# ---- block 1 ----
### Placed cells, one colour a class, block 1

Fill, decap, tap and diode cells in grey.
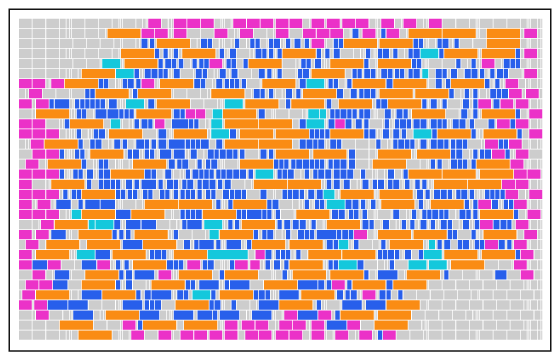

[src/rtl/parallel_unloader.sv]
// parallel_unloader: reader side of the parallel register. Snapshots the
// bus on an accepted load, then streams it out one byte per valid/ready
// handshake together with the byte index (index k <-> bus bits [8k+7:8k]).
module parallel_unloader #(
  parameter int NUM_BYTES = 15,
  parameter int IDX_W     = 4,
  parameter bit REVERSE   = 1'b0
) (
  input  logic                   mclk,
  input  logic                   reset,
  input  logic [8*NUM_BYTES-1:0] bus_in,
  input  logic                   load,
  input  logic                   ready,
  output logic [7:0]             data_out,
  output logic [IDX_W-1:0]       rd_dw,
  output logic                   valid,
  output logic                   busy,
  output logic                   done
);

  localparam logic [1:0] S_IDLE = 2'd0;
  localparam logic [1:0] S_SEND = 2'd1;
  localparam logic [1:0] S_DONE = 2'd2;

  // Scan order endpoints; the index never wraps past LAST_IDX.
  localparam logic [IDX_W-1:0] FIRST_IDX = REVERSE ? IDX_W'(NUM_BYTES-1) : '0;
  localparam logic [IDX_W-1:0] LAST_IDX  = REVERSE ? '0 : IDX_W'(NUM_BYTES-1);

  logic [1:0]                 state;
  logic [NUM_BYTES-1:0][7:0]  shadow;
  logic [NUM_BYTES-1:0][7:0]  bus_bytes;
  logic [IDX_W-1:0]           nxt_idx;
  logic                       xfer;

  assign bus_bytes = bus_in;
  assign xfer      = valid & ready;

  // Neighbouring index in scan direction; only used when rd_dw != LAST_IDX.
  assign nxt_idx = REVERSE ? (rd_dw - IDX_W'(1)) : (rd_dw + IDX_W'(1));

  // Control FSM plus the registered byte/index outputs.
  always_ff @(posedge mclk or posedge reset) begin
    if (reset) begin
      state    <= S_IDLE;
      shadow   <= '0;
      data_out <= '0;
      rd_dw    <= '0;
      valid    <= 1'b0;
      busy     <= 1'b0;
      done     <= 1'b0;
    end else begin
      case (state)
        S_IDLE: begin
          done <= 1'b0;
          if (load) begin
            // First byte comes straight from bus_in so valid rises next cycle.
            shadow   <= bus_bytes;
            rd_dw    <= FIRST_IDX;
            data_out <= bus_bytes[FIRST_IDX];
            valid    <= 1'b1;
            busy     <= 1'b1;
            state    <= S_SEND;
          end
        end
        S_SEND: begin
          if (xfer) begin
            if (rd_dw == LAST_IDX) begin
              // data_out/rd_dw keep the last byte until the next load.
              valid <= 1'b0;
              done  <= 1'b1;
              state <= S_DONE;
            end else begin
              rd_dw    <= nxt_idx;
              data_out <= shadow[nxt_idx];
            end
          end
        end
        S_DONE: begin
          done  <= 1'b0;
          busy  <= 1'b0;
          state <= S_IDLE;
        end
        default: state <= S_IDLE;
      endcase
    end
  end

endmodule

[config.mk]
export PLATFORM = sky130hd
export DESIGN_NAME = parallel_unloader
export DESIGN_NICKNAME = d
export VERILOG_FILES = /design/src/rtl/parallel_unloader.sv
export SDC_FILE = /design/constraint.sdc
export NUM_CORES = 1
export LEC_CHECK = 0
export ABC_AREA = 1
export ABC_CLOCK_PERIOD_IN_PS = 14250
export CAP_MARGIN = 20
export CORE_AREA = 2 2 144 90
export CTS_BUF_LIST = sky130_fd_sc_hd__clkbuf_2 sky130_fd_sc_hd__clkbuf_4 sky130_fd_sc_hd__clkbuf_8
export CTS_CLUSTER_DIAMETER = 30
export DETAILED_ROUTE_END_ITERATION = 8
export DIE_AREA = 0 0 146 92
export GPL_TIMING_DRIVEN = 1
export PLACE_DENSITY = 0.86
export SETUP_SLACK_MARGIN = 0.2
export SYNTH_ARGS = -nofsm -noshare
export SYNTH_HDL_FRONTEND = slang
export SYNTH_SLANG_ARGS = --single-unit
[constraint.sdc]
create_clock -name mclk -period 14.25 [get_ports mclk]
set_clock_uncertainty 0.2 [all_clocks]
set_input_delay 2.85 -clock mclk [delete_from_list [all_inputs] [get_ports mclk]]
set_output_delay 2.85 -clock mclk [all_outputs]
set_load 0.05 [all_outputs]
# ---- block 2 ----
$ cat src/rtl/l4_status_regfile_if.sv
// Control/status bus between the switch controller and the status register file.
// Pure wiring: no storage, no added latency.
// Backpressure: the change offer holds until chg_ack; load/set_empty are never stalled.
interface l4_status_regfile_if #(
    parameter int NBITS = 4,
    parameter int NCH   = 4,
    parameter int CHW   = 2
);
    logic [NCH-1:0]       set_empty;
    logic                 ld_en;
    logic [CHW-1:0]       ld_ch;
    logic [NBITS-1:0]     ld_d;
    logic [CHW-1:0]       rd_ch;
    logic [NBITS-1:0]     rd_q;
    logic [NCH*NBITS-1:0] q_all;
    logic                 chg_valid;
    logic [CHW-1:0]       chg_ch;
    logic                 chg_ack;

    // Controller side
    modport master (
        output set_empty, ld_en, ld_ch, ld_d, rd_ch, chg_ack,
        input  rd_q, q_all, chg_valid, chg_ch
    );

    // Register file side
    modport slave (
        input  set_empty, ld_en, ld_ch, ld_d, rd_ch, chg_ack,
        output rd_q, q_all, chg_valid, chg_ch
    );
endinterface

$ cat src/rtl/l4_status_regfile.sv
// Per-channel status words with force-to-empty, addressed load and round-robin change reporting.
// Latency: words and rd_q visible 1 cycle after the strobe; first change offer 2 edges after the update.
// Backpressure: an offer holds chg_valid/chg_ch until chg_ack; one IDLE bubble follows each ack.
module l4_status_regfile #(
    parameter int               NBITS     = 4,
    parameter int               NCH       = 4,
    parameter int               CHW       = 2,
    parameter logic [NBITS-1:0] EMPTY_VAL = NBITS'(1)
) (
    input  logic                clk,
    input  logic                reset,
    l4_status_regfile_if.slave  bus
);
    typedef enum logic {IDLE, OFFER} state_t;

    logic [NBITS-1:0] word_q [NCH];
    logic [NBITS-1:0] word_d [NCH];
    logic [NCH-1:0]   chg_set;
    logic [NCH-1:0]   flag_clr;
    logic [NCH-1:0]   flag_q;
    logic [NCH-1:0]   flag_d;
    logic [NBITS-1:0] rd_q;
    logic [NBITS-1:0] rd_d;
    state_t           state_q;
    state_t           state_d;
    logic [CHW-1:0]   ptr_q;
    logic [CHW-1:0]   ptr_d;
    logic [CHW-1:0]   ch_q;
    logic [CHW-1:0]   ch_d;
    logic             found;
    logic [CHW-1:0]   pick;

    // Next word value per channel (set_empty beats load) and whether it differs from the current one
    always_comb begin
        chg_set = '0;
        for (int i = 0; i < NCH; i++) begin
            word_d[i] = word_q[i];
            if (bus.set_empty[i]) begin
                word_d[i] = EMPTY_VAL;
            end else if (bus.ld_en && (bus.ld_ch == CHW'(i))) begin
                word_d[i] = bus.ld_d;
            end
            chg_set[i] = (word_d[i] != word_q[i]);
        end
    end

    // Read mux on pre-update words; out-of-range channels read as zero
    always_comb begin
        rd_d = '0;
        for (int i = 0; i < NCH; i++) begin
            if (bus.rd_ch == CHW'(i)) begin
                rd_d = word_q[i];
            end
        end
    end

    // First set change flag at or after ptr, wrapping modulo NCH
    always_comb begin
        int             j;
        logic [CHW-1:0] cand;
        found = 1'b0;
        pick  = '0;
        j     = 0;
        cand  = '0;
        for (int k = 0; k < NCH; k++) begin
            j = int'(ptr_q) + k;
            if (j >= NCH) begin
                j = j - NCH;
            end
            cand = CHW'(j);
            if (!found && flag_q[cand]) begin
                found = 1'b1;
                pick  = cand;
            end
        end
    end

    // Reporter FSM next state; ack clears the offered flag and moves ptr past it
    always_comb begin
        state_d  = state_q;
        ch_d     = ch_q;
        ptr_d    = ptr_q;
        flag_clr = '0;
        case (state_q)
            IDLE: begin
                if (found) begin
                    state_d = OFFER;
                    ch_d    = pick;
                end
            end
            OFFER: begin
                if (bus.chg_ack) begin
                    state_d        = IDLE;
                    flag_clr[ch_q] = 1'b1;
                    ptr_d          = (ch_q == CHW'(NCH - 1)) ? '0 : ch_q + 1'b1;
                end
            end
            default: state_d = IDLE;
        endcase
    end

    // A change in the ack cycle re-sets the flag being cleared
    assign flag_d = (flag_q & ~flag_clr) | chg_set;

    // State registers, all cleared asynchronously
    always_ff @(posedge clk or posedge reset) begin
        if (reset) begin
            for (int i = 0; i < NCH; i++) begin
                word_q[i] <= '0;
            end
            flag_q  <= '0;
            rd_q    <= '0;
            state_q <= IDLE;
            ptr_q   <= '0;
            ch_q    <= '0;
        end else begin
            for (int i = 0; i < NCH; i++) begin
                word_q[i] <= word_d[i];
            end
            flag_q  <= flag_d;
            rd_q    <= rd_d;
            state_q <= state_d;
            ptr_q   <= ptr_d;
            ch_q    <= ch_d;
        end
    end

    for (genvar g = 0; g < NCH; g++) begin : g_qall
        assign bus.q_all[g*NBITS +: NBITS] = word_q[g];
    end

    assign bus.rd_q      = rd_q;
    assign bus.chg_valid = (state_q == OFFER);
    assign bus.chg_ch    = ch_q;
endmodule

$ cat src/flat_wrapper.sv
// flat-port wrapper written by rule: the top's interface ports become plain ports
module l4_status_regfile_flat 
#(
    parameter int               NBITS     = 4,
    parameter int               NCH       = 4,
    parameter int               CHW       = 2,
    parameter logic [NBITS-1:0] EMPTY_VAL = NBITS'(1)
)
  (clk, reset, bus_set_empty, bus_ld_en, bus_ld_ch, bus_ld_d, bus_rd_ch, bus_chg_ack, bus_rd_q, bus_q_all, bus_chg_valid, bus_chg_ch);
  l4_status_regfile_if #(.NBITS(NBITS), .NCH(NCH), .CHW(CHW)) bus_i ();
  input  logic clk;
  input  logic reset;
  input wire logic [$bits(bus_i.set_empty)-1:0] bus_set_empty;
  input wire logic [$bits(bus_i.ld_en)-1:0] bus_ld_en;
  input wire logic [$bits(bus_i.ld_ch)-1:0] bus_ld_ch;
  input wire logic [$bits(bus_i.ld_d)-1:0] bus_ld_d;
  input wire logic [$bits(bus_i.rd_ch)-1:0] bus_rd_ch;
  input wire logic [$bits(bus_i.chg_ack)-1:0] bus_chg_ack;
  output wire logic [$bits(bus_i.rd_q)-1:0] bus_rd_q;
  output wire logic [$bits(bus_i.q_all)-1:0] bus_q_all;
  output wire logic [$bits(bus_i.chg_valid)-1:0] bus_chg_valid;
  output wire logic [$bits(bus_i.chg_ch)-1:0] bus_chg_ch;
  assign bus_i.set_empty = bus_set_empty;
  assign bus_i.ld_en = bus_ld_en;
  assign bus_i.ld_ch = bus_ld_ch;
  assign bus_i.ld_d = bus_ld_d;
  assign bus_i.rd_ch = bus_rd_ch;
  assign bus_i.chg_ack = bus_chg_ack;
  assign bus_rd_q = bus_i.rd_q;
  assign bus_q_all = bus_i.q_all;
  assign bus_chg_valid = bus_i.chg_valid;
  assign bus_chg_ch = bus_i.chg_ch;
  l4_status_regfile #(.NBITS(NBITS), .NCH(NCH), .CHW(CHW), .EMPTY_VAL(EMPTY_VAL)) u_core (.clk(clk), .reset(reset), .bus(bus_i));
endmodule
$ cat config.mk
export PLATFORM = sky130hd
export DESIGN_NAME = l4_status_regfile_flat
export DESIGN_NICKNAME = d
export VERILOG_FILES = /design/src/rtl/l4_status_regfile_if.sv /design/src/rtl/l4_status_regfile.sv /design/src/flat_wrapper.sv
export SDC_FILE = /design/constraint.sdc
export NUM_CORES = 1
export LEC_CHECK = 0
export ABC_AREA = 1
export CELL_PAD_IN_SITES_DETAIL_PLACEMENT = 0
export CELL_PAD_IN_SITES_GLOBAL_PLACEMENT = 2
export CORE_MARGIN = 2
export CORE_UTILIZATION = 23
export CTS_CLUSTER_DIAMETER = 50
export DETAILED_ROUTE_END_ITERATION = 10
export GPL_ROUTABILITY_DRIVEN = 0
export PLACE_DENSITY = 0.78
export SYNTH_ARGS = -nofsm -noshare
export SYNTH_HDL_FRONTEND = slang
export SYNTH_SLANG_ARGS = --single-unit
$ cat constraint.sdc
create_clock -name clk -period 1.4 [get_ports clk]
set_input_delay 0.21 -clock clk [delete_from_list [all_inputs] [get_ports clk]]
set_output_delay 0.21 -clock clk [all_outputs]
set_load 0.01 [all_outputs]
# ---- block 3 ----
File: src/rtl/butterfly_writeback.sv
// rtl/butterfly_writeback.sv - radix-2 in-place FFT writeback: round/saturate, address generation, progress tracking.
// Optional BUTTERFLY_WB_SATCNT_EN adds a saturating clip counter output sat_cnt_o.
module butterfly_writeback #(
  parameter int width     = 9,
  parameter int intrwidth = 24,
  parameter int log2n     = 3,
  parameter int shift     = 14,
  localparam int sw       = (log2n > 1) ? $clog2(log2n) : 1,
  localparam int kw       = (log2n > 1) ? log2n - 1 : 1
) (
  input  logic                         clk,
  input  logic                         rstn,
  input  logic                         s_axis_tvalid,
  output logic                         s_axis_tready,
  input  logic [0:3][intrwidth-1:0]    data_i,
  input  logic                         start_i,
  output logic                         wr_en_o,
  output logic [log2n-1:0]             wr_addr_a_o,
  output logic [log2n-1:0]             wr_addr_b_o,
  output logic [2*width-1:0]           wr_data_a_o,
  output logic [2*width-1:0]           wr_data_b_o,
  output logic [sw-1:0]                stage_o,
  output logic                         busy_o,
  output logic                         done_o
`ifdef BUTTERFLY_WB_SATCNT_EN
  ,
  output logic [7:0]                   sat_cnt_o
`endif
);

  typedef enum logic {IDLE, RUN} state_t;

  localparam logic signed [intrwidth:0] half  = (intrwidth+1)'(1 << (shift - 1));
  localparam logic signed [intrwidth:0] max_v = (intrwidth+1)'((1 << (width - 1)) - 1);
  localparam logic signed [intrwidth:0] min_v = (intrwidth+1)'(-(1 << (width - 1)));
  localparam logic [kw-1:0]             k_max = kw'((1 << (log2n - 1)) - 1);
  localparam logic [sw-1:0]             s_max = sw'(log2n - 1);

  state_t          state_q, state_d;
  logic [kw-1:0]   k_q, k_d;
  logic [sw-1:0]   s_q, s_d;
  logic            hs, last, start_acc;
  logic [log2n-1:0] k_ext, span, addr_a, addr_b;

  logic signed [intrwidth:0] r_full [4];
  logic [width-1:0]          r_sat  [4];

  // One extra bit keeps the rounding offset from overflowing near full scale.
  function automatic logic signed [intrwidth:0] round_full(input logic [intrwidth-1:0] v);
    logic signed [intrwidth:0] sum;
    sum = $signed({v[intrwidth-1], v}) + half;
    return sum >>> shift;
  endfunction

  assign s_axis_tready = (state_q == RUN);
  assign busy_o        = (state_q == RUN);
  assign stage_o       = s_q;
  assign hs            = s_axis_tvalid && (state_q == RUN);
  assign last          = (k_q == k_max) && (s_q == s_max);
  assign start_acc     = (state_q == IDLE) && start_i;

  always_comb begin
    for (int i = 0; i < 4; i++) begin
      r_full[i] = round_full(data_i[i]);
      if (r_full[i] > max_v)      r_sat[i] = max_v[width-1:0];
      else if (r_full[i] < min_v) r_sat[i] = min_v[width-1:0];
      else                        r_sat[i] = r_full[i][width-1:0];
    end
  end

  // Group index shifted up past the pair span, plus position inside the span.
  always_comb begin
    k_ext  = log2n'(k_q);
    span   = log2n'(1) << s_q;
    addr_a = ((k_ext >> s_q) << (int'(s_q) + 1)) | (k_ext & (span - log2n'(1)));
    addr_b = addr_a | span;
  end

  always_comb begin
    state_d = state_q;
    k_d     = k_q;
    s_d     = s_q;
    case (state_q)
      IDLE: begin
        if (start_i) begin
          state_d = RUN;
          k_d     = '0;
          s_d     = '0;
        end
      end
      RUN: begin
        if (hs) begin
          if (k_q == k_max) begin
            k_d = '0;
            if (s_q == s_max) begin
              s_d     = '0;
              state_d = IDLE;
            end else begin
              s_d = s_q + sw'(1);
            end
          end else begin
            k_d = k_q + kw'(1);
          end
        end
      end
      default: state_d = IDLE;
    endcase
  end

  always_ff @(posedge clk) begin
    if (!rstn) begin
      state_q     <= IDLE;
      k_q         <= '0;
      s_q         <= '0;
      wr_en_o     <= 1'b0;
      done_o      <= 1'b0;
      wr_addr_a_o <= '0;
      wr_addr_b_o <= '0;
      wr_data_a_o <= '0;
      wr_data_b_o <= '0;
    end else begin
      state_q <= state_d;
      k_q     <= k_d;
      s_q     <= s_d;
      wr_en_o <= hs;
      done_o  <= hs && last;
      if (hs) begin
        wr_addr_a_o <= addr_a;
        wr_addr_b_o <= addr_b;
        wr_data_a_o <= {r_sat[0], r_sat[1]};
        wr_data_b_o <= {r_sat[2], r_sat[3]};
      end
    end
  end

`ifdef BUTTERFLY_WB_SATCNT_EN
  logic [3:0] clip;
  logic [8:0] sat_sum;

  always_comb begin
    for (int i = 0; i < 4; i++) begin
      clip[i] = (r_full[i] > max_v) || (r_full[i] < min_v);
    end
    sat_sum = {1'b0, sat_cnt_o} + 9'(clip[0]) + 9'(clip[1]) + 9'(clip[2]) + 9'(clip[3]);
  end

  always_ff @(posedge clk) begin
    if (!rstn)          sat_cnt_o <= '0;
    else if (start_acc) sat_cnt_o <= '0;
    else if (hs)        sat_cnt_o <= sat_sum[8] ? 8'hFF : sat_sum[7:0];
  end
`else
  logic unused_start_acc;
  assign unused_start_acc = start_acc;
`endif

endmodule
File: config.mk
export PLATFORM = sky130hd
export DESIGN_NAME = butterfly_writeback
export DESIGN_NICKNAME = d
export VERILOG_FILES = /design/src/rtl/butterfly_writeback.sv
export SDC_FILE = /design/constraint.sdc
export NUM_CORES = 1
export LEC_CHECK = 0
export CAP_MARGIN = 20
export CORE_AREA = 2 2 85 87
export DETAILED_ROUTE_END_ITERATION = 7
export DIE_AREA = 0 0 87 89
export PLACE_DENSITY = 0.93
export SYNTH_ARGS = -nofsm -noshare
export SYNTH_HDL_FRONTEND = slang
export SYNTH_SLANG_ARGS = --single-unit
export TNS_END_PERCENT = 50
File: constraint.sdc
create_clock -name clk -period 3.1 [get_ports clk]
set_input_delay 0.31 -clock clk [delete_from_list [all_inputs] [get_ports clk]]
set_output_delay 0.31 -clock clk [all_outputs]
set_load 0.05 [all_outputs]
### Routed metal, one colour a layer, block 2

Bar = 20 um. Only two layers are drawn.
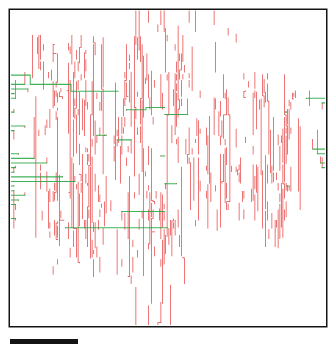
legend:
  red:
    layer: M2
    wire_length: 2750 um
  green:
    layer: M3
    wire_length: 203 um
GRT Overall Usage: 13.70%
routed length per instance: 12.74 um
routed wire length: 5758 um
DR vias: 1965

==> run_results.csv, block 2 <==
group,metric,value,unit
run_status,run_status,"finished with violations",
run_status,violations,"setup timing",
synth,yosysTopAreaCell,"dfrtp_1",
worst_setup_path,worstSetupEndpoint,"u_core.bus.chg_ch[1]$_DFFE_PP0P_",
synth,syn_inst,263,
synth,synth-main-ff-cell,"dfrtp_1",
floorplan,rows,32,
timing,setup_slack,-0.02499,ns
synth,logic_family,"simple AND/OR/NAND/NOR gates",
cells_and_area,diodes,0,
timing,slew_headroom,77.13,%
timing,finalSetupViolations,1,
cells_and_area,layout_top_cell,"nand2_1",
cells_and_area,largest_register_ffs,16,
cells_and_area,lay_top_cells,"nand2_1 (59), inv_1 (41), buf_4 (38), dfrtp_1 (24)",
floorplan,chipWidth,92.94,um
worst_setup_path,path_class,"reg -> reg",
cells_and_area,comb_share,35.86,%
timing,fin_tns_setup,-0.02499,ns
cells_and_area,buf_share,24.29,%
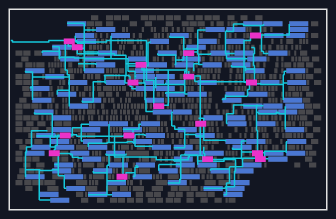
*Routed clock nets over the placement, block 1*
legend:
  magenta:
    item: clock-net drivers
    count: 17
  blue:
    item: flip-flops
    count: 137
  cyan:
    item: clock wires
    length: 1690 um
flops lie: widely spread
routed clock nets: 18
clock latency (worst-skew pair): 0.45 ns
Clk. pwr: 0.303 mW
Clock Power Share: 15.3%

## Picture notes: 'Placed cells, one colour a class' of block 1
legend:
  cyan:
    class: clock drivers and dummy loads
    cells: 32
    share_of_their_area: 4.5%
  orange:
    class: registers
    cells: 137
    share_of_their_area: 42%
  blue:
    class: remaining logic cells
    cells: 623
    share_of_their_area: 37%
  magenta:
    class: remaining buffers and delay cells
    cells: 144
    share_of_their_area: 17%
fin util: 68.72%
row cnt: 32
core area: 12330 sq um
post-route design area: 8474 sq um

==> run_results.csv, block 1 <==
group,metric,value,unit
synth,ys_sh_aoi,6.988,%
cells_and_area,regMostFlops,"shadow",
cells_and_area,syn2layout_area_growth,25.54,%
pwr,seq-power,0.661,mW
global_routing,grt_use_met1,40.75,%
clock_tree,cts-root-buf,"clkbuf_8",
worst_setup_path,critPathTopFamily,"buffers and inverters",
global_routing,overflow,0,
pwr,p_seq_share,33.3,%
synth,yosysWarnings,0,
floorplan,chipArea,13430,sq um
worst_setup_path,crit_path_max_incr_delay,0.79,ns
drt,drcViolationCount,0,
clock_tree,cts_hold_buf,0,
worst_setup_path,path_max_fanout,98,
drt,vias,5841,
clock_tree,cts_resized,0,
floorplan,io_pins,139,
cells_and_area,logic_area,2646,sq um
synth,synth-edff-count,0,
drt,top_layer_used,"met4",
run,log.warning_count,27,
place,place_area,8099,sq um
hold_path,min_to,"shadow[7]$_DFFE_PP0P_",
synth,most_common_cell,"nand2_1",
drt,first_pass_iters,6,
drt,ant_nets,0,
timing,period_used_share,38.17,%
floorplan,chipWidth,146,um
drt,drt_iter0_drc,729,
synth,top_cells_by_area,"dfrtp_1 (51%), nand2_1 (11%), nand3_1 (7.2%)",
global_routing,grt-busiest-layer,"met1",
global_routing,antenna_found_initial,0,
cells_and_area,flop-count,137,
timing,slew_headroom,39.30,%
pwr,p_sw,0.8948,mW
timing,max_freq,183.9,MHz
worst_setup_path,rr_endpoint,"shadow[44]$_DFFE_PP0P_",
synth,synth.distinct_cells,22,
cells_and_area,buffers,144,
cells_and_area,comb_share,31.23,%
clock_tree,ctsHtreeMaxLevel,4,
timing,fin_tns_setup,0,ns
cells_and_area,stdcell_count,1106,
pwr,ir_drop,0.0001884,V
synth,yosys_area,6750,sq um
global_routing,grt_usage,27.70,%
hold_path,min_from,"shadow[7]$_DFFE_PP0P_",
clock_tree,cts_made_buffers,17,
cells_and_area,clock_area_share,4.429,%
worst_setup_path,crit_arrival,5.61,ns
worst_setup_path,crit_start,"load",
synth,ys_cells,808,
cells_and_area,biggestCellCategory,"sequential cells",
cells_and_area,largest_register_ffs,120,
drt,via_per_inst,5.281,
cells_and_area,nFillCells,999,
pwr,comb_power_share,51.4,%
drt,wl_met2,7547,um
cells_and_area,nets,1049,
pwr,leakage,4.232,nW
floorplan,tap_cells,170,
timing,finalSetupViolations,0,
floorplan,fp_util,54.74,%
cells_and_area,clock_buffers,21,
worst_setup_path,crit_required,14.42,ns
run_status,run_status,"completed",
timing,layout_min_cycle_time,5.439,ns
timing,whs,0.2969,ns
cells_and_area,buf_share,16.83,%
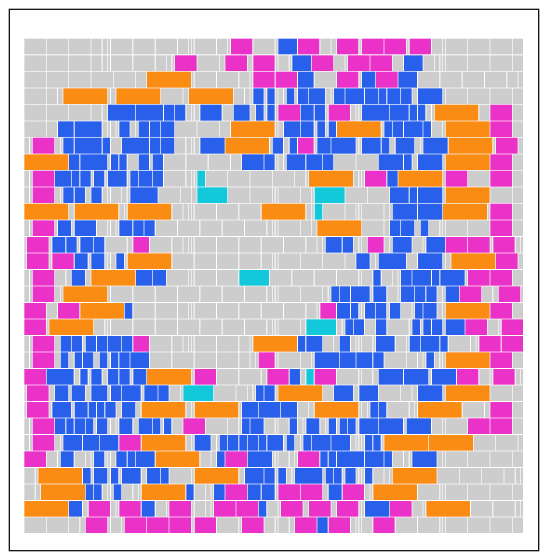
*Placed cells, one colour a class, block 3*
Fill, decap, tap and diode cells in grey.
legend:
  orange:
    class: registers
    cells: 49
    share_of_their_area: 26%
  blue:
    class: remaining logic cells
    cells: 279
    share_of_their_area: 46%
  magenta:
    class: remaining buffers and delay cells
    cells: 101
    share_of_their_area: 26%
  cyan:
    class: clock drivers and dummy loads
    cells: 8
    share_of_their_area: 2.1%

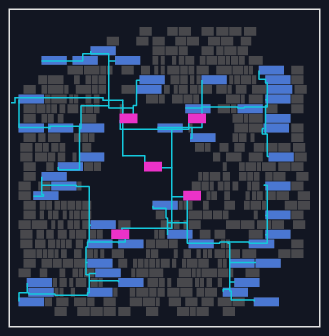
*Routed clock nets over the placement, block 3*
legend:
  magenta:
    item: clock-net drivers
    count: 5
  blue:
    item: flip-flops
    count: 49
  cyan:
    item: clock wires
    length: 554 um
flops lie: widely spread

==> run_results.csv, block 3 <==
group,metric,value,unit
hold_path,hold_class,"reg -> reg",
synth,synth-main-ff-cell,"dfxtp_1",
pwr,p_sw,0.4873,mW
pwr,power.internal,1.014,mW
cells_and_area,fin_area,3921,sq um
clock_tree,cts-root-buf,"clkbuf_8",
timing,whs,0.4674,ns
floorplan,core_area,6719,sq um
clock_tree,cts_tree,"built",
synth,yosysTopAreaCell,"dfxtp_1",
worst_setup_path,rr_endpoint,"wr_data_b_o[4]$_SDFFE_PN0P_",
timing,finalSetupViolations,0,
global_routing,grt_use_met3,3.970,%
pwr,comb_power_share,30.5,%
timing,clock_skew,0.006478,ns
clock_tree,cts_sinks,49,
place,pre_cts_ws,0.4534,ns
pwr,power.share.switching,32.45,%
global_routing,grt_usage,19.05,%
floorplan,fp_util,42.23,%
synth,ys_sh_mux,0.3527,%
cells_and_area,seq_area,980.9,sq um
timing,worst_pin_slew,0.6300,ns
worst_setup_path,crit_required,3.29,ns
clock_tree,cts_made_buffers,5,
cells_and_area,fin_util,58.36,%
worst_setup_path,cp_slowest_cell,"or4_1",
timing,slew_headroom,57.87,%
worst_setup_path,r2r_start,"busy_o$_SDFF_PN0_",
pwr,power_frac_clock,23.7,%
worst_setup_path,crit_path_max_incr_delay,0.48,ns
drt,wl_met3,374,um
synth,postSynthSeqShare,34.57,%
pwr,p_seq_share,45.8,%
global_routing,grt-busiest-layer,"met2",
drt,avgRoutedWirePerCell,14.43,um
clock_tree,clk_pin_slew,0.08,ns
hold_path,min_to,"wr_data_a_o[17]$_SDFFE_PN0P_",
timing,max_freq,427.9,MHz
synth,synth-edff-count,0,
cells_and_area,logic_gate_count,268,
synth,simple_gate_area_share,25.53,%
synth,yosysWarnings,0,
pwr,p_comb,0.458,mW
pwr,ir_drop,0.0001950,V
clock_tree,cts_hold_buf,0,
cells_and_area,comb_share,43.94,%
drt,via_per_inst,5.580,
timing,setup_slack,0.7630,ns
synth,netlist_area,2838,sq um
run_status,run_status,"completed",

# ---- block 4 ----
### Routed metal, one colour a layer, block 4

Bar = 20 um. Only two layers are drawn.
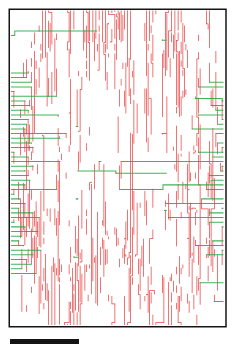

$ cat src/rtl/mic1_mem_if.sv
// Signal bundle between the Mic-1 memory controller and its clients:
// datapath word port, instruction fetch port, debug/loader port and the dual-port array.
interface mic1_mem_if #(
  parameter int ADDR_W = 9,
  parameter int DATA_W = 9
);
  logic              rd_req;
  logic              wr_req;
  logic [ADDR_W-1:0] mar;
  logic [DATA_W-1:0] mdr_out;
  logic [DATA_W-1:0] mdr_in;
  logic              dp_done;

  logic              fetch_req;
  logic [ADDR_W-1:0] pc;
  logic [DATA_W-1:0] mbr;
  logic              fetch_done;

  logic              dbg_req;
  logic              dbg_we;
  logic [ADDR_W-1:0] dbg_addr;
  logic [DATA_W-1:0] dbg_wdata;
  logic [DATA_W-1:0] dbg_rdata;
  logic              dbg_ack;

  logic              addr_err;

  logic              mem_wen_A;
  logic              mem_ren_A;
  logic              mem_ren_B;
  logic [ADDR_W-1:0] mem_addr_A;
  logic [ADDR_W-1:0] mem_addr_B;
  logic [DATA_W-1:0] mem_wdata_A;
  logic [DATA_W-1:0] mem_rdata_A;
  logic [DATA_W-1:0] mem_rdata_B;

  modport slave (
    input  rd_req, wr_req, mar, mdr_out, fetch_req, pc,
           dbg_req, dbg_we, dbg_addr, dbg_wdata, mem_rdata_A, mem_rdata_B,
    output mdr_in, dp_done, mbr, fetch_done, dbg_rdata, dbg_ack, addr_err,
           mem_wen_A, mem_ren_A, mem_ren_B, mem_addr_A, mem_addr_B, mem_wdata_A
  );

  modport master (
    output rd_req, wr_req, mar, mdr_out, fetch_req, pc,
           dbg_req, dbg_we, dbg_addr, dbg_wdata, mem_rdata_A, mem_rdata_B,
    input  mdr_in, dp_done, mbr, fetch_done, dbg_rdata, dbg_ack, addr_err,
           mem_wen_A, mem_ren_A, mem_ren_B, mem_addr_A, mem_addr_B, mem_wdata_A
  );
endinterface

$ cat src/rtl/mic1_mem_ctrl.sv
// Mic-1 main memory controller: port A shared by datapath and debug (round-robin),
// port B dedicated to instruction fetch; out-of-range addresses never strobe the array.
//
// state  | meaning
// A_IDLE | arbitrate datapath vs debug
// A_WR   | mem_wen_A asserted for one cycle
// A_RD   | mem_ren_A asserted for one cycle
// A_CAP  | array output settling
// A_DONE | read data captured, done/ack pulse
// B_IDLE | wait for fetch_req
// B_RD   | mem_ren_B asserted for one cycle
// B_CAP  | array output settling, mbr loaded on exit
module mic1_mem_ctrl #(
  parameter int ADDR_W = 9,
  parameter int DATA_W = 9,
  parameter int DEPTH  = 10
) (
  input  logic      clk,
  input  logic      rst_n,
  mic1_mem_if.slave bus
);

  typedef enum logic [2:0] {A_IDLE, A_WR, A_RD, A_CAP, A_DONE} a_state_t;
  typedef enum logic [1:0] {B_IDLE, B_RD, B_CAP} b_state_t;

  // One extra bit so DEPTH == 2**ADDR_W still compares correctly.
  localparam logic [ADDR_W:0] DEPTH_W = (ADDR_W+1)'(DEPTH);

  a_state_t          a_state_q;
  b_state_t          b_state_q;
  logic              a_dbg_q;
  logic              a_err_q;
  logic              b_err_q;
  logic              rr_dbg_q;
  logic              dp_done_q;
  logic              dbg_ack_q;
  logic              fetch_done_q;
  logic              addr_err_q;
  logic              mem_wen_a_q;
  logic              mem_ren_a_q;
  logic              mem_ren_b_q;
  logic [ADDR_W-1:0] mem_addr_a_q;
  logic [ADDR_W-1:0] mem_addr_b_q;
  logic [DATA_W-1:0] mem_wdata_a_q;
  logic [DATA_W-1:0] mdr_in_q;
  logic [DATA_W-1:0] dbg_rdata_q;
  logic [DATA_W-1:0] mbr_q;

  logic              dp_any;
  logic              grant_dp;
  logic              grant_dbg;
  logic              sel_we;
  logic [ADDR_W-1:0] sel_addr;
  logic [DATA_W-1:0] sel_wdata;
  logic              a_in_range;
  logic              b_in_range;
  logic [DATA_W-1:0] a_rdata;
  logic [DATA_W-1:0] b_rdata;

  assign dp_any     = bus.rd_req | bus.wr_req;
  assign grant_dp   = dp_any & (~bus.dbg_req | ~rr_dbg_q);
  assign grant_dbg  = bus.dbg_req & ~grant_dp;
  // A datapath request with both rd_req and wr_req high is treated as a write.
  assign sel_we     = grant_dp ? bus.wr_req : bus.dbg_we;
  assign sel_addr   = grant_dp ? bus.mar : bus.dbg_addr;
  assign sel_wdata  = grant_dp ? bus.mdr_out : bus.dbg_wdata;
  assign a_in_range = {1'b0, sel_addr} < DEPTH_W;
  assign b_in_range = {1'b0, bus.pc} < DEPTH_W;
  assign a_rdata    = a_err_q ? '0 : bus.mem_rdata_A;
  assign b_rdata    = b_err_q ? '0 : bus.mem_rdata_B;

  always_ff @(posedge clk or negedge rst_n) begin
    if (!rst_n) begin
      a_state_q     <= A_IDLE;
      a_dbg_q       <= 1'b0;
      a_err_q       <= 1'b0;
      rr_dbg_q      <= 1'b0;
      dp_done_q     <= 1'b0;
      dbg_ack_q     <= 1'b0;
      mem_wen_a_q   <= 1'b0;
      mem_ren_a_q   <= 1'b0;
      mem_addr_a_q  <= '0;
      mem_wdata_a_q <= '0;
      mdr_in_q      <= '0;
      dbg_rdata_q   <= '0;
    end else begin
      dp_done_q   <= 1'b0;
      dbg_ack_q   <= 1'b0;
      mem_wen_a_q <= 1'b0;
      mem_ren_a_q <= 1'b0;
      case (a_state_q)
        A_IDLE: begin
          if (grant_dp || grant_dbg) begin
            a_dbg_q  <= grant_dbg;
            a_err_q  <= ~a_in_range;
            rr_dbg_q <= grant_dp;
            if (a_in_range) mem_addr_a_q <= sel_addr;
            if (sel_we) begin
              a_state_q   <= A_WR;
              mem_wen_a_q <= a_in_range;
              if (a_in_range) mem_wdata_a_q <= sel_wdata;
            end else begin
              a_state_q   <= A_RD;
              mem_ren_a_q <= a_in_range;
            end
          end
        end
        A_WR: begin
          a_state_q <= A_DONE;
          dp_done_q <= ~a_dbg_q;
          dbg_ack_q <= a_dbg_q;
        end
        A_RD: a_state_q <= A_CAP;
        A_CAP: begin
          a_state_q <= A_DONE;
          dp_done_q <= ~a_dbg_q;
          dbg_ack_q <= a_dbg_q;
          if (a_dbg_q) dbg_rdata_q <= a_rdata;
          else         mdr_in_q    <= a_rdata;
        end
        A_DONE:  a_state_q <= A_IDLE;
        default: a_state_q <= A_IDLE;
      endcase
    end
  end

  always_ff @(posedge clk or negedge rst_n) begin
    if (!rst_n) begin
      b_state_q    <= B_IDLE;
      b_err_q      <= 1'b0;
      fetch_done_q <= 1'b0;
      mem_ren_b_q  <= 1'b0;
      mem_addr_b_q <= '0;
      mbr_q        <= '0;
    end else begin
      fetch_done_q <= 1'b0;
      mem_ren_b_q  <= 1'b0;
      case (b_state_q)
        B_IDLE: begin
          if (bus.fetch_req) begin
            b_state_q   <= B_RD;
            b_err_q     <= ~b_in_range;
            mem_ren_b_q <= b_in_range;
            if (b_in_range) mem_addr_b_q <= bus.pc;
          end
        end
        B_RD: b_state_q <= B_CAP;
        B_CAP: begin
          b_state_q    <= B_IDLE;
          fetch_done_q <= 1'b1;
          mbr_q        <= b_rdata;
        end
        default: b_state_q <= B_IDLE;
      endcase
    end
  end

  // Both ports can finish in the same cycle, so their range errors are merged.
  always_ff @(posedge clk or negedge rst_n) begin
    if (!rst_n) begin
      addr_err_q <= 1'b0;
    end else begin
      addr_err_q <= (((a_state_q == A_WR) || (a_state_q == A_CAP)) && a_err_q) ||
                    ((b_state_q == B_CAP) && b_err_q);
    end
  end

  assign bus.mdr_in      = mdr_in_q;
  assign bus.dp_done     = dp_done_q;
  assign bus.mbr         = mbr_q;
  assign bus.fetch_done  = fetch_done_q;
  assign bus.dbg_rdata   = dbg_rdata_q;
  assign bus.dbg_ack     = dbg_ack_q;
  assign bus.addr_err    = addr_err_q;
  assign bus.mem_wen_A   = mem_wen_a_q;
  assign bus.mem_ren_A   = mem_ren_a_q;
  assign bus.mem_ren_B   = mem_ren_b_q;
  assign bus.mem_addr_A  = mem_addr_a_q;
  assign bus.mem_addr_B  = mem_addr_b_q;
  assign bus.mem_wdata_A = mem_wdata_a_q;

endmodule
$ cat src/flat_wrapper.sv
// flat-port wrapper written by rule: the top's interface ports become plain ports
module mic1_mem_ctrl_flat 
#(
  parameter int ADDR_W = 9,
  parameter int DATA_W = 9,
  parameter int DEPTH  = 10
)
  (clk, rst_n, bus_rd_req, bus_wr_req, bus_mar, bus_mdr_out, bus_fetch_req, bus_pc, bus_dbg_req, bus_dbg_we, bus_dbg_addr, bus_dbg_wdata, bus_mem_rdata_A, bus_mem_rdata_B, bus_mdr_in, bus_dp_done, bus_mbr, bus_fetch_done, bus_dbg_rdata, bus_dbg_ack, bus_addr_err, bus_mem_wen_A, bus_mem_ren_A, bus_mem_ren_B, bus_mem_addr_A, bus_mem_addr_B, bus_mem_wdata_A);
  mic1_mem_if #(.ADDR_W(ADDR_W), .DATA_W(DATA_W)) bus_i ();
  input  logic clk;
  input  logic rst_n;
  input wire logic [$bits(bus_i.rd_req)-1:0] bus_rd_req;
  input wire logic [$bits(bus_i.wr_req)-1:0] bus_wr_req;
  input wire logic [$bits(bus_i.mar)-1:0] bus_mar;
  input wire logic [$bits(bus_i.mdr_out)-1:0] bus_mdr_out;
  input wire logic [$bits(bus_i.fetch_req)-1:0] bus_fetch_req;
  input wire logic [$bits(bus_i.pc)-1:0] bus_pc;
  input wire logic [$bits(bus_i.dbg_req)-1:0] bus_dbg_req;
  input wire logic [$bits(bus_i.dbg_we)-1:0] bus_dbg_we;
  input wire logic [$bits(bus_i.dbg_addr)-1:0] bus_dbg_addr;
  input wire logic [$bits(bus_i.dbg_wdata)-1:0] bus_dbg_wdata;
  input wire logic [$bits(bus_i.mem_rdata_A)-1:0] bus_mem_rdata_A;
  input wire logic [$bits(bus_i.mem_rdata_B)-1:0] bus_mem_rdata_B;
  output wire logic [$bits(bus_i.mdr_in)-1:0] bus_mdr_in;
  output wire logic [$bits(bus_i.dp_done)-1:0] bus_dp_done;
  output wire logic [$bits(bus_i.mbr)-1:0] bus_mbr;
  output wire logic [$bits(bus_i.fetch_done)-1:0] bus_fetch_done;
  output wire logic [$bits(bus_i.dbg_rdata)-1:0] bus_dbg_rdata;
  output wire logic [$bits(bus_i.dbg_ack)-1:0] bus_dbg_ack;
  output wire logic [$bits(bus_i.addr_err)-1:0] bus_addr_err;
  output wire logic [$bits(bus_i.mem_wen_A)-1:0] bus_mem_wen_A;
  output wire logic [$bits(bus_i.mem_ren_A)-1:0] bus_mem_ren_A;
  output wire logic [$bits(bus_i.mem_ren_B)-1:0] bus_mem_ren_B;
  output wire logic [$bits(bus_i.mem_addr_A)-1:0] bus_mem_addr_A;
  output wire logic [$bits(bus_i.mem_addr_B)-1:0] bus_mem_addr_B;
  output wire logic [$bits(bus_i.mem_wdata_A)-1:0] bus_mem_wdata_A;
  assign bus_i.rd_req = bus_rd_req;
  assign bus_i.wr_req = bus_wr_req;
  assign bus_i.mar = bus_mar;
  assign bus_i.mdr_out = bus_mdr_out;
  assign bus_i.fetch_req = bus_fetch_req;
  assign bus_i.pc = bus_pc;
  assign bus_i.dbg_req = bus_dbg_req;
  assign bus_i.dbg_we = bus_dbg_we;
  assign bus_i.dbg_addr = bus_dbg_addr;
  assign bus_i.dbg_wdata = bus_dbg_wdata;
  assign bus_i.mem_rdata_A = bus_mem_rdata_A;
  assign bus_i.mem_rdata_B = bus_mem_rdata_B;
  assign bus_mdr_in = bus_i.mdr_in;
  assign bus_dp_done = bus_i.dp_done;
  assign bus_mbr = bus_i.mbr;
  assign bus_fetch_done = bus_i.fetch_done;
  assign bus_dbg_rdata = bus_i.dbg_rdata;
  assign bus_dbg_ack = bus_i.dbg_ack;
  assign bus_addr_err = bus_i.addr_err;
  assign bus_mem_wen_A = bus_i.mem_wen_A;
  assign bus_mem_ren_A = bus_i.mem_ren_A;
  assign bus_mem_ren_B = bus_i.mem_ren_B;
  assign bus_mem_addr_A = bus_i.mem_addr_A;
  assign bus_mem_addr_B = bus_i.mem_addr_B;
  assign bus_mem_wdata_A = bus_i.mem_wdata_A;
  mic1_mem_ctrl #(.ADDR_W(ADDR_W), .DATA_W(DATA_W), .DEPTH(DEPTH)) u_core (.clk(clk), .rst_n(rst_n), .bus(bus_i));
endmodule
$ cat config.mk
export PLATFORM = sky130hd
export DESIGN_NAME = mic1_mem_ctrl_flat
export DESIGN_NICKNAME = d
export VERILOG_FILES = /design/src/rtl/mic1_mem_if.sv /design/src/rtl/mic1_mem_ctrl.sv /design/src/flat_wrapper.sv
export SDC_FILE = /design/constraint.sdc
export NUM_CORES = 1
export LEC_CHECK = 0
export ABC_AREA = 0
export CAP_MARGIN = 25
export CORE_ASPECT_RATIO = 1.5
export CORE_MARGIN = 2
export CORE_UTILIZATION = 55
export CTS_BUF_LIST = sky130_fd_sc_hd__clkbuf_8
export CTS_CLUSTER_SIZE = 14
export DETAILED_ROUTE_END_ITERATION = 6
export DONT_BUFFER_PORTS = 1
export PLACE_DENSITY_LB_ADDON = 0.08
export RECOVER_POWER = 100
export SKIP_CTS_REPAIR_TIMING = 1
export SYNTH_ARGS = -nofsm -noshare
export SYNTH_HDL_FRONTEND = slang
export SYNTH_SLANG_ARGS = --single-unit
$ cat constraint.sdc
create_clock -name clk -period 6.2 [get_ports clk]
set_input_delay 1.24 -clock clk [delete_from_list [all_inputs] [get_ports clk]]
set_output_delay 1.24 -clock clk [all_outputs]
set_load 0.01 [all_outputs]
# ---- block 5 ----
`src/rtl/snake_stream_if.sv`:
```
// rtl/snake_stream_if.sv - move request handshake and segment stream bundle for snake_stream
interface snake_stream_if;
  logic       move;
  logic [1:0] move_dir;
  logic       grow;
  logic       move_done;
  logic [4:0] snake_x;
  logic [3:0] snake_y;
  logic [1:0] snake_dir;
  logic       snake_first;
  logic       snake_last;
  logic       snake_valid;

  modport master (
    input  move, move_dir, grow,
    output move_done, snake_x, snake_y, snake_dir, snake_first, snake_last, snake_valid
  );

  modport slave (
    output move, move_dir, grow,
    input  move_done, snake_x, snake_y, snake_dir, snake_first, snake_last, snake_valid
  );
endinterface

```
`src/rtl/snake_stream.sv`:
```
// rtl/snake_stream.sv - snake body store that streams segments head to tail and applies moves between walks
// Optional playfield wrap-around is enabled by defining SNAKE_WRAP_EN.
module snake_stream #(
  parameter int MAX_LEN     = 32,
  parameter int GAME_WIDTH  = 18,
  parameter int GAME_HEIGHT = 13,
  parameter int START_X     = 4,
  parameter int START_Y     = 7,
  parameter int START_LEN   = 3
) (
  input  logic           clk,
  input  logic           rst,
  input  logic           game_rst,
  snake_stream_if.master bus,
  output logic [4:0]     snake_head_x,
  output logic [3:0]     snake_head_y,
  output logic [5:0]     length,
  output logic           failure,
  output logic           success
);
  localparam int         PW = $clog2(MAX_LEN);
  localparam logic [4:0] GW = 5'(GAME_WIDTH);
  localparam logic [3:0] GH = 4'(GAME_HEIGHT);

  typedef enum logic [1:0] {S_PLAY, S_ARMED, S_FAIL, S_WIN} state_t;
  state_t state, state_nx;

  logic [1:0]    links [MAX_LEN];
  logic [PW-1:0] hp;
  logic [5:0]    k;
  logic [4:0]    wx, nx, cand_x;
  logic [3:0]    wy, ny, cand_y;
  logic          pending, pend_grow, arm_grow, hit;
  logic [1:0]    pend_dir, arm_dir, cur_link;
  logic          clear, in_walk, at_gap, grow_eff, off_field, bad, seg_hit;
  logic          arm, accept, done_c, commit_ok;

  function automatic logic [8:0] step(input logic [4:0] x, input logic [3:0] y, input logic [1:0] d);
    logic [4:0] sx;
    logic [3:0] sy;
    sx = x;
    sy = y;
    case (d)
      2'd0:    sy = y - 4'd1;
      2'd1:    sy = y + 4'd1;
      2'd2:    sx = x - 5'd1;
      default: sx = x + 5'd1;
    endcase
`ifdef SNAKE_WRAP_EN
    if (sx == 5'd0) sx = GW;
    else if (sx == GW + 5'd1) sx = 5'd1;
    if (sy == 4'd0) sy = GH;
    else if (sy == GH + 4'd1) sy = 4'd1;
`endif
    return {sx, sy};
  endfunction

  assign clear    = rst | game_rst;
  assign in_walk  = (k < length);
  assign at_gap   = (k == length);
  assign cur_link = links[hp + k[PW-1:0]];
  assign grow_eff = arm_grow && (length < 6'(MAX_LEN));
  assign {nx, ny}         = step(wx, wy, cur_link);
  assign {cand_x, cand_y} = step(snake_head_x, snake_head_y, arm_dir);

`ifdef SNAKE_WRAP_EN
  assign off_field = 1'b0;
`else
  assign off_field = (cand_x == 5'd0) || (cand_x > GW) || (cand_y == 4'd0) || (cand_y > GH);
`endif
  assign bad = off_field || hit;

  // The tail vacates its tile during a plain move, so it only blocks when growing.
  assign seg_hit = (state == S_ARMED) && in_walk && ((k != length - 6'd1) || grow_eff)
                   && (wx == cand_x) && (wy == cand_y);

  always_ff @(posedge clk) begin
    if (clear) state <= S_PLAY;
    else       state <= state_nx;
  end

  always_comb begin
    state_nx = state;
    case (state)
      S_PLAY:  if (arm) state_nx = S_ARMED;
      S_ARMED: if (at_gap) begin
        if (bad)                                         state_nx = S_FAIL;
        else if (grow_eff && length == 6'(MAX_LEN - 1)) state_nx = S_WIN;
        else                                             state_nx = S_PLAY;
      end
      default: state_nx = state;
    endcase
  end

  always_comb begin
    arm       = 1'b0;
    accept    = 1'b0;
    done_c    = 1'b0;
    commit_ok = 1'b0;
    failure   = 1'b0;
    success   = 1'b0;
    case (state)
      S_PLAY: begin
        accept = 1'b1;
        arm    = pending && (k == 6'd0);
      end
      S_ARMED: begin
        accept    = 1'b1;
        done_c    = at_gap;
        commit_ok = at_gap && !bad;
      end
      S_FAIL:  failure = 1'b1;
      default: success = 1'b1;
    endcase
  end

  always_ff @(posedge clk) begin
    if (clear) begin
      for (int i = 0; i < MAX_LEN; i++) links[i] <= 2'd2;
      hp              <= '0;
      k               <= 6'd0;
      length          <= 6'(START_LEN);
      snake_head_x    <= 5'(START_X);
      snake_head_y    <= 4'(START_Y);
      wx              <= 5'(START_X);
      wy              <= 4'(START_Y);
      pending         <= 1'b0;
      pend_dir        <= 2'd0;
      pend_grow       <= 1'b0;
      arm_dir         <= 2'd0;
      arm_grow        <= 1'b0;
      hit             <= 1'b0;
      bus.move_done   <= 1'b0;
      bus.snake_x     <= 5'd0;
      bus.snake_y     <= 4'd0;
      bus.snake_dir   <= 2'd0;
      bus.snake_first <= 1'b0;
      bus.snake_last  <= 1'b0;
      bus.snake_valid <= 1'b0;
    end else begin
      bus.move_done <= done_c;

      // A fresh request landing on the arming cycle stays pending for the next walk.
      if (bus.move && accept) begin
        pending   <= 1'b1;
        pend_dir  <= bus.move_dir;
        pend_grow <= bus.grow;
      end else if (arm) begin
        pending <= 1'b0;
      end

      if (arm) begin
        arm_dir  <= pend_dir;
        arm_grow <= pend_grow;
        hit      <= 1'b0;
      end else if (seg_hit) begin
        hit <= 1'b1;
      end

      if (in_walk) begin
        bus.snake_x     <= wx;
        bus.snake_y     <= wy;
        bus.snake_dir   <= cur_link;
        bus.snake_first <= (k == 6'd0);
        bus.snake_last  <= (k == length - 6'd1);
        bus.snake_valid <= 1'b1;
        wx              <= nx;
        wy              <= ny;
        k               <= k + 6'd1;
      end else begin
        bus.snake_first <= 1'b0;
        bus.snake_last  <= 1'b0;
        bus.snake_valid <= 1'b0;
        k               <= 6'd0;
        if (commit_ok) begin
          snake_head_x         <= cand_x;
          snake_head_y         <= cand_y;
          hp                   <= hp - PW'(1);
          links[hp - PW'(1)]   <= {arm_dir[1], ~arm_dir[0]};
          wx                   <= cand_x;
          wy                   <= cand_y;
          if (grow_eff) length <= length + 6'd1;
        end else begin
          wx <= snake_head_x;
          wy <= snake_head_y;
        end
      end
    end
  end
endmodule

```
`src/flat_wrapper.sv`:
```
// flat-port wrapper written by rule: the top's interface ports become plain ports
module snake_stream_flat 
#(
  parameter int MAX_LEN     = 32,
  parameter int GAME_WIDTH  = 18,
  parameter int GAME_HEIGHT = 13,
  parameter int START_X     = 4,
  parameter int START_Y     = 7,
  parameter int START_LEN   = 3
)
  (clk, rst, game_rst, snake_head_x, snake_head_y, length, failure, success, bus_move, bus_move_dir, bus_grow, bus_move_done, bus_snake_x, bus_snake_y, bus_snake_dir, bus_snake_first, bus_snake_last, bus_snake_valid);
  snake_stream_if bus_i ();
  input  logic clk;
  input  logic rst;
  input  logic game_rst;
  output logic [4:0] snake_head_x;
  output logic [3:0] snake_head_y;
  output logic [5:0] length;
  output logic failure;
  output logic success;
  input wire logic [$bits(bus_i.move)-1:0] bus_move;
  input wire logic [$bits(bus_i.move_dir)-1:0] bus_move_dir;
  input wire logic [$bits(bus_i.grow)-1:0] bus_grow;
  output wire logic [$bits(bus_i.move_done)-1:0] bus_move_done;
  output wire logic [$bits(bus_i.snake_x)-1:0] bus_snake_x;
  output wire logic [$bits(bus_i.snake_y)-1:0] bus_snake_y;
  output wire logic [$bits(bus_i.snake_dir)-1:0] bus_snake_dir;
  output wire logic [$bits(bus_i.snake_first)-1:0] bus_snake_first;
  output wire logic [$bits(bus_i.snake_last)-1:0] bus_snake_last;
  output wire logic [$bits(bus_i.snake_valid)-1:0] bus_snake_valid;
  assign bus_i.move = bus_move;
  assign bus_i.move_dir = bus_move_dir;
  assign bus_i.grow = bus_grow;
  assign bus_move_done = bus_i.move_done;
  assign bus_snake_x = bus_i.snake_x;
  assign bus_snake_y = bus_i.snake_y;
  assign bus_snake_dir = bus_i.snake_dir;
  assign bus_snake_first = bus_i.snake_first;
  assign bus_snake_last = bus_i.snake_last;
  assign bus_snake_valid = bus_i.snake_valid;
  snake_stream #(.MAX_LEN(MAX_LEN), .GAME_WIDTH(GAME_WIDTH), .GAME_HEIGHT(GAME_HEIGHT), .START_X(START_X), .START_Y(START_Y), .START_LEN(START_LEN)) u_core (.clk(clk), .rst(rst), .game_rst(game_rst), .bus(bus_i), .snake_head_x(snake_head_x), .snake_head_y(snake_head_y), .length(length), .failure(failure), .success(success));
endmodule
```
`config.mk`:
```
export PLATFORM = sky130hd
export DESIGN_NAME = snake_stream_flat
export DESIGN_NICKNAME = d
export VERILOG_FILES = /design/src/rtl/snake_stream_if.sv /design/src/rtl/snake_stream.sv /design/src/flat_wrapper.sv
export SDC_FILE = /design/constraint.sdc
export NUM_CORES = 1
export LEC_CHECK = 0
export ABC_CLOCK_PERIOD_IN_PS = 11700
export CAP_MARGIN = 20
export CORE_ASPECT_RATIO = 0.9
export CORE_MARGIN = 2
export CORE_UTILIZATION = 55
export DETAILED_ROUTE_END_ITERATION = 8
export PLACE_DENSITY_LB_ADDON = 0.08
export SETUP_SLACK_MARGIN = 0.1
export SYNTH_ARGS = -nofsm -noshare
export SYNTH_HDL_FRONTEND = slang
export SYNTH_SLANG_ARGS = --single-unit
export TNS_END_PERCENT = 1
```
`constraint.sdc`:
```
create_clock -name clk -period 11.7 [get_ports clk]
set_clock_uncertainty 0.1 [all_clocks]
set_input_delay 2.34 -clock clk [delete_from_list [all_inputs] [get_ports clk]]
set_output_delay 2.34 -clock clk [all_outputs]
set_load 0.02 [all_outputs]
```

==> notes/layouts.md <==
Pictures saved along the way, in no particular order.

Placed cells, one colour a class.
Fill, decap, tap and diode cells in grey.
picture 1
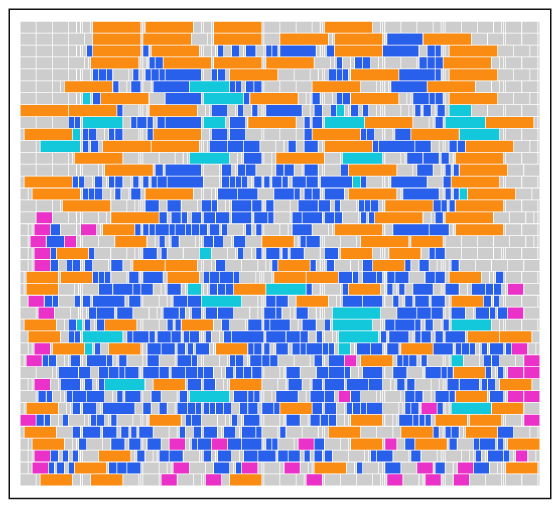
picture 2
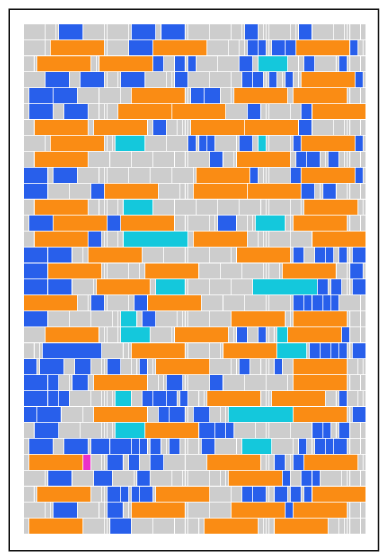
Picture 1 comes from block 5.
Picture 2 comes from block 4.

### Routed clock nets over the placement, block 4

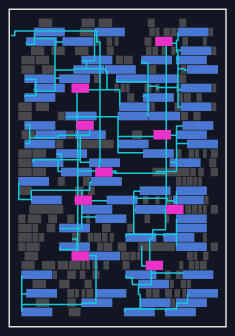
legend:
  magenta:
    item: clock-net drivers
    count: 9
  cyan:
    item: clock wires
    length: 791 um
  blue:
    item: flip-flops
    count: 70
flops lie: widely spread
routed clock nets: 10

About 'Routed metal, one colour a layer' of block 4:
legend:
  green:
    layer: M3
    wire_length: 514 um
  red:
    layer: M2
    wire_length: 2730 um
routed wire length: 5434 um
GRT Overall Usage: 19.72%
DR vias: 1800
routed length per instance: 17.20 um

==> run_results.csv, block 4 <==
group,metric,value,unit
floorplan,die_h,92.13,um
global_routing,grt-busiest-layer,"met2",
synth,logic_family,"simple AND/OR/NAND/NOR gates",
cells_and_area,buf_share,0.1197,%
pwr,power_frac_clock,33.1,%
synth,yosys_area,2848,sq um
cells_and_area,lay_top_cells,"dfrtp_1 (70), o21ai_0 (31), nand2_1 (30), mux2_2 (29), nand2b_1 (19)",
global_routing,grt_use_met3,7.730,%
worst_setup_path,critPathTopFamily,"AND-OR/OR-AND gates",
hold_path,hold_depth,1,
floorplan,tap_cells,68,
synth,most_common_cell,"dfrtp_1",
synth,ys_sh_aoi,9.446,%
timing,layout_min_cycle_time,3.507,ns
cells_and_area,seq_share,55.84,%
synth,syn_inst,240,
hold_path,min_to,"u_core.b_state_q[1]$_DFFE_PN0P_",
synth,ys_sh_mux,11.86,%
drt,ant_nets,0,
run_status,run_status,"completed",
worst_setup_path,crit_path_max_incr_delay,1.09,ns
timing,setup_slack,2.693,ns
worst_setup_path,cp.depth,5,
cells_and_area,syn2layout_area_growth,10.15,%
worst_setup_path,worstSetupEndpoint,"u_core.bus.mem_addr_A[2]$_DFFE_PN0P_",
place,gp_congestion,0.7823,
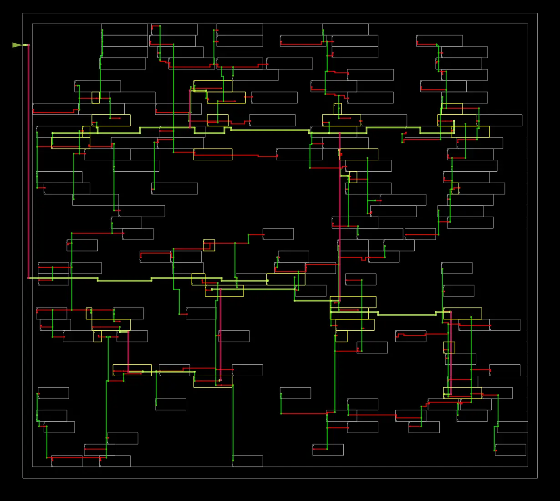
*The clock network, block 5*
total CTS buffers: 17
flop count: 124

==> run_results.csv, block 5 <==
group,metric,value,unit
run_status,run_status,"completed",
pwr,ir_drop,0.0001092,V
timing,whs,0.3556,ns
synth,netlist_area,7044,sq um
cells_and_area,biggestCellCategory,"multi-input combinational cells",
worst_setup_path,cp.depth,14,
timing,grt_setup_unrepaired,"no",
floorplan,io_pins,39,
worst_setup_path,path_max_fanout,31,
global_routing,grt_use_met2,38.10,%
pwr,p_clk,0.505,mW
worst_setup_path,start_kind,"register",
timing,finalSetupViolations,0,
clock_tree,cts-root-buf,"clkbuf_16",
cells_and_area,regMostFlops,"u_core.links",
worst_setup_path,path_class,"reg -> reg",
synth,synthTopCellsByCount,"nand2_1 (86), nor2_1 (84), edfxtp_1 (64), dfxtp_1 (60), o21ai_0 (51)",
timing,layout_min_cycle_time,4.724,ns
drt,avgRoutedWirePerCell,19.07,um
global_routing,grt_use_met1,41.00,%
worst_setup_path,critPathTopFamily,"simple AND/OR/NAND/NOR gates",
cells_and_area,logic_area,3641,sq um
floorplan,fp_util,55.95,%
floorplan,rows,39,
drt,drt_iter0_drc,656,
synth,ys_cells,736,
synth,yosysTopAreaCell,"edfxtp_1",
synth,syn_avg_cell_area,9.571,sq um
run,log.warning_count,32,
cells_and_area,clock_area_share,7.108,%
timing,hold_violations,0,
clock_tree,clockBufferDepth,2,
drt,wl_met3,1529,um
synth,top_cells_by_area,"edfxtp_1 (27%), dfxtp_1 (17%), mux4_2 (5.1%)",
pwr,p_per_area,128.4,nW/um^2
cells_and_area,nFillCells,1042,
pwr,seq-power,0.472,mW
hold_path,min_from,"u_core.bus.snake_x[0]$_SDFFE_PP0P_",
drt,ant_nets,0,
worst_setup_path,cp_slowest_cell,"and3_1",
pwr,maxPowerGroup,"clock",
cells_and_area,stdcell_count,928,
cells_and_area,largest_register_ffs,64,
global_routing,grt-busiest-layer,"met1",
pwr,p_seq_share,45.6,%
drt,first_pass_iters,6,
synth,ys_sh_xor,6.341,%
synth,yosys_area,7044,sq um
worst_setup_path,r2r_slack,6.98,ns
floorplan,die_h,111.4,um
cells_and_area,reg_top3,"u_core.links: 64 flops, u_core.k: 6 flops, u_core.length: 6 flops",
synth,postSynthSeqShare,44.33,%
worst_setup_path,crit_required,11.68,ns
synth,syn_inst,736,
clock_tree,cts_resized,0,
drt,drcViolationCount,0,
timing,period_used_share,40.38,%
cells_and_area,syn2layout_area_growth,14.44,%
synth,ys_sh_mux,9.663,%
worst_setup_path,path_buffers,2,
synth,yosysWarnings,0,
worst_setup_path,worstSetupEndpoint,"u_core.links[4][0]$_SDFFCE_PN0P_",
pwr,p_sw,0.2303,mW
timing,slew_headroom,34.79,%
pwr,power.share.switching,22.25,%
place,port_buffers,38,
pwr,power_frac_clock,48.8,%
synth,ys_sh_aoi,10.83,%

# ---- block 6 ----
### Power grid, block 6

Bar = 100 um. Pins as bars on the die edge.
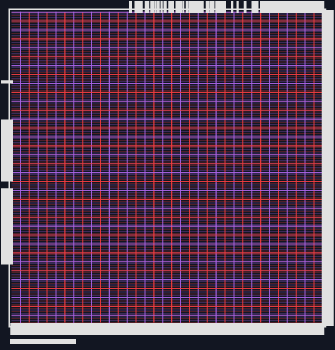

$ cat config.mk
export PLATFORM = sky130hd
export DESIGN_NAME = nxs_nonce_collector
export DESIGN_NICKNAME = d
export VERILOG_FILES = /design/src/rtl/nxs_nonce_collector.sv
export SDC_FILE = /design/constraint.sdc
export NUM_CORES = 1
export LEC_CHECK = 0
export CORE_AREA = 2 2 478 480
export CTS_CLUSTER_DIAMETER = 150
export DETAILED_ROUTE_END_ITERATION = 6
export DIE_AREA = 0 0 480 482
export GPL_ROUTABILITY_DRIVEN = 1
export HOLD_SLACK_MARGIN = 0.15
export PLACE_DENSITY = 0.31
export SETUP_SLACK_MARGIN = 0.15
export SLEW_MARGIN = 20
export SYNTH_ARGS = -nofsm -noshare
export SYNTH_HDL_FRONTEND = slang
export SYNTH_SLANG_ARGS = --single-unit
$ cat constraint.sdc
create_clock -name clk -period 4.2 [get_ports clk]
set_clock_uncertainty 0.2 [all_clocks]
set_input_delay 0.63 -clock clk [delete_from_list [all_inputs] [get_ports clk]]
set_output_delay 0.63 -clock clk [all_outputs]
set_load 0.05 [all_outputs]
$ cat src/rtl/nxs_nonce_collector.sv
// rtl/nxs_nonce_collector.sv - Skein result collector: nonce recovery, target compare, winner queue
// Tracks which nonce each pipeline output belongs to and queues the ones that beat the share target.
module nxs_nonce_collector #(
    parameter int LATENCY    = 245,
    parameter int COREIDX    = 0,
    parameter int HASHERS    = 1,
    parameter int FIFO_DEPTH = 4,
    parameter int CMP_WORD   = 15
) (
    input  logic          clk,
    input  logic          nHashRst,
    input  logic          WorkLoad,
    input  logic [63:0]   StartNonce,
    input  logic [63:0]   Target,
    input  logic [1023:0] HashIn,
    output logic [63:0]   NonceOut,
    output logic          NonceValid,
    input  logic          NonceReady,
    output logic          Flushing,
    output logic          Overflow
);
    localparam int PW = (FIFO_DEPTH > 1) ? $clog2(FIFO_DEPTH) : 1;
    localparam int OW = PW + 1;
    localparam int CW = (LATENCY > 1) ? $clog2(LATENCY) : 1;

    typedef enum logic [1:0] {
        S_IDLE,
        S_FLUSH,
        S_RUN
    } state_t;

    state_t        r_state;
    state_t        w_state_nxt;
    logic [CW-1:0] r_flush_cnt;
    logic [CW-1:0] w_flush_cnt_nxt;
    logic          w_eval;

    logic [63:0]   r_track_nonce;
    logic [63:0]   r_target;
    logic [63:0]   r_match_nonce;
    logic          r_match;
    logic [63:0]   w_hash_word;
    logic          w_unused_hash;

    logic [63:0]   r_mem [FIFO_DEPTH];
    logic [PW-1:0] r_wr_ptr;
    logic [PW-1:0] r_rd_ptr;
    logic [OW-1:0] r_ring_cnt;
    logic [63:0]   r_out;
    logic          r_out_valid;
    logic          r_overflow;
    logic [OW-1:0] w_occ;
    logic          w_full;
    logic          w_pop;
    logic          w_push;
    logic          w_drop;
    logic          w_ring_rd;

    // Only one hash word takes part in the compare; the rest of the state is don't-care here.
    assign w_hash_word   = HashIn[CMP_WORD*64 +: 64];
    assign w_unused_hash = ^HashIn;

    always_ff @(posedge clk or negedge nHashRst) begin
        if (!nHashRst) begin
            r_state     <= S_IDLE;
            r_flush_cnt <= '0;
        end else begin
            r_state     <= w_state_nxt;
            r_flush_cnt <= w_flush_cnt_nxt;
        end
    end

    // The last FLUSH edge already carries the first hash of the new work, so it evaluates too.
    always_comb begin
        w_state_nxt     = r_state;
        w_flush_cnt_nxt = r_flush_cnt;
        w_eval          = 1'b0;
        if (WorkLoad) begin
            w_state_nxt     = S_FLUSH;
            w_flush_cnt_nxt = CW'(LATENCY - 1);
        end else begin
            case (r_state)
                S_FLUSH: begin
                    if (r_flush_cnt == '0) begin
                        w_state_nxt = S_RUN;
                        w_eval      = 1'b1;
                    end else begin
                        w_flush_cnt_nxt = r_flush_cnt - CW'(1);
                    end
                end
                S_RUN:   w_eval = 1'b1;
                default: ;
            endcase
        end
    end

    assign Flushing = (r_state == S_FLUSH);

    always_ff @(posedge clk or negedge nHashRst) begin
        if (!nHashRst) begin
            r_track_nonce <= '0;
            r_target      <= '0;
            r_match_nonce <= '0;
            r_match       <= 1'b0;
        end else if (WorkLoad) begin
            r_track_nonce <= StartNonce + 64'(COREIDX);
            r_target      <= Target;
            r_match       <= 1'b0;
        end else begin
            r_match <= w_eval && (w_hash_word < r_target);
            if (w_eval) begin
                r_match_nonce <= r_track_nonce;
                r_track_nonce <= r_track_nonce + 64'(HASHERS);
            end
        end
    end

    // Queue = ring buffer feeding a registered head; occupancy counts both.
    assign w_pop     = r_out_valid && NonceReady;
    assign w_occ     = r_ring_cnt + OW'(r_out_valid);
    assign w_full    = (w_occ == OW'(FIFO_DEPTH));
    assign w_push    = r_match && (!w_full || w_pop);
    assign w_drop    = r_match && w_full && !w_pop;
    assign w_ring_rd = (r_ring_cnt != '0) && (!r_out_valid || w_pop);

    always_ff @(posedge clk) begin
        if (w_push && !WorkLoad) begin
            r_mem[r_wr_ptr] <= r_match_nonce;
        end
    end

    always_ff @(posedge clk or negedge nHashRst) begin
        if (!nHashRst) begin
            r_wr_ptr    <= '0;
            r_rd_ptr    <= '0;
            r_ring_cnt  <= '0;
            r_out       <= '0;
            r_out_valid <= 1'b0;
            r_overflow  <= 1'b0;
        end else if (WorkLoad) begin
            r_wr_ptr    <= '0;
            r_rd_ptr    <= '0;
            r_ring_cnt  <= '0;
            r_out_valid <= 1'b0;
            r_overflow  <= 1'b0;
        end else begin
            if (w_push) begin
                r_wr_ptr <= r_wr_ptr + PW'(1);
            end
            if (w_ring_rd) begin
                r_out    <= r_mem[r_rd_ptr];
                r_rd_ptr <= r_rd_ptr + PW'(1);
            end
            if (w_ring_rd) begin
                r_out_valid <= 1'b1;
            end else if (w_pop) begin
                r_out_valid <= 1'b0;
            end
            r_ring_cnt <= r_ring_cnt + OW'(w_push) - OW'(w_ring_rd);
            if (w_drop) begin
                r_overflow <= 1'b1;
            end
        end
    end

    assign NonceOut   = r_out;
    assign NonceValid = r_out_valid;
    assign Overflow   = r_overflow;

endmodule

# ---- block 7 ----
===== src/rtl/quad_pkg.sv =====
// Quadrature decoder shared types: phase codes and the
// transition classifier used by the decode stage.
package quad_pkg;

  localparam logic [1:0] PH_00 = 2'b00;
  localparam logic [1:0] PH_01 = 2'b01;
  localparam logic [1:0] PH_11 = 2'b11;
  localparam logic [1:0] PH_10 = 2'b10;

  typedef struct packed {
    logic valid;
    logic up;
    logic illegal;
  } qdir_t;

  function automatic qdir_t quad_dir(
    input logic [1:0] old_ab,
    input logic [1:0] new_ab
  );
    qdir_t r;
    r = '0;
    unique case (1'b1)
      ((old_ab ^ new_ab) == 2'b11): r.illegal = 1'b1;
      (old_ab == new_ab): ;
      default: begin
        r.valid = 1'b1;
        r.up = (old_ab == PH_00 && new_ab == PH_01) ||
               (old_ab == PH_01 && new_ab == PH_11) ||
               (old_ab == PH_11 && new_ab == PH_10) ||
               (old_ab == PH_10 && new_ab == PH_00);
      end
    endcase
    return r;
  endfunction

endpackage


===== src/rtl/quad_sync_filter.sv =====
// Two-flop synchronizer plus stability filter for the A/B pair;
// fab only follows s2 once s2 has held one value for FILT clocks.
module quad_sync_filter #(
  parameter int FILT = 3
) (
  input  logic       clk,
  input  logic       rst_n,
  input  logic [1:0] d_in,
  input  logic       acc_eq,
  output logic [1:0] fab,
  output logic [1:0] fab_new,
  output logic       fab_upd
);

  localparam int CW = $clog2(FILT + 1);
  localparam logic [CW-1:0] FILT_C = CW'(FILT);

  logic [1:0]    s1_q, s1_d;
  logic [1:0]    s2_q, s2_d;
  logic [1:0]    fab_q, fab_d;
  logic [1:0]    cand_q, cand_d;
  logic [CW-1:0] stab_q, stab_d;
  logic [CW-1:0] run;

  always_comb begin
    s1_d    = d_in;
    s2_d    = s1_q;
    fab_d   = fab_q;
    cand_d  = s2_q;
    stab_d  = '0;
    fab_upd = 1'b0;
    run     = (s2_q == cand_q) ? stab_q + CW'(1) : CW'(1);
    // acc_eq lets the reset value itself be accepted for priming
    if (s2_q != fab_q || acc_eq) begin
      if (run >= FILT_C) begin
        fab_d   = s2_q;
        fab_upd = 1'b1;
      end else begin
        stab_d = run;
      end
    end
  end

  always_ff @(posedge clk or negedge rst_n) begin
    if (!rst_n) begin
      s1_q   <= '0;
      s2_q   <= '0;
      fab_q  <= '0;
      cand_q <= '0;
      stab_q <= '0;
    end else begin
      s1_q   <= s1_d;
      s2_q   <= s2_d;
      fab_q  <= fab_d;
      cand_q <= cand_d;
      stab_q <= stab_d;
    end
  end

  assign fab     = fab_q;
  assign fab_new = s2_q;

endmodule


===== src/rtl/quad_decoder.sv =====
// Quadrature decoder: filtered A/B phases drive a loadable
// up/down position count with step, dir and sticky err flags.
module quad_decoder
  import quad_pkg::*;
#(
  parameter int WIDTH = 16,
  parameter int FILT  = 3
) (
  input  logic             clk,
  input  logic             reset,
  input  logic             a_in,
  input  logic             b_in,
  input  logic             en_load,
  input  logic [WIDTH-1:0] load,
  input  logic             clr_err,
  output logic [WIDTH-1:0] cnt,
  output logic             dir,
  output logic             step,
  output logic             err
);

  logic [1:0] fab, fab_new;
  logic       fab_upd;
  qdir_t      qd;
  logic       mv, bad;

  logic             primed_q, primed_d;
  logic [WIDTH-1:0] cnt_q, cnt_d;
  logic             dir_q, dir_d;
  logic             step_q, step_d;
  logic             err_q, err_d;

  quad_sync_filter #(.FILT(FILT)) u_filt (
    .clk     (clk),
    .rst_n   (reset),
    .d_in    ({a_in, b_in}),
    .acc_eq  (!primed_q),
    .fab     (fab),
    .fab_new (fab_new),
    .fab_upd (fab_upd)
  );

  always_comb begin
    qd       = quad_dir(fab, fab_new);
    mv       = fab_upd && primed_q && qd.valid;
    bad      = fab_upd && primed_q && qd.illegal;
    primed_d = primed_q | fab_upd;
    cnt_d    = cnt_q;
    dir_d    = dir_q;
    step_d   = 1'b0;
    err_d    = err_q;
    // a load beats a coincident step; the filter still tracks fab
    unique case (1'b1)
      en_load: cnt_d = load;
      (mv && !en_load): begin
        cnt_d  = qd.up ? cnt_q + WIDTH'(1) : cnt_q - WIDTH'(1);
        dir_d  = qd.up;
        step_d = 1'b1;
      end
      default: ;
    endcase
    if (bad) begin
      err_d = 1'b1;
    end else if (clr_err) begin
      err_d = 1'b0;
    end
  end

  always_ff @(posedge clk or negedge reset) begin
    if (!reset) begin
      primed_q <= 1'b0;
      cnt_q    <= '0;
      dir_q    <= 1'b0;
      step_q   <= 1'b0;
      err_q    <= 1'b0;
    end else begin
      primed_q <= primed_d;
      cnt_q    <= cnt_d;
      dir_q    <= dir_d;
      step_q   <= step_d;
      err_q    <= err_d;
    end
  end

  assign cnt  = cnt_q;
  assign dir  = dir_q;
  assign step = step_q;
  assign err  = err_q;

endmodule


===== config.mk =====
export PLATFORM = sky130hd
export DESIGN_NAME = quad_decoder
export DESIGN_NICKNAME = d
export VERILOG_FILES = /design/src/rtl/quad_pkg.sv /design/src/rtl/quad_sync_filter.sv /design/src/rtl/quad_decoder.sv
export SDC_FILE = /design/constraint.sdc
export NUM_CORES = 1
export LEC_CHECK = 0
export CAP_MARGIN = 20
export CORE_MARGIN = 4
export CORE_UTILIZATION = 35
export DETAILED_ROUTE_END_ITERATION = 8
export PLACE_DENSITY = 0.69
export SLEW_MARGIN = 20
export SYNTH_ARGS = -nofsm -noshare
export SYNTH_HDL_FRONTEND = slang
export SYNTH_SLANG_ARGS = --single-unit

===== constraint.sdc =====
create_clock -name clk -period 4.4 [get_ports clk]
set_input_delay 1.32 -clock clk [delete_from_list [all_inputs] [get_ports clk]]
set_output_delay 1.32 -clock clk [all_outputs]
set_load 0.005 [all_outputs]

# ---- block 8 ----
--- src/rtl/schem_pkg.sv ---
// Shared types, constants and golden function for the schematic-test stimulus driver.
// Optional build macro: SCHEM_STIM_LFSR_EN (scrambled LFSR vector order instead of ascending).
package schem_pkg;

  localparam int unsigned STIM_W = 4;
  localparam int unsigned NVEC   = 1 << STIM_W;

  // FSM encoding
  localparam logic [2:0] ST_IDLE  = 3'd0;
  localparam logic [2:0] ST_DRIVE = 3'd1;
  localparam logic [2:0] ST_WAIT  = 3'd2;
  localparam logic [2:0] ST_CHECK = 3'd3;
  localparam logic [2:0] ST_DONE  = 3'd4;

  typedef logic [2:0] state_t;

  // Fibonacci LFSR x^4+x^3+1: feedback from bits 3 and 2, shift towards the MSB.
  localparam logic [STIM_W-1:0] LFSR_SEED = 4'b0001;
  localparam logic [STIM_W-1:0] LFSR_TAPS = 4'b1100;
  // Last nonzero state before the sequence would return to the seed.
  localparam logic [STIM_W-1:0] LFSR_WRAP = 4'b1000;

`ifdef SCHEM_STIM_LFSR_EN
  localparam logic [STIM_W-1:0] FIRST_VEC = LFSR_SEED;
  localparam logic [STIM_W-1:0] LAST_VEC  = 4'b0000;
`else
  localparam logic [STIM_W-1:0] FIRST_VEC = 4'b0000;
  localparam logic [STIM_W-1:0] LAST_VEC  = 4'b1111;
`endif

  // Golden response of the schematic block: (in0&in1)|(in2&in3)
  function automatic logic schem_expect(input logic [STIM_W-1:0] v);
    return (v[0] & v[1]) | (v[2] & v[3]);
  endfunction

  // One LFSR step
  function automatic logic [STIM_W-1:0] schem_lfsr_step(input logic [STIM_W-1:0] v);
    return {v[2:0], ^(v & LFSR_TAPS)};
  endfunction

  // Vector that follows v in the active ordering
  function automatic logic [STIM_W-1:0] schem_next_vec(input logic [STIM_W-1:0] v);
`ifdef SCHEM_STIM_LFSR_EN
    // The all-zero vector is appended after the 15 nonzero LFSR states.
    if (v == LFSR_WRAP) begin
      return 4'b0000;
    end else begin
      return schem_lfsr_step(v);
    end
`else
    return v + 4'd1;
`endif
  endfunction

endpackage

--- src/rtl/schem_ref_model.sv ---
// Combinational golden model of the schematic block: vector in, expected output bit out.
module schem_ref_model
  import schem_pkg::*;
(
  input  logic [STIM_W-1:0] vec,
  output logic              exp_out
);

  // Evaluate the golden function for the vector currently under test
  always_comb begin
    exp_out = schem_expect(vec);
  end

endmodule

--- src/rtl/schem_stim_driver.sv ---
// Self-checking stimulus driver: sweeps all 16 vectors into the schematic block,
// compares each response with the golden model and reports pass/fail, error count
// and the first failing vector.
// Optional build macro: SCHEM_STIM_LFSR_EN selects scrambled LFSR vector order.
// SETTLE must lie in 1..15 (it is loaded into a 4-bit settle counter).
module schem_stim_driver
  import schem_pkg::*;
#(
  parameter int unsigned SETTLE = 2
)(
  input  logic              clk,
  input  logic              rst,
  input  logic              start,
  input  logic              dut_out,
  output logic [STIM_W-1:0] stim,
  output logic              busy,
  output logic              done,
  output logic              pass,
  output logic [4:0]        err_count,
  output logic              fail_valid,
  output logic [STIM_W-1:0] first_fail
);

  localparam logic [3:0] SETTLE_M1 = 4'(SETTLE - 1);

  state_t            state_r;
  logic [STIM_W-1:0] vec_r;
  logic [3:0]        cnt_r;
  logic              exp_s;
  logic              mismatch_s;
  logic              last_s;

  schem_ref_model u_ref (
    .vec     (vec_r),
    .exp_out (exp_s)
  );

  // Compare the sampled response and detect the final vector of the run
  always_comb begin
    mismatch_s = dut_out ^ exp_s;
    last_s     = (vec_r == LAST_VEC);
  end

  // Run sequencing, result accumulation and registered outputs
  always_ff @(posedge clk) begin
    if (rst) begin
      state_r    <= ST_IDLE;
      vec_r      <= 4'd0;
      cnt_r      <= 4'd0;
      stim       <= 4'd0;
      busy       <= 1'b0;
      done       <= 1'b0;
      pass       <= 1'b0;
      err_count  <= 5'd0;
      fail_valid <= 1'b0;
      first_fail <= 4'd0;
    end else begin
      done <= 1'b0;
      case (state_r)
        ST_IDLE: begin
          // The done-pulse cycle still belongs to the finished run, so a start
          // arriving then is dropped rather than launching a new run.
          if (start && !done) begin
            err_count  <= 5'd0;
            fail_valid <= 1'b0;
            first_fail <= 4'd0;
            pass       <= 1'b0;
            vec_r      <= FIRST_VEC;
            busy       <= 1'b1;
            state_r    <= ST_DRIVE;
          end else begin
            state_r    <= ST_IDLE;
          end
        end
        ST_DRIVE: begin
          stim    <= vec_r;
          cnt_r   <= SETTLE_M1;
          state_r <= ST_WAIT;
        end
        ST_WAIT: begin
          if (cnt_r == 4'd0) begin
            state_r <= ST_CHECK;
          end else begin
            cnt_r   <= cnt_r - 4'd1;
          end
        end
        ST_CHECK: begin
          // At most 16 mismatches per run, so the 5-bit counter never wraps.
          if (mismatch_s) begin
            err_count <= err_count + 5'd1;
            if (!fail_valid) begin
              first_fail <= vec_r;
              fail_valid <= 1'b1;
            end else begin
              fail_valid <= 1'b1;
            end
          end else begin
            err_count <= err_count;
          end
          if (last_s) begin
            state_r <= ST_DONE;
          end else begin
            vec_r   <= schem_next_vec(vec_r);
            state_r <= ST_DRIVE;
          end
        end
        ST_DONE: begin
          done    <= 1'b1;
          busy    <= 1'b0;
          pass    <= (err_count == 5'd0);
          state_r <= ST_IDLE;
        end
        default: begin
          busy    <= 1'b0;
          state_r <= ST_IDLE;
        end
      endcase
    end
  end

endmodule

--- config.mk ---
export PLATFORM = sky130hd
export DESIGN_NAME = schem_stim_driver
export DESIGN_NICKNAME = d
export VERILOG_FILES = /design/src/rtl/schem_pkg.sv /design/src/rtl/schem_ref_model.sv /design/src/rtl/schem_stim_driver.sv
export SDC_FILE = /design/constraint.sdc
export NUM_CORES = 1
export LEC_CHECK = 0
export CAP_MARGIN = 20
export CORE_ASPECT_RATIO = 0.9
export CORE_MARGIN = 3
export CORE_UTILIZATION = 52
export DETAILED_ROUTE_END_ITERATION = 12
export HOLD_SLACK_MARGIN = 0.05
export PLACE_DENSITY = 0.88
export SLEW_MARGIN = 20
export SYNTH_ARGS = -nofsm -noshare
export SYNTH_HDL_FRONTEND = slang
export SYNTH_SLANG_ARGS = --single-unit
--- constraint.sdc ---
create_clock -name clk -period 1.76 [get_ports clk]
set_input_delay 0.264 -clock clk [delete_from_list [all_inputs] [get_ports clk]]
set_output_delay 0.264 -clock clk [all_outputs]
set_load 0.03 [all_outputs]
# ---- block 9 ----
$ cat src/rtl/seq_booth_mult_pkg.sv
// Shared types and constants for the sequential radix-2 Booth multiplier.
package seq_booth_mult_pkg;

  // Default operand width; the product is twice this.
  localparam int unsigned DefaultWidth = 16;

  typedef enum logic [1:0] {
    IDLE,
    CALC,
    DONE
  } state_t;

endpackage

$ cat src/rtl/seq_booth_mult_if.sv
// Operand/product valid-ready bundle for the Booth multiplier.
interface seq_booth_mult_if
  import seq_booth_mult_pkg::*;
#(
  parameter int unsigned WIDTH = DefaultWidth
);

  logic                 src_valid;
  logic                 src_ready;
  logic [WIDTH-1:0]     Multiplicand;
  logic [WIDTH-1:0]     Multiplier;
  logic                 dest_valid;
  logic                 dest_ready;
  logic [2*WIDTH-1:0]   Product;

  // Requester side: issues operands, consumes the product.
  modport master (
    output src_valid, Multiplicand, Multiplier, dest_ready,
    input  src_ready, dest_valid, Product
  );

  // Multiplier side.
  modport slave (
    input  src_valid, Multiplicand, Multiplier, dest_ready,
    output src_ready, dest_valid, Product
  );

endinterface

$ cat src/rtl/seq_booth_mult_ctrl.sv
// Controller for the Booth multiplier: Moore FSM plus the step counter.
module seq_booth_mult_ctrl
  import seq_booth_mult_pkg::*;
#(
  parameter int unsigned WIDTH = DefaultWidth
) (
  input  logic                       clk,
  input  logic                       reset,
  input  logic                       src_valid,
  input  logic                       dest_ready,
  input  logic                       cnt_last,
  output logic                       load,
  output logic                       step,
  output logic                       latch,
  output logic                       src_ready,
  output logic                       dest_valid,
  output logic [$clog2(WIDTH)-1:0]   count
);

  state_t state_q;
  // Set once the final Booth step has been issued; the next CALC cycle latches the product.
  logic   fin_q;

  // State, counter and registered handshake outputs.
  always_ff @(posedge clk) begin
    if (!reset) begin
      state_q    <= IDLE;
      count      <= '0;
      fin_q      <= 1'b0;
      src_ready  <= 1'b1;
      dest_valid <= 1'b0;
    end else begin
      unique case (state_q)
        IDLE: begin
          if (src_valid) begin
            state_q   <= CALC;
            count     <= '0;
            fin_q     <= 1'b0;
            src_ready <= 1'b0;
          end
        end
        CALC: begin
          if (fin_q) begin
            state_q    <= DONE;
            fin_q      <= 1'b0;
            dest_valid <= 1'b1;
          end else begin
            count <= count + 1'b1;
            if (cnt_last) fin_q <= 1'b1;
          end
        end
        DONE: begin
          if (dest_ready) begin
            state_q    <= IDLE;
            dest_valid <= 1'b0;
            src_ready  <= 1'b1;
          end
        end
        default: begin
          state_q    <= IDLE;
          src_ready  <= 1'b1;
          dest_valid <= 1'b0;
        end
      endcase
    end
  end

  // Datapath strobes decoded from the registered state.
  always_comb begin
    load  = (state_q == IDLE) && src_valid;
    step  = (state_q == CALC) && !fin_q;
    latch = (state_q == CALC) && fin_q;
  end

endmodule

$ cat src/rtl/seq_booth_mult_rv.sv
// Sequential signed radix-2 Booth multiplier with valid/ready on both sides.
module seq_booth_mult_rv
  import seq_booth_mult_pkg::*;
#(
  parameter int unsigned WIDTH = DefaultWidth
) (
  input logic             clk,
  input logic             reset,
  seq_booth_mult_if.slave bus
);

  localparam int unsigned CntW = $clog2(WIDTH);

  logic            load;
  logic            step;
  logic            latch;
  logic            cnt_last;
  logic [CntW-1:0] count;

  logic [WIDTH-1:0]   m_q;
  logic [WIDTH:0]     a_q;
  logic [WIDTH-1:0]   q_q;
  logic               q1_q;
  logic [2*WIDTH-1:0] prod_q;

  logic [WIDTH:0]     m_ext;
  logic [WIDTH:0]     sum;

  assign cnt_last    = (count == CntW'(WIDTH - 1));
  assign bus.Product = prod_q;

  seq_booth_mult_ctrl #(
    .WIDTH (WIDTH)
  ) u_ctrl (
    .clk        (clk),
    .reset      (reset),
    .src_valid  (bus.src_valid),
    .dest_ready (bus.dest_ready),
    .cnt_last   (cnt_last),
    .load       (load),
    .step       (step),
    .latch      (latch),
    .src_ready  (bus.src_ready),
    .dest_valid (bus.dest_valid),
    .count      (count)
  );

  // Booth recode of {Q[0],Q_1}; A carries one guard bit so M = -2^(WIDTH-1) cannot overflow.
  always_comb begin
    m_ext = {m_q[WIDTH-1], m_q};
    unique case ({q_q[0], q1_q})
      2'b10:   sum = a_q - m_ext;
      2'b01:   sum = a_q + m_ext;
      default: sum = a_q;
    endcase
  end

  // Operand load, arithmetic right shift of {A,Q,Q_1}, and product capture.
  always_ff @(posedge clk) begin
    if (!reset) begin
      m_q    <= '0;
      a_q    <= '0;
      q_q    <= '0;
      q1_q   <= 1'b0;
      prod_q <= '0;
    end else begin
      if (load) begin
        m_q  <= bus.Multiplicand;
        q_q  <= bus.Multiplier;
        a_q  <= '0;
        q1_q <= 1'b0;
      end else if (step) begin
        a_q  <= {sum[WIDTH], sum[WIDTH:1]};
        q_q  <= {sum[0], q_q[WIDTH-1:1]};
        q1_q <= q_q[0];
      end
      if (latch) prod_q <= {a_q[WIDTH-1:0], q_q};
    end
  end

endmodule

$ cat src/flat_wrapper.sv
// flat-port wrapper written by rule: the top's interface ports become plain ports
module seq_booth_mult_rv_flat import seq_booth_mult_pkg::*;
#(
  parameter int unsigned WIDTH = DefaultWidth
)
  (clk, reset, bus_src_valid, bus_Multiplicand, bus_Multiplier, bus_dest_ready, bus_src_ready, bus_dest_valid, bus_Product);
  seq_booth_mult_if #(.WIDTH(WIDTH)) bus_i ();
  input logic clk;
  input logic reset;
  input wire logic [$bits(bus_i.src_valid)-1:0] bus_src_valid;
  input wire logic [$bits(bus_i.Multiplicand)-1:0] bus_Multiplicand;
  input wire logic [$bits(bus_i.Multiplier)-1:0] bus_Multiplier;
  input wire logic [$bits(bus_i.dest_ready)-1:0] bus_dest_ready;
  output wire logic [$bits(bus_i.src_ready)-1:0] bus_src_ready;
  output wire logic [$bits(bus_i.dest_valid)-1:0] bus_dest_valid;
  output wire logic [$bits(bus_i.Product)-1:0] bus_Product;
  assign bus_i.src_valid = bus_src_valid;
  assign bus_i.Multiplicand = bus_Multiplicand;
  assign bus_i.Multiplier = bus_Multiplier;
  assign bus_i.dest_ready = bus_dest_ready;
  assign bus_src_ready = bus_i.src_ready;
  assign bus_dest_valid = bus_i.dest_valid;
  assign bus_Product = bus_i.Product;
  seq_booth_mult_rv #(.WIDTH(WIDTH)) u_core (.clk(clk), .reset(reset), .bus(bus_i));
endmodule
$ cat config.mk
export PLATFORM = sky130hd
export DESIGN_NAME = seq_booth_mult_rv_flat
export DESIGN_NICKNAME = d
export VERILOG_FILES = /design/src/rtl/seq_booth_mult_pkg.sv /design/src/rtl/seq_booth_mult_if.sv /design/src/rtl/seq_booth_mult_ctrl.sv /design/src/rtl/seq_booth_mult_rv.sv /design/src/flat_wrapper.sv
export SDC_FILE = /design/constraint.sdc
export NUM_CORES = 1
export LEC_CHECK = 0
export CORE_MARGIN = 8
export CORE_UTILIZATION = 30
export CTS_BUF_LIST = sky130_fd_sc_hd__clkbuf_16
export DETAILED_ROUTE_END_ITERATION = 8
export PLACE_DENSITY = 0.5
export SYNTH_ARGS = -nofsm -noshare
export SYNTH_HDL_FRONTEND = slang
export SYNTH_SLANG_ARGS = --single-unit
$ cat constraint.sdc
create_clock -name clk -period 4.8 [get_ports clk]
set_clock_uncertainty 0.1 [all_clocks]
set_input_delay 0.72 -clock clk [delete_from_list [all_inputs] [get_ports clk]]
set_output_delay 0.72 -clock clk [all_outputs]
set_load 0.01 [all_outputs]
### Power grid, block 9

Bar = 50 um. Pins as bars on the die edge.
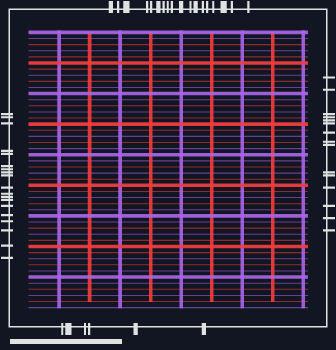
legend:
  red:
    net: VDD
  purple:
    net: VSS
met4 straps: 9
rows: 45
met1 rails: 46
met5 straps: 9
signal pins: 70
maximum VDD drop: 0.0001502 V
Die Span X: 140.5 um
core area: 15200 sq um

==> run_results.csv, block 9 <==
group,metric,value,unit
run_status,run_status,"completed",
pwr,maxPowerGroup,"sequential cells",
timing,worst_pin_slew,0.9680,ns
clock_tree,ctsHtreeMaxLevel,3,
drt,first_pass_iters,4,
floorplan,rows,45,
cells_and_area,clock_buffers,9,
timing,grt_setup_unrepaired,"no",
pwr,p_per_area,327.5,nW/um^2
worst_setup_path,ff2ff_path_depth,14,
timing,period_used_share,76.65,%
global_routing,grt-busiest-layer,"met2",
synth,synthArstFlopShare,0,%
synth,yosys_area,4652,sq um
cells_and_area,inv_count,8,
pwr,comb_power_share,22.0,%
place,place_area,5484,sq um
clock_tree,cts_hold_buf,0,
pwr,power_frac_clock,35.0,%
clock_tree,cts_tree,"built",
synth,synth-main-ff-cell,"dfxtp_1",
synth,postSynthSeqShare,38.73,%
clock_tree,cts_sinks,90,
drt,vias,4081,
cells_and_area,logic_area,2686,sq um
worst_setup_path,critPathTopFamily,"simple AND/OR/NAND/NOR gates",
clock_tree,cts_resized,0,
worst_setup_path,cp_slowest_cell,"nor4_1",
worst_setup_path,r2r_slack,1.12,ns
drt,routedLengthMet1,6256,um
global_routing,grt_pass1_wl,20340,um
timing,fin_tns_setup,0,ns
pwr,leakage,2.264,nW
drt,drcViolationCount,0,
timing,layout_min_cycle_time,3.679,ns
clock_tree,clockBufferDepth,2,
floorplan,chipArea,19750,sq um
pwr,p_clk,0.659,mW
cells_and_area,seq_share,31.32,%
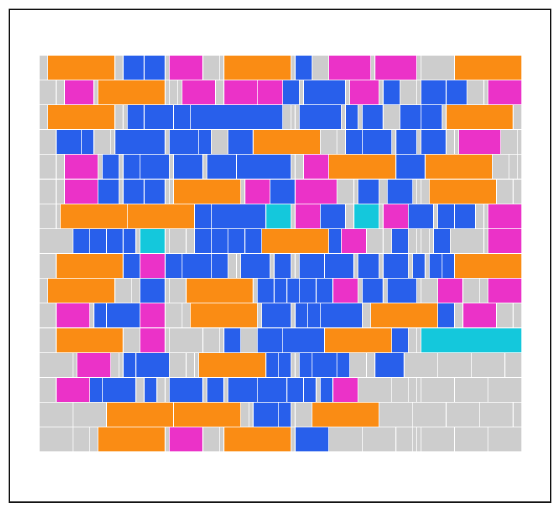
*Placed cells, one colour a class, block 8*
Fill, decap, tap and diode cells in grey.
legend:
  orange:
    class: registers
    cells: 28
    share_of_their_area: 34%
  blue:
    class: remaining logic cells
    cells: 110
    share_of_their_area: 45%
  cyan:
    class: clock drivers and dummy loads
    cells: 4
    share_of_their_area: 3.2%
  magenta:
    class: remaining buffers and delay cells
    cells: 32
    share_of_their_area: 18%
row cnt: 16
post-route design area: 1685 sq um
core area: 2302 sq um
flop share of the area: 33.26%
fin util: 73.21%

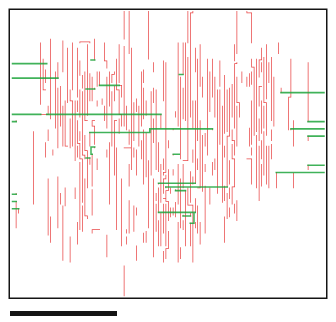
*Routed metal, one colour a layer, block 8*
Bar = 20 um. Only two layers are drawn.
legend:
  red:
    layer: M2
    wire_length: 1580 um
  green:
    layer: M3
    wire_length: 143 um

==> run_results.csv, block 8 <==
group,metric,value,unit
global_routing,grt_use_met2,36.00,%
synth,synth-edff-count,0,
worst_setup_path,crit_required,1.50,ns
clock_tree,cts_hold_buf,0,
synth,adder_share,3.774,%
synth,syn_inst,149,
synth,syn_avg_cell_area,8.901,sq um
worst_setup_path,crit_path_max_incr_delay,0.68,ns
floorplan,tap_cells,27,
pwr,power_frac_clock,31.6,%
clock_tree,cts_resized,3,
worst_setup_path,ff2ff_path_depth,5,
clock_tree,ctsHtreeMaxLevel,1,
cells_and_area,flop-count,28,
timing,whs,0.4942,ns
synth,ys_cells,149,
run_status,run_status,"completed",
clock_tree,clk_pin_slew,0.16,ns
cells_and_area,diodes,0,
pwr,p_clk,0.428,mW
worst_setup_path,path_buffers,1,
synth,netlist_area,1326,sq um
synth,ys_sh_xor,5.189,%
timing,max_freq,598.8,MHz
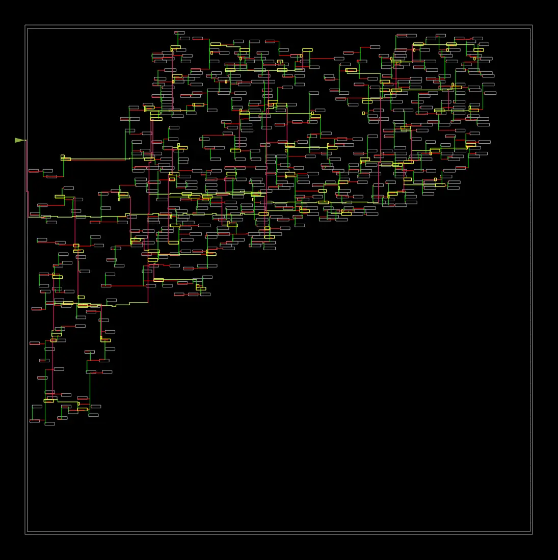
*The clock network, block 6*
flop count: 532
total CTS buffers: 69
clock sinks: 532
clock buffer count: 104

Notes on 'Power grid' of block 6 above:
legend:
  purple:
    net: VSS
  red:
    net: VDD
rows: 175
met5 straps: 35
met4 straps: 35
DIE HEIGHT: 482 um
Die Span X: 480 um
maximum VDD drop: 0.0003464 V

==> run_results.csv, block 6 <==
group,metric,value,unit
drt,drt_iter0_drc,596,
timing,drv_slew,0,
drt,wl_met3,6421,um
clock_tree,clock_latency,0.66,ns
timing,fin_tns_setup,0,ns
timing,slew_headroom,35.09,%
synth,syn_inst,1549,
floorplan,core_area,226400,sq um
timing,setup_slack,1.027,ns
worst_setup_path,ff2ff_path_depth,13,
timing,hold_violations,0,
cells_and_area,clock_area_share,6.920,%
floorplan,io_pins,1223,
worst_setup_path,cp_slowest_cell,"clkdlybuf4s50_1",
hold_path,min_to,"r_track_nonce[56]$_DFFE_PN0P_",
synth,ys_sh_aoi,4.604,%
drt,wl_met2,36370,um
synth,ys.flops,532,
cells_and_area,drive_gt1_share,18.01,%
pwr,power_frac_clock,34.7,%
worst_setup_path,crit_start,"r_state[1]$_DFFE_PN0P_",
run_status,run_status,"completed",
synth,yosys_area,22530,sq um
hold_path,hold_class,"in -> reg",
floorplan,tap_cells,3009,
global_routing,grt_use_met1,7.554,%
synth,synth-main-ff-cell,"dfrtp_1",
clock_tree,cts_resized,0,
pwr,comb_power_share,26.0,%
cells_and_area,buffers,303,
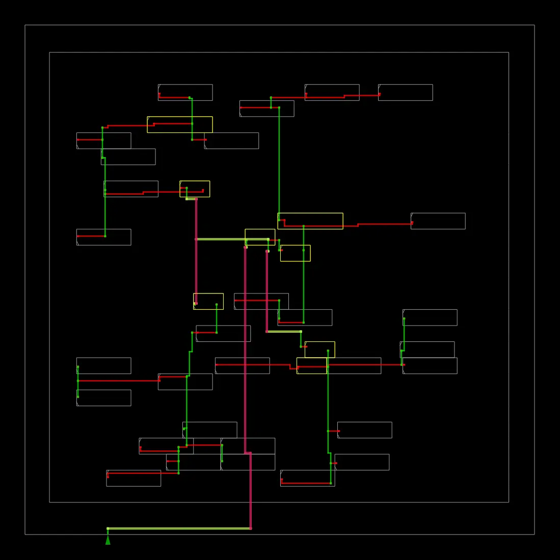
*The clock network, block 7*
skew final: 0.006233 ns
clock sinks: 30
total CTS buffers: 5
flop count: 30
Clk. pwr: 0.352 mW

==> run_results.csv, block 7 <==
group,metric,value,unit
place,pre_cts_ws,1.206,ns
clock_tree,cts_resized,0,
synth,syn_inst,228,
cells_and_area,stdcell_count,347,
drt,drt_iter0_drc,103,
pwr,comb_power_share,55.7,%
worst_setup_path,r2r_slack,1.16,ns
worst_setup_path,crit_arrival,3.41,ns
place,hpwlAfterDp,3587,um
worst_setup_path,rr_endpoint,"cnt[11]$_DFFE_PN0P_",
drt,via_per_inst,5.262,
cells_and_area,nFillCells,561,
cells_and_area,logic_area,1311,sq um
cells_and_area,seq_area,750.7,sq um
global_routing,antenna_found_initial,0,
pwr,power_frac_clock,21.9,%
cells_and_area,largest_register_ffs,16,
worst_setup_path,start_kind,"register",
clock_tree,cts_hold_buf,0,
run_status,run_status,"completed",
synth,syn_avg_cell_area,9.395,sq um
place,port_buffers,40,
worst_setup_path,path_class,"reg -> reg",
pwr,p_seq_share,22.4,%

# ---- block 10 ----
### Routed metal, one colour a layer, block 10

Bar = 50 um. Only two layers are drawn.
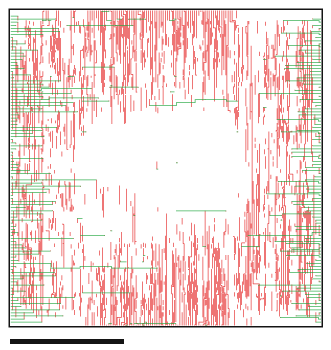

==> config.mk <==
export PLATFORM = sky130hd
export DESIGN_NAME = id_ex_stage
export DESIGN_NICKNAME = d
export VERILOG_FILES = /design/src/rtl/all_pkgs.sv /design/src/rtl/load_use_detect.sv /design/src/rtl/id_ex_stage.sv
export SDC_FILE = /design/constraint.sdc
export NUM_CORES = 1
export LEC_CHECK = 0
export CORE_AREA = 2 2 135 137
export DETAILED_ROUTE_END_ITERATION = 8
export DIE_AREA = 0 0 137 139
export PLACE_DENSITY = 0.81
export SLEW_MARGIN = 20
export SYNTH_ARGS = -nofsm -noshare
export SYNTH_HDL_FRONTEND = slang
export SYNTH_SLANG_ARGS = --single-unit
==> constraint.sdc <==
create_clock -name clk -period 2.9 [get_ports clk]
set_input_delay 0.87 -clock clk [delete_from_list [all_inputs] [get_ports clk]]
set_output_delay 0.87 -clock clk [all_outputs]
set_load 0.005 [all_outputs]
==> src/rtl/all_pkgs.sv <==
// Shared RV32 core definitions: opcodes, branch/writeback encodings and the
// bundled decode-control struct carried down the pipeline.
package all_pkgs;

  localparam logic [6:0] R_TYPE    = 7'b0110011;
  localparam logic [6:0] I_TYPE    = 7'b0010011;
  localparam logic [6:0] I_LOAD    = 7'b0000011;
  localparam logic [6:0] S_TYPE    = 7'b0100011;
  localparam logic [6:0] B_TYPE    = 7'b1100011;
  localparam logic [6:0] J_TYPE    = 7'b1101111;
  localparam logic [6:0] JALR_TYPE = 7'b1100111;

  localparam logic [2:0] BR_NONE = 3'd0;
  localparam logic [2:0] BR_EQ   = 3'd1;
  localparam logic [2:0] BR_NE   = 3'd2;
  localparam logic [2:0] BR_LT   = 3'd3;
  localparam logic [2:0] BR_GE   = 3'd4;
  localparam logic [2:0] BR_LTU  = 3'd5;
  localparam logic [2:0] BR_GEU  = 3'd6;
  localparam logic [2:0] BR_JUMP = 3'd7;

  localparam logic [1:0] WB_ALU = 2'b00;
  localparam logic [1:0] WB_MEM = 2'b01;
  localparam logic [1:0] WB_PC4 = 2'b10;

  typedef struct packed {
    logic       reg_wr_en;
    logic       alu_src;
    logic       mem_wr_en;
    logic       mem_rd_en;
    logic       mem_to_reg;
    logic [2:0] branch_op;
    logic [1:0] wb_sel;
  } ctrl_t;

  localparam ctrl_t CTRL_NOP = '{reg_wr_en: 1'b0, alu_src: 1'b0, mem_wr_en: 1'b0,
                                 mem_rd_en: 1'b0, mem_to_reg: 1'b0,
                                 branch_op: BR_NONE, wb_sel: WB_ALU};

  function automatic logic op_uses_rs1(input logic [6:0] op);
    case (op)
      R_TYPE, I_TYPE, I_LOAD, S_TYPE, B_TYPE, JALR_TYPE: return 1'b1;
      default: return 1'b0;
    endcase
  endfunction

  function automatic logic op_uses_rs2(input logic [6:0] op);
    case (op)
      R_TYPE, S_TYPE, B_TYPE: return 1'b1;
      default: return 1'b0;
    endcase
  endfunction

endpackage

==> src/rtl/load_use_detect.sv <==
// Combinational load-use hazard check between the load in EX and the
// instruction in ID. Pipeline-control gating (flush/hold) is left to the user.
module load_use_detect
  import all_pkgs::*;
(
  input  logic       id_valid,
  input  logic [6:0] id_opcode,
  input  logic [4:0] id_rs1,
  input  logic [4:0] id_rs2,
  input  logic       ex_valid,
  input  logic       ex_mem_rd_en,
  input  logic [4:0] ex_rd,
  output logic       load_use_stall
);

  logic rs1_hit;
  logic rs2_hit;

  always_comb begin
    rs1_hit = op_uses_rs1(id_opcode) && (id_rs1 == ex_rd);
    rs2_hit = op_uses_rs2(id_opcode) && (id_rs2 == ex_rd);
    load_use_stall = ex_valid && ex_mem_rd_en && id_valid && (ex_rd != '0) &&
                     (rs1_hit || rs2_hit);
  end

endmodule

==> src/rtl/id_ex_stage.sv <==
// ID/EX pipeline register with load-use bubble insertion, flush and hold.
// Optional perf counters are enabled with `define ID_EX_PERF_CNT_EN.
module id_ex_stage
  import all_pkgs::*;
#(
  parameter int unsigned XLEN  = 32,
  parameter int unsigned CNT_W = 32
) (
  input  logic            clk,
  input  logic            rst_n,
  input  logic            id_valid,
  input  logic [6:0]      id_opcode,
  input  logic [2:0]      id_funct3,
  input  logic [6:0]      id_funct7,
  input  logic [4:0]      id_rs1,
  input  logic [4:0]      id_rs2,
  input  logic [4:0]      id_rd,
  input  logic [XLEN-1:0] id_rs1_data,
  input  logic [XLEN-1:0] id_rs2_data,
  input  logic [XLEN-1:0] id_imm,
  input  logic [XLEN-1:0] id_pc,
  input  logic            id_reg_wr_en,
  input  logic            id_alu_src,
  input  logic            id_mem_wr_en,
  input  logic            id_mem_rd_en,
  input  logic            id_mem_to_reg,
  input  logic [2:0]      id_branch_op,
  input  logic [1:0]      id_wb_sel,
  input  logic            flush,
  input  logic            hold,
  output logic            load_use_stall,
  output logic            ex_valid,
  output logic [6:0]      ex_opcode,
  output logic [2:0]      ex_funct3,
  output logic [6:0]      ex_funct7,
  output logic [4:0]      ex_rs1,
  output logic [4:0]      ex_rs2,
  output logic [4:0]      ex_rd,
  output logic [XLEN-1:0] ex_rs1_data,
  output logic [XLEN-1:0] ex_rs2_data,
  output logic [XLEN-1:0] ex_imm,
  output logic [XLEN-1:0] ex_pc,
  output logic            ex_reg_wr_en,
  output logic            ex_alu_src,
  output logic            ex_mem_wr_en,
  output logic            ex_mem_rd_en,
  output logic            ex_mem_to_reg,
  output logic [2:0]      ex_branch_op,
  output logic [1:0]      ex_wb_sel
`ifdef ID_EX_PERF_CNT_EN
  ,
  output logic [CNT_W-1:0] perf_bubble_cnt,
  output logic [CNT_W-1:0] perf_flush_cnt,
  output logic [CNT_W-1:0] perf_hold_cnt
`endif
);

  if (CNT_W < 1) begin : g_cnt_w_check
    $error("CNT_W must be at least 1");
  end

  ctrl_t id_ctrl;
  ctrl_t ex_ctrl;
  logic  hazard;
  logic  load_data;

  assign id_ctrl = '{reg_wr_en: id_reg_wr_en, alu_src: id_alu_src, mem_wr_en: id_mem_wr_en,
                     mem_rd_en: id_mem_rd_en, mem_to_reg: id_mem_to_reg,
                     branch_op: id_branch_op, wb_sel: id_wb_sel};

  load_use_detect u_load_use_detect (
    .id_valid      (id_valid),
    .id_opcode     (id_opcode),
    .id_rs1        (id_rs1),
    .id_rs2        (id_rs2),
    .ex_valid      (ex_valid),
    .ex_mem_rd_en  (ex_ctrl.mem_rd_en),
    .ex_rd         (ex_rd),
    .load_use_stall(hazard)
  );

  assign load_use_stall = hazard && !flush && !hold;
  // Data fields follow ID in every case except a plain hold.
  assign load_data      = flush || !hold;

  always_ff @(posedge clk or negedge rst_n) begin
    if (!rst_n) begin
      ex_valid <= 1'b0;
      ex_ctrl  <= CTRL_NOP;
    end else if (flush || (!hold && load_use_stall)) begin
      ex_valid <= 1'b0;
      ex_ctrl  <= CTRL_NOP;
    end else if (!hold) begin
      ex_valid <= id_valid;
      ex_ctrl  <= id_valid ? id_ctrl : CTRL_NOP;
    end
  end

  always_ff @(posedge clk or negedge rst_n) begin
    if (!rst_n) begin
      ex_opcode   <= '0;
      ex_funct3   <= '0;
      ex_funct7   <= '0;
      ex_rs1      <= '0;
      ex_rs2      <= '0;
      ex_rd       <= '0;
      ex_rs1_data <= '0;
      ex_rs2_data <= '0;
      ex_imm      <= '0;
      ex_pc       <= '0;
    end else if (load_data) begin
      ex_opcode   <= id_opcode;
      ex_funct3   <= id_funct3;
      ex_funct7   <= id_funct7;
      ex_rs1      <= id_rs1;
      ex_rs2      <= id_rs2;
      ex_rd       <= id_rd;
      ex_rs1_data <= id_rs1_data;
      ex_rs2_data <= id_rs2_data;
      ex_imm      <= id_imm;
      ex_pc       <= id_pc;
    end
  end

  assign ex_reg_wr_en  = ex_ctrl.reg_wr_en;
  assign ex_alu_src    = ex_ctrl.alu_src;
  assign ex_mem_wr_en  = ex_ctrl.mem_wr_en;
  assign ex_mem_rd_en  = ex_ctrl.mem_rd_en;
  assign ex_mem_to_reg = ex_ctrl.mem_to_reg;
  assign ex_branch_op  = ex_ctrl.branch_op;
  assign ex_wb_sel     = ex_ctrl.wb_sel;

`ifdef ID_EX_PERF_CNT_EN
  always_ff @(posedge clk or negedge rst_n) begin
    if (!rst_n) begin
      perf_bubble_cnt <= '0;
      perf_flush_cnt  <= '0;
      perf_hold_cnt   <= '0;
    end else begin
      if (load_use_stall && perf_bubble_cnt != '1)
        perf_bubble_cnt <= perf_bubble_cnt + CNT_W'(1);
      if (flush && (ex_valid || id_valid) && perf_flush_cnt != '1)
        perf_flush_cnt <= perf_flush_cnt + CNT_W'(1);
      if (hold && !flush && perf_hold_cnt != '1)
        perf_hold_cnt <= perf_hold_cnt + CNT_W'(1);
    end
  end
`endif

endmodule

# ---- block 11 ----
[src/rtl/key_debounce_pkg.sv]
// Shared helpers for the push-button debouncer: prescaler/counter sizing and raw pin levels.
package key_debounce_pkg;

  // Raw pin level of a released key, indexed by the active-low flag.
  localparam logic [1:0] KEY_RELEASED_RAW = 2'b10;

  function automatic int unsigned tick_cycles(input int unsigned clk_hz);
    return clk_hz / 1000;
  endfunction

  function automatic int unsigned cnt_width(input int unsigned debounce_ms);
    int unsigned w;
    w = $clog2(debounce_ms);
    return (w < 1) ? 1 : w;
  endfunction

endpackage

[src/rtl/key_debounce_cell.sv]
// One debounced key: 2-flop synchroniser, stable-time counter, level flop and edge strobes.
module key_debounce_cell
  import key_debounce_pkg::*;
#(
  parameter int unsigned DEBOUNCE_MS    = 20,
  parameter bit          KEY_ACTIVE_LOW = 1'b1
) (
  input  logic clk,
  input  logic rst,
  input  logic tick,
  input  logic key_raw,
  output logic key_state,
  output logic key_press,
  output logic key_release
);

  localparam int unsigned CntW = cnt_width(DEBOUNCE_MS);
  localparam logic [CntW-1:0] CntLast = CntW'(DEBOUNCE_MS - 1);
  localparam logic RelLevel = KEY_RELEASED_RAW[KEY_ACTIVE_LOW];

  logic [1:0]      sync_q;
  logic [CntW-1:0] cnt_q;
  logic            key_sync;

  // XOR with the released level yields logical pressed = 1 for either polarity.
  assign key_sync = sync_q[1] ^ RelLevel;

  always_ff @(posedge clk or posedge rst) begin
    if (rst) begin
      sync_q      <= {2{RelLevel}};
      cnt_q       <= '0;
      key_state   <= 1'b0;
      key_press   <= 1'b0;
      key_release <= 1'b0;
    end else begin
      sync_q      <= {sync_q[0], key_raw};
      key_press   <= 1'b0;
      key_release <= 1'b0;
      if (key_sync == key_state) begin
        cnt_q <= '0;
      end else if (tick) begin
        if (cnt_q == CntLast) begin
          key_state   <= ~key_state;
          cnt_q       <= '0;
          key_press   <= ~key_state;
          key_release <= key_state;
        end else begin
          cnt_q <= cnt_q + CntW'(1);
        end
      end
    end
  end

endmodule

[src/rtl/key_debounce.sv]
// Debounces NUM_KEYS push-buttons against a shared 1 ms tick and drives the key PIO level.
module key_debounce
  import key_debounce_pkg::*;
#(
  parameter int unsigned NUM_KEYS       = 8,
  parameter int unsigned CLK_HZ         = 50_000_000,
  parameter int unsigned DEBOUNCE_MS    = 20,
  parameter int unsigned KEY_ACTIVE_LOW = 1
) (
  input  logic                clk_clk,
  input  logic                reset_reset,
  input  logic [NUM_KEYS-1:0] key_raw,
  output logic [NUM_KEYS-1:0] key_state,
  output logic [NUM_KEYS-1:0] key_press,
  output logic [NUM_KEYS-1:0] key_release
);

  localparam int unsigned TickCycles = tick_cycles(CLK_HZ);
  localparam int unsigned PreW = cnt_width(TickCycles);
  localparam logic [PreW-1:0] PreLast = PreW'(TickCycles - 1);

  initial begin
    if ((CLK_HZ % 1000) != 0 || CLK_HZ < 2000) begin
      $fatal(1, "key_debounce: CLK_HZ must be a multiple of 1000 and at least 2000");
    end
    if (DEBOUNCE_MS < 1) begin
      $fatal(1, "key_debounce: DEBOUNCE_MS must be at least 1");
    end
  end

  logic [PreW-1:0] pre_q;
  logic            tick;

  assign tick = (pre_q == PreLast);

  always_ff @(posedge clk_clk or posedge reset_reset) begin
    if (reset_reset) begin
      pre_q <= '0;
    end else if (tick) begin
      pre_q <= '0;
    end else begin
      pre_q <= pre_q + PreW'(1);
    end
  end

  for (genvar i = 0; i < int'(NUM_KEYS); i++) begin : g_key
    key_debounce_cell #(
      .DEBOUNCE_MS   (DEBOUNCE_MS),
      .KEY_ACTIVE_LOW(KEY_ACTIVE_LOW != 0)
    ) u_cell (
      .clk        (clk_clk),
      .rst        (reset_reset),
      .tick       (tick),
      .key_raw    (key_raw[i]),
      .key_state  (key_state[i]),
      .key_press  (key_press[i]),
      .key_release(key_release[i])
    );
  end

endmodule
[config.mk]
export PLATFORM = sky130hd
export DESIGN_NAME = key_debounce
export DESIGN_NICKNAME = d
export VERILOG_FILES = /design/src/rtl/key_debounce_pkg.sv /design/src/rtl/key_debounce_cell.sv /design/src/rtl/key_debounce.sv
export SDC_FILE = /design/constraint.sdc
export NUM_CORES = 1
export LEC_CHECK = 0
export CAP_MARGIN = 20
export CELL_PAD_IN_SITES_DETAIL_PLACEMENT = 0
export CELL_PAD_IN_SITES_GLOBAL_PLACEMENT = 1
export CORE_MARGIN = 5
export CORE_UTILIZATION = 46
export CTS_CLUSTER_DIAMETER = 200
export DETAILED_ROUTE_END_ITERATION = 8
export PLACE_DENSITY_LB_ADDON = 0.3
export SETUP_SLACK_MARGIN = 0.1
export SYNTH_ARGS = -nofsm -noshare
export SYNTH_HDL_FRONTEND = slang
export SYNTH_SLANG_ARGS = --single-unit
[constraint.sdc]
create_clock -name clk_clk -period 3.4 [get_ports clk_clk]
set_input_delay 0.51 -clock clk_clk [delete_from_list [all_inputs] [get_ports clk_clk]]
set_output_delay 0.51 -clock clk_clk [all_outputs]
set_load 0.05 [all_outputs]
### Placed cells, one colour a class, block 11

Fill, decap, tap and diode cells in grey.
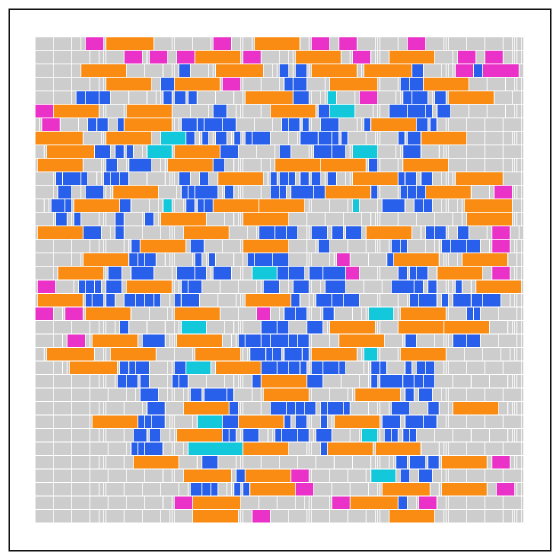
legend:
  magenta:
    class: remaining buffers and delay cells
    cells: 37
    share_of_their_area: 7.8%
  blue:
    class: remaining logic cells
    cells: 289
    share_of_their_area: 38%
  cyan:
    class: clock drivers and dummy loads
    cells: 16
    share_of_their_area: 4.1%
  orange:
    class: registers
    cells: 96
    share_of_their_area: 50%

==> run_results.csv, block 11 <==
group,metric,value,unit
run_status,run_status,"completed",
synth,synthArstFlopShare,100.0,%
cells_and_area,clock_buffers,11,
cells_and_area,inv_count,2,
timing,period_used_share,76.69,%
pwr,comb_power_share,2.2,%
global_routing,overflow,0,
place,hpwlAfterDp,5218,um
place,gp_congestion,0.8717,
cells_and_area,regMostFlops,"g_key.u_cell.cnt_q",
clock_tree,clockBufferDepth,2,
cells_and_area,logic_gate_count,287,
floorplan,fp_util,46.57,%
synth,ys.flops,96,
drt,top_layer_used,"met4",
cells_and_area,largest_register_ffs,40,
worst_setup_path,cp.depth,4,
synth,most_common_cell,"dfrtp_1",
worst_setup_path,start_kind,"register",
timing,fin_tns_setup,0,ns
place,pre_cts_ws,0.8156,ns
worst_setup_path,crit_start,"pre_q[11]$_DFF_PP0_",
drt,wl_met3,248,um
place,place_area,4776,sq um
global_routing,grt_use_met1,18.90,%
global_routing,antenna_found_initial,0,
clock_tree,cts_made_buffers,9,
worst_setup_path,cp-end-kind,"register",
synth,top_area_share,44.59,%
cells_and_area,syn2layout_area_growth,10.79,%
worst_setup_path,path_buffers,0,
global_routing,grt-busiest-layer,"met2",
pwr,p_comb,0.0440,mW
cells_and_area,fin_area,4974,sq um
synth,yosysTopAreaCell,"dfrtp_1",
timing,drv_slew,0,
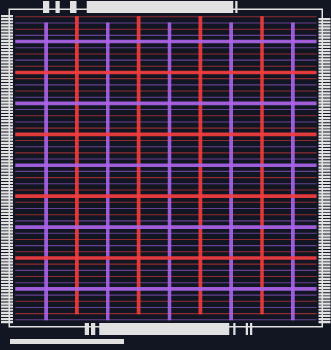
*Power grid, block 10*
Bar = 50 um. Pins as bars on the die edge.
legend:
  purple:
    net: VSS
  red:
    net: VDD
signal pins: 347
met5 straps: 9
rows: 49
met4 straps: 9

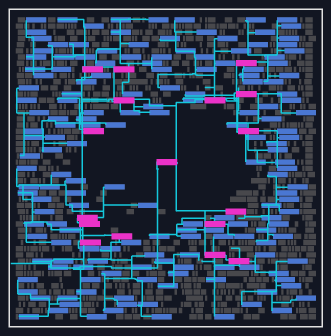
*Routed clock nets over the placement, block 10*
legend:
  blue:
    item: flip-flops
    count: 171
  cyan:
    item: clock wires
    length: 2110 um
  magenta:
    item: clock-net drivers
    count: 17
routed clock nets: 18
flops lie: widely spread
skew final: 0.01357 ns
Clk. pwr: 2.36 mW
Clock Power Share: 38.7%
clock latency (worst-skew pair): 0.42 ns

About 'Routed metal, one colour a layer' of block 10:
legend:
  green:
    layer: M3
    wire_length: 2200 um
  red:
    layer: M2
    wire_length: 9580 um
routed length per instance: 14.99 um
GRT Overall Usage: 21.26%
routed wire length: 19750 um
DR vias: 6030

==> run_results.csv, block 10 <==
group,metric,value,unit
synth,ys_cells,730,
worst_setup_path,start_kind,"input pin",
timing,setup_slack,0.02613,ns
global_routing,grt_use_met3,8.808,%
floorplan,fp_util,37.20,%
cells_and_area,comb_share,20.00,%
cells_and_area,diodes,0,
synth,synth.distinct_cells,19,
place,dp.cells,1286,
place,place_area,10380,sq um
run_status,run_status,"completed",
worst_setup_path,r2r_slack,0.66,ns
clock_tree,cts_made_buffers,17,
timing,whs,0.3533,ns
synth,top_cells_by_area,"dfrtp_1 (65%), nand2_1 (28%), clkbuf_1 (1.5%)",
clock_tree,cts-root-buf,"clkbuf_16",
clock_tree,cts_hold_buf,0,
place,hpwlAfterDp,14340,um

## Gallery

The clock network.
panel A
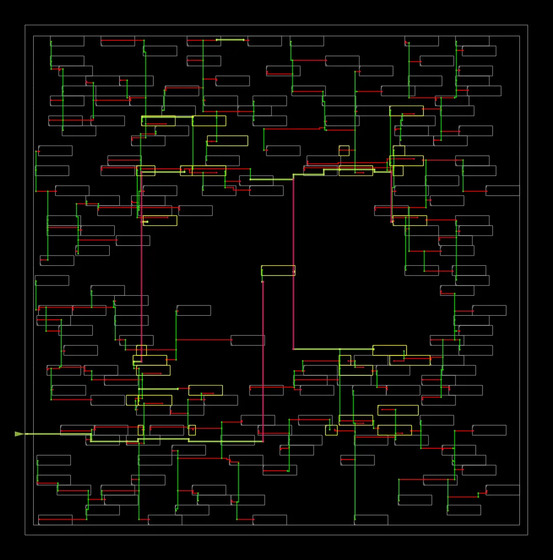
panel B
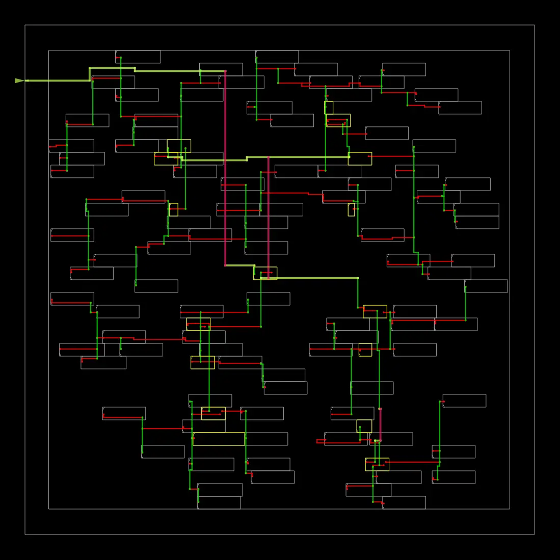
Of these, most clock buffers: panel A
Of these, most sequential cells: panel A
| picture | from |
|---|---|
| panel A | block 10 |
| panel B | block 11 |



==> notes/layouts.md <==
Pictures saved along the way, in no particular order.

The clock network.
image #1
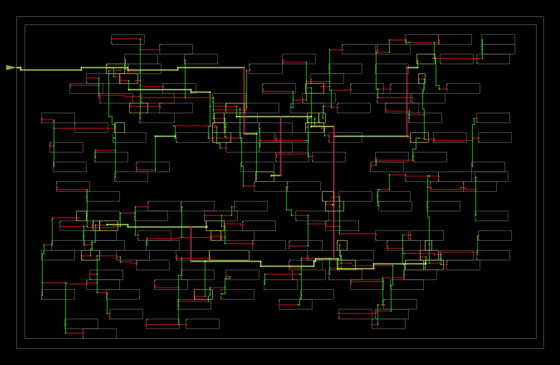
image #2
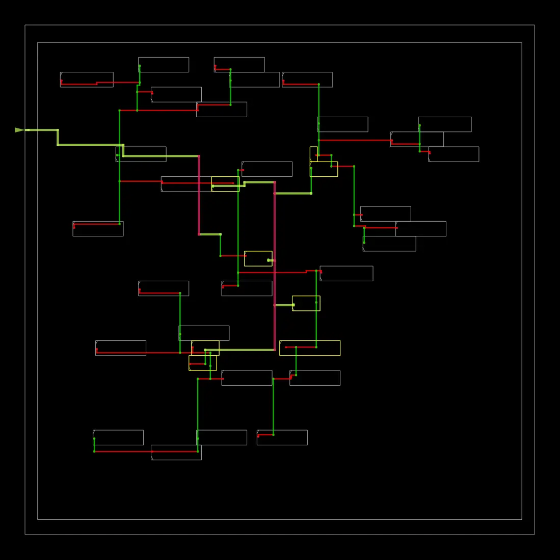
image #3
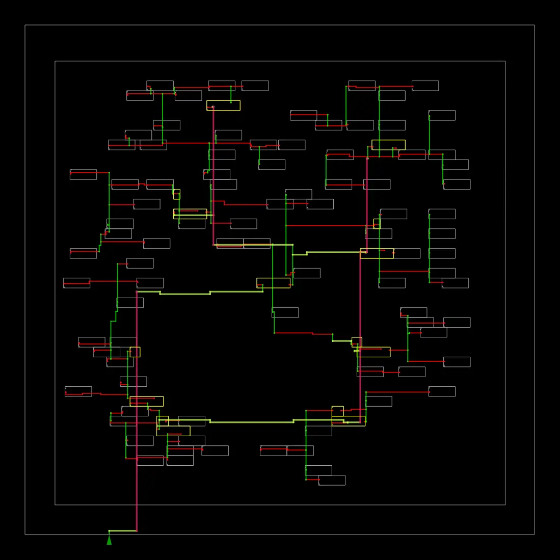
image #4
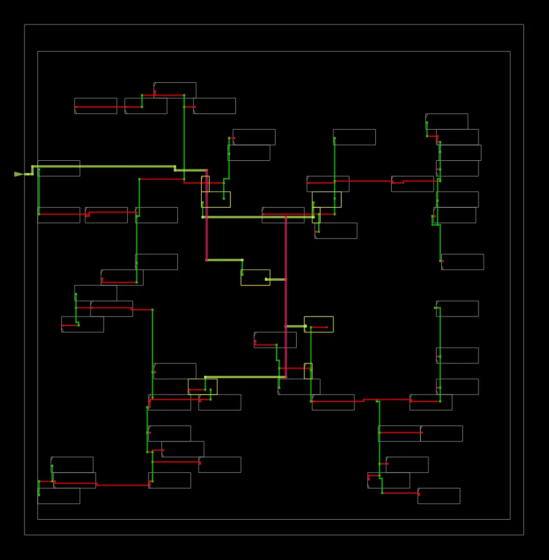
image #5
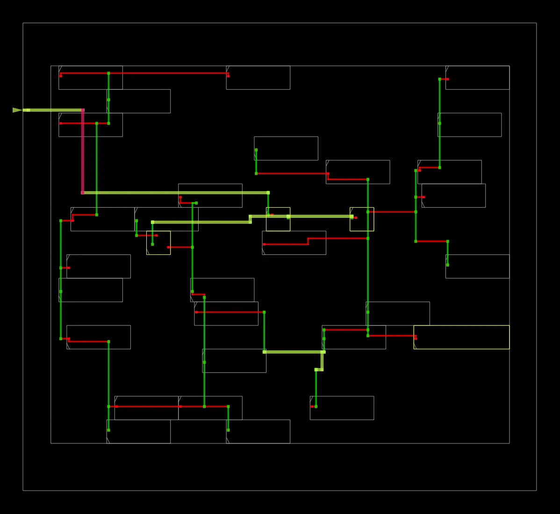
image #6
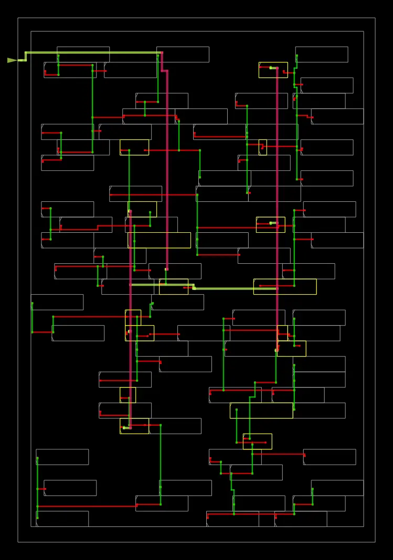
Image #3 is block 9.
Image #2 is block 2.
Image #1 is block 1.
Image #4 is block 3.
Image #6 is block 4.
Image #5 is block 8.
The one with the most clock buffers is image #1.
The one with the most sequential cells is image #1.


==> notes/layouts.md <==
Pictures saved along the way, in no particular order.

Power grid.
Plate I
Bar = 50 um. Pins as bars on the die edge.
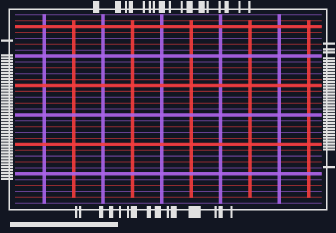
Plate II
Bar = 20 um. Pins as bars on the die edge.
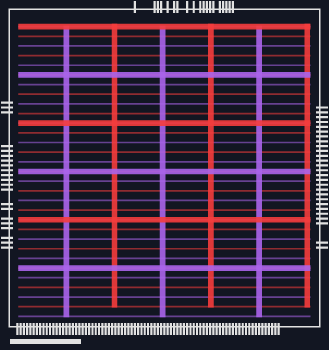
Plate III
Bar = 20 um. Pins as bars on the die edge.
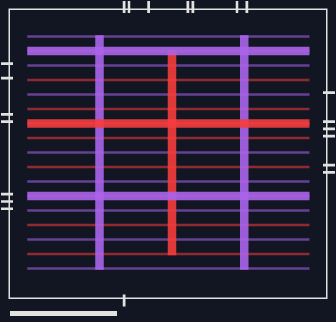
Plate IV
Bar = 20 um. Pins as bars on the die edge.
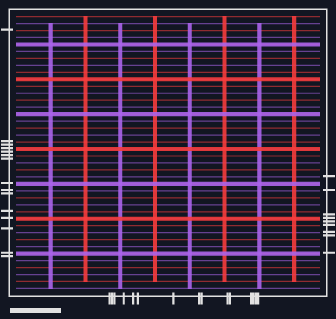
Plate V
Bar = 20 um. Pins as bars on the die edge.
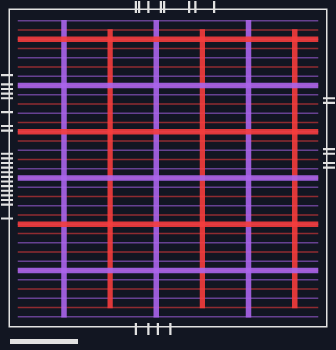
Plate VI
Bar = 20 um. Pins as bars on the die edge.
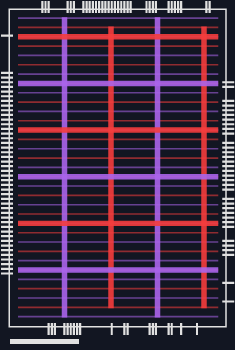
block 4: Plate VI
block 1: Plate I
block 5: Plate IV
block 3: Plate II
block 8: Plate III
block 2: Plate V
The one with the fewest pins is Plate III.
The one with the smallest die is Plate III.

Key to Plate IV:
legend:
  red:
    net: VDD
  purple:
    net: VSS
met1 rails: 40
signal pins: 39
met5 straps: 7
met4 straps: 8
rows: 39

Power figures rest on the tool's default switching activity, not on a simulated workload.
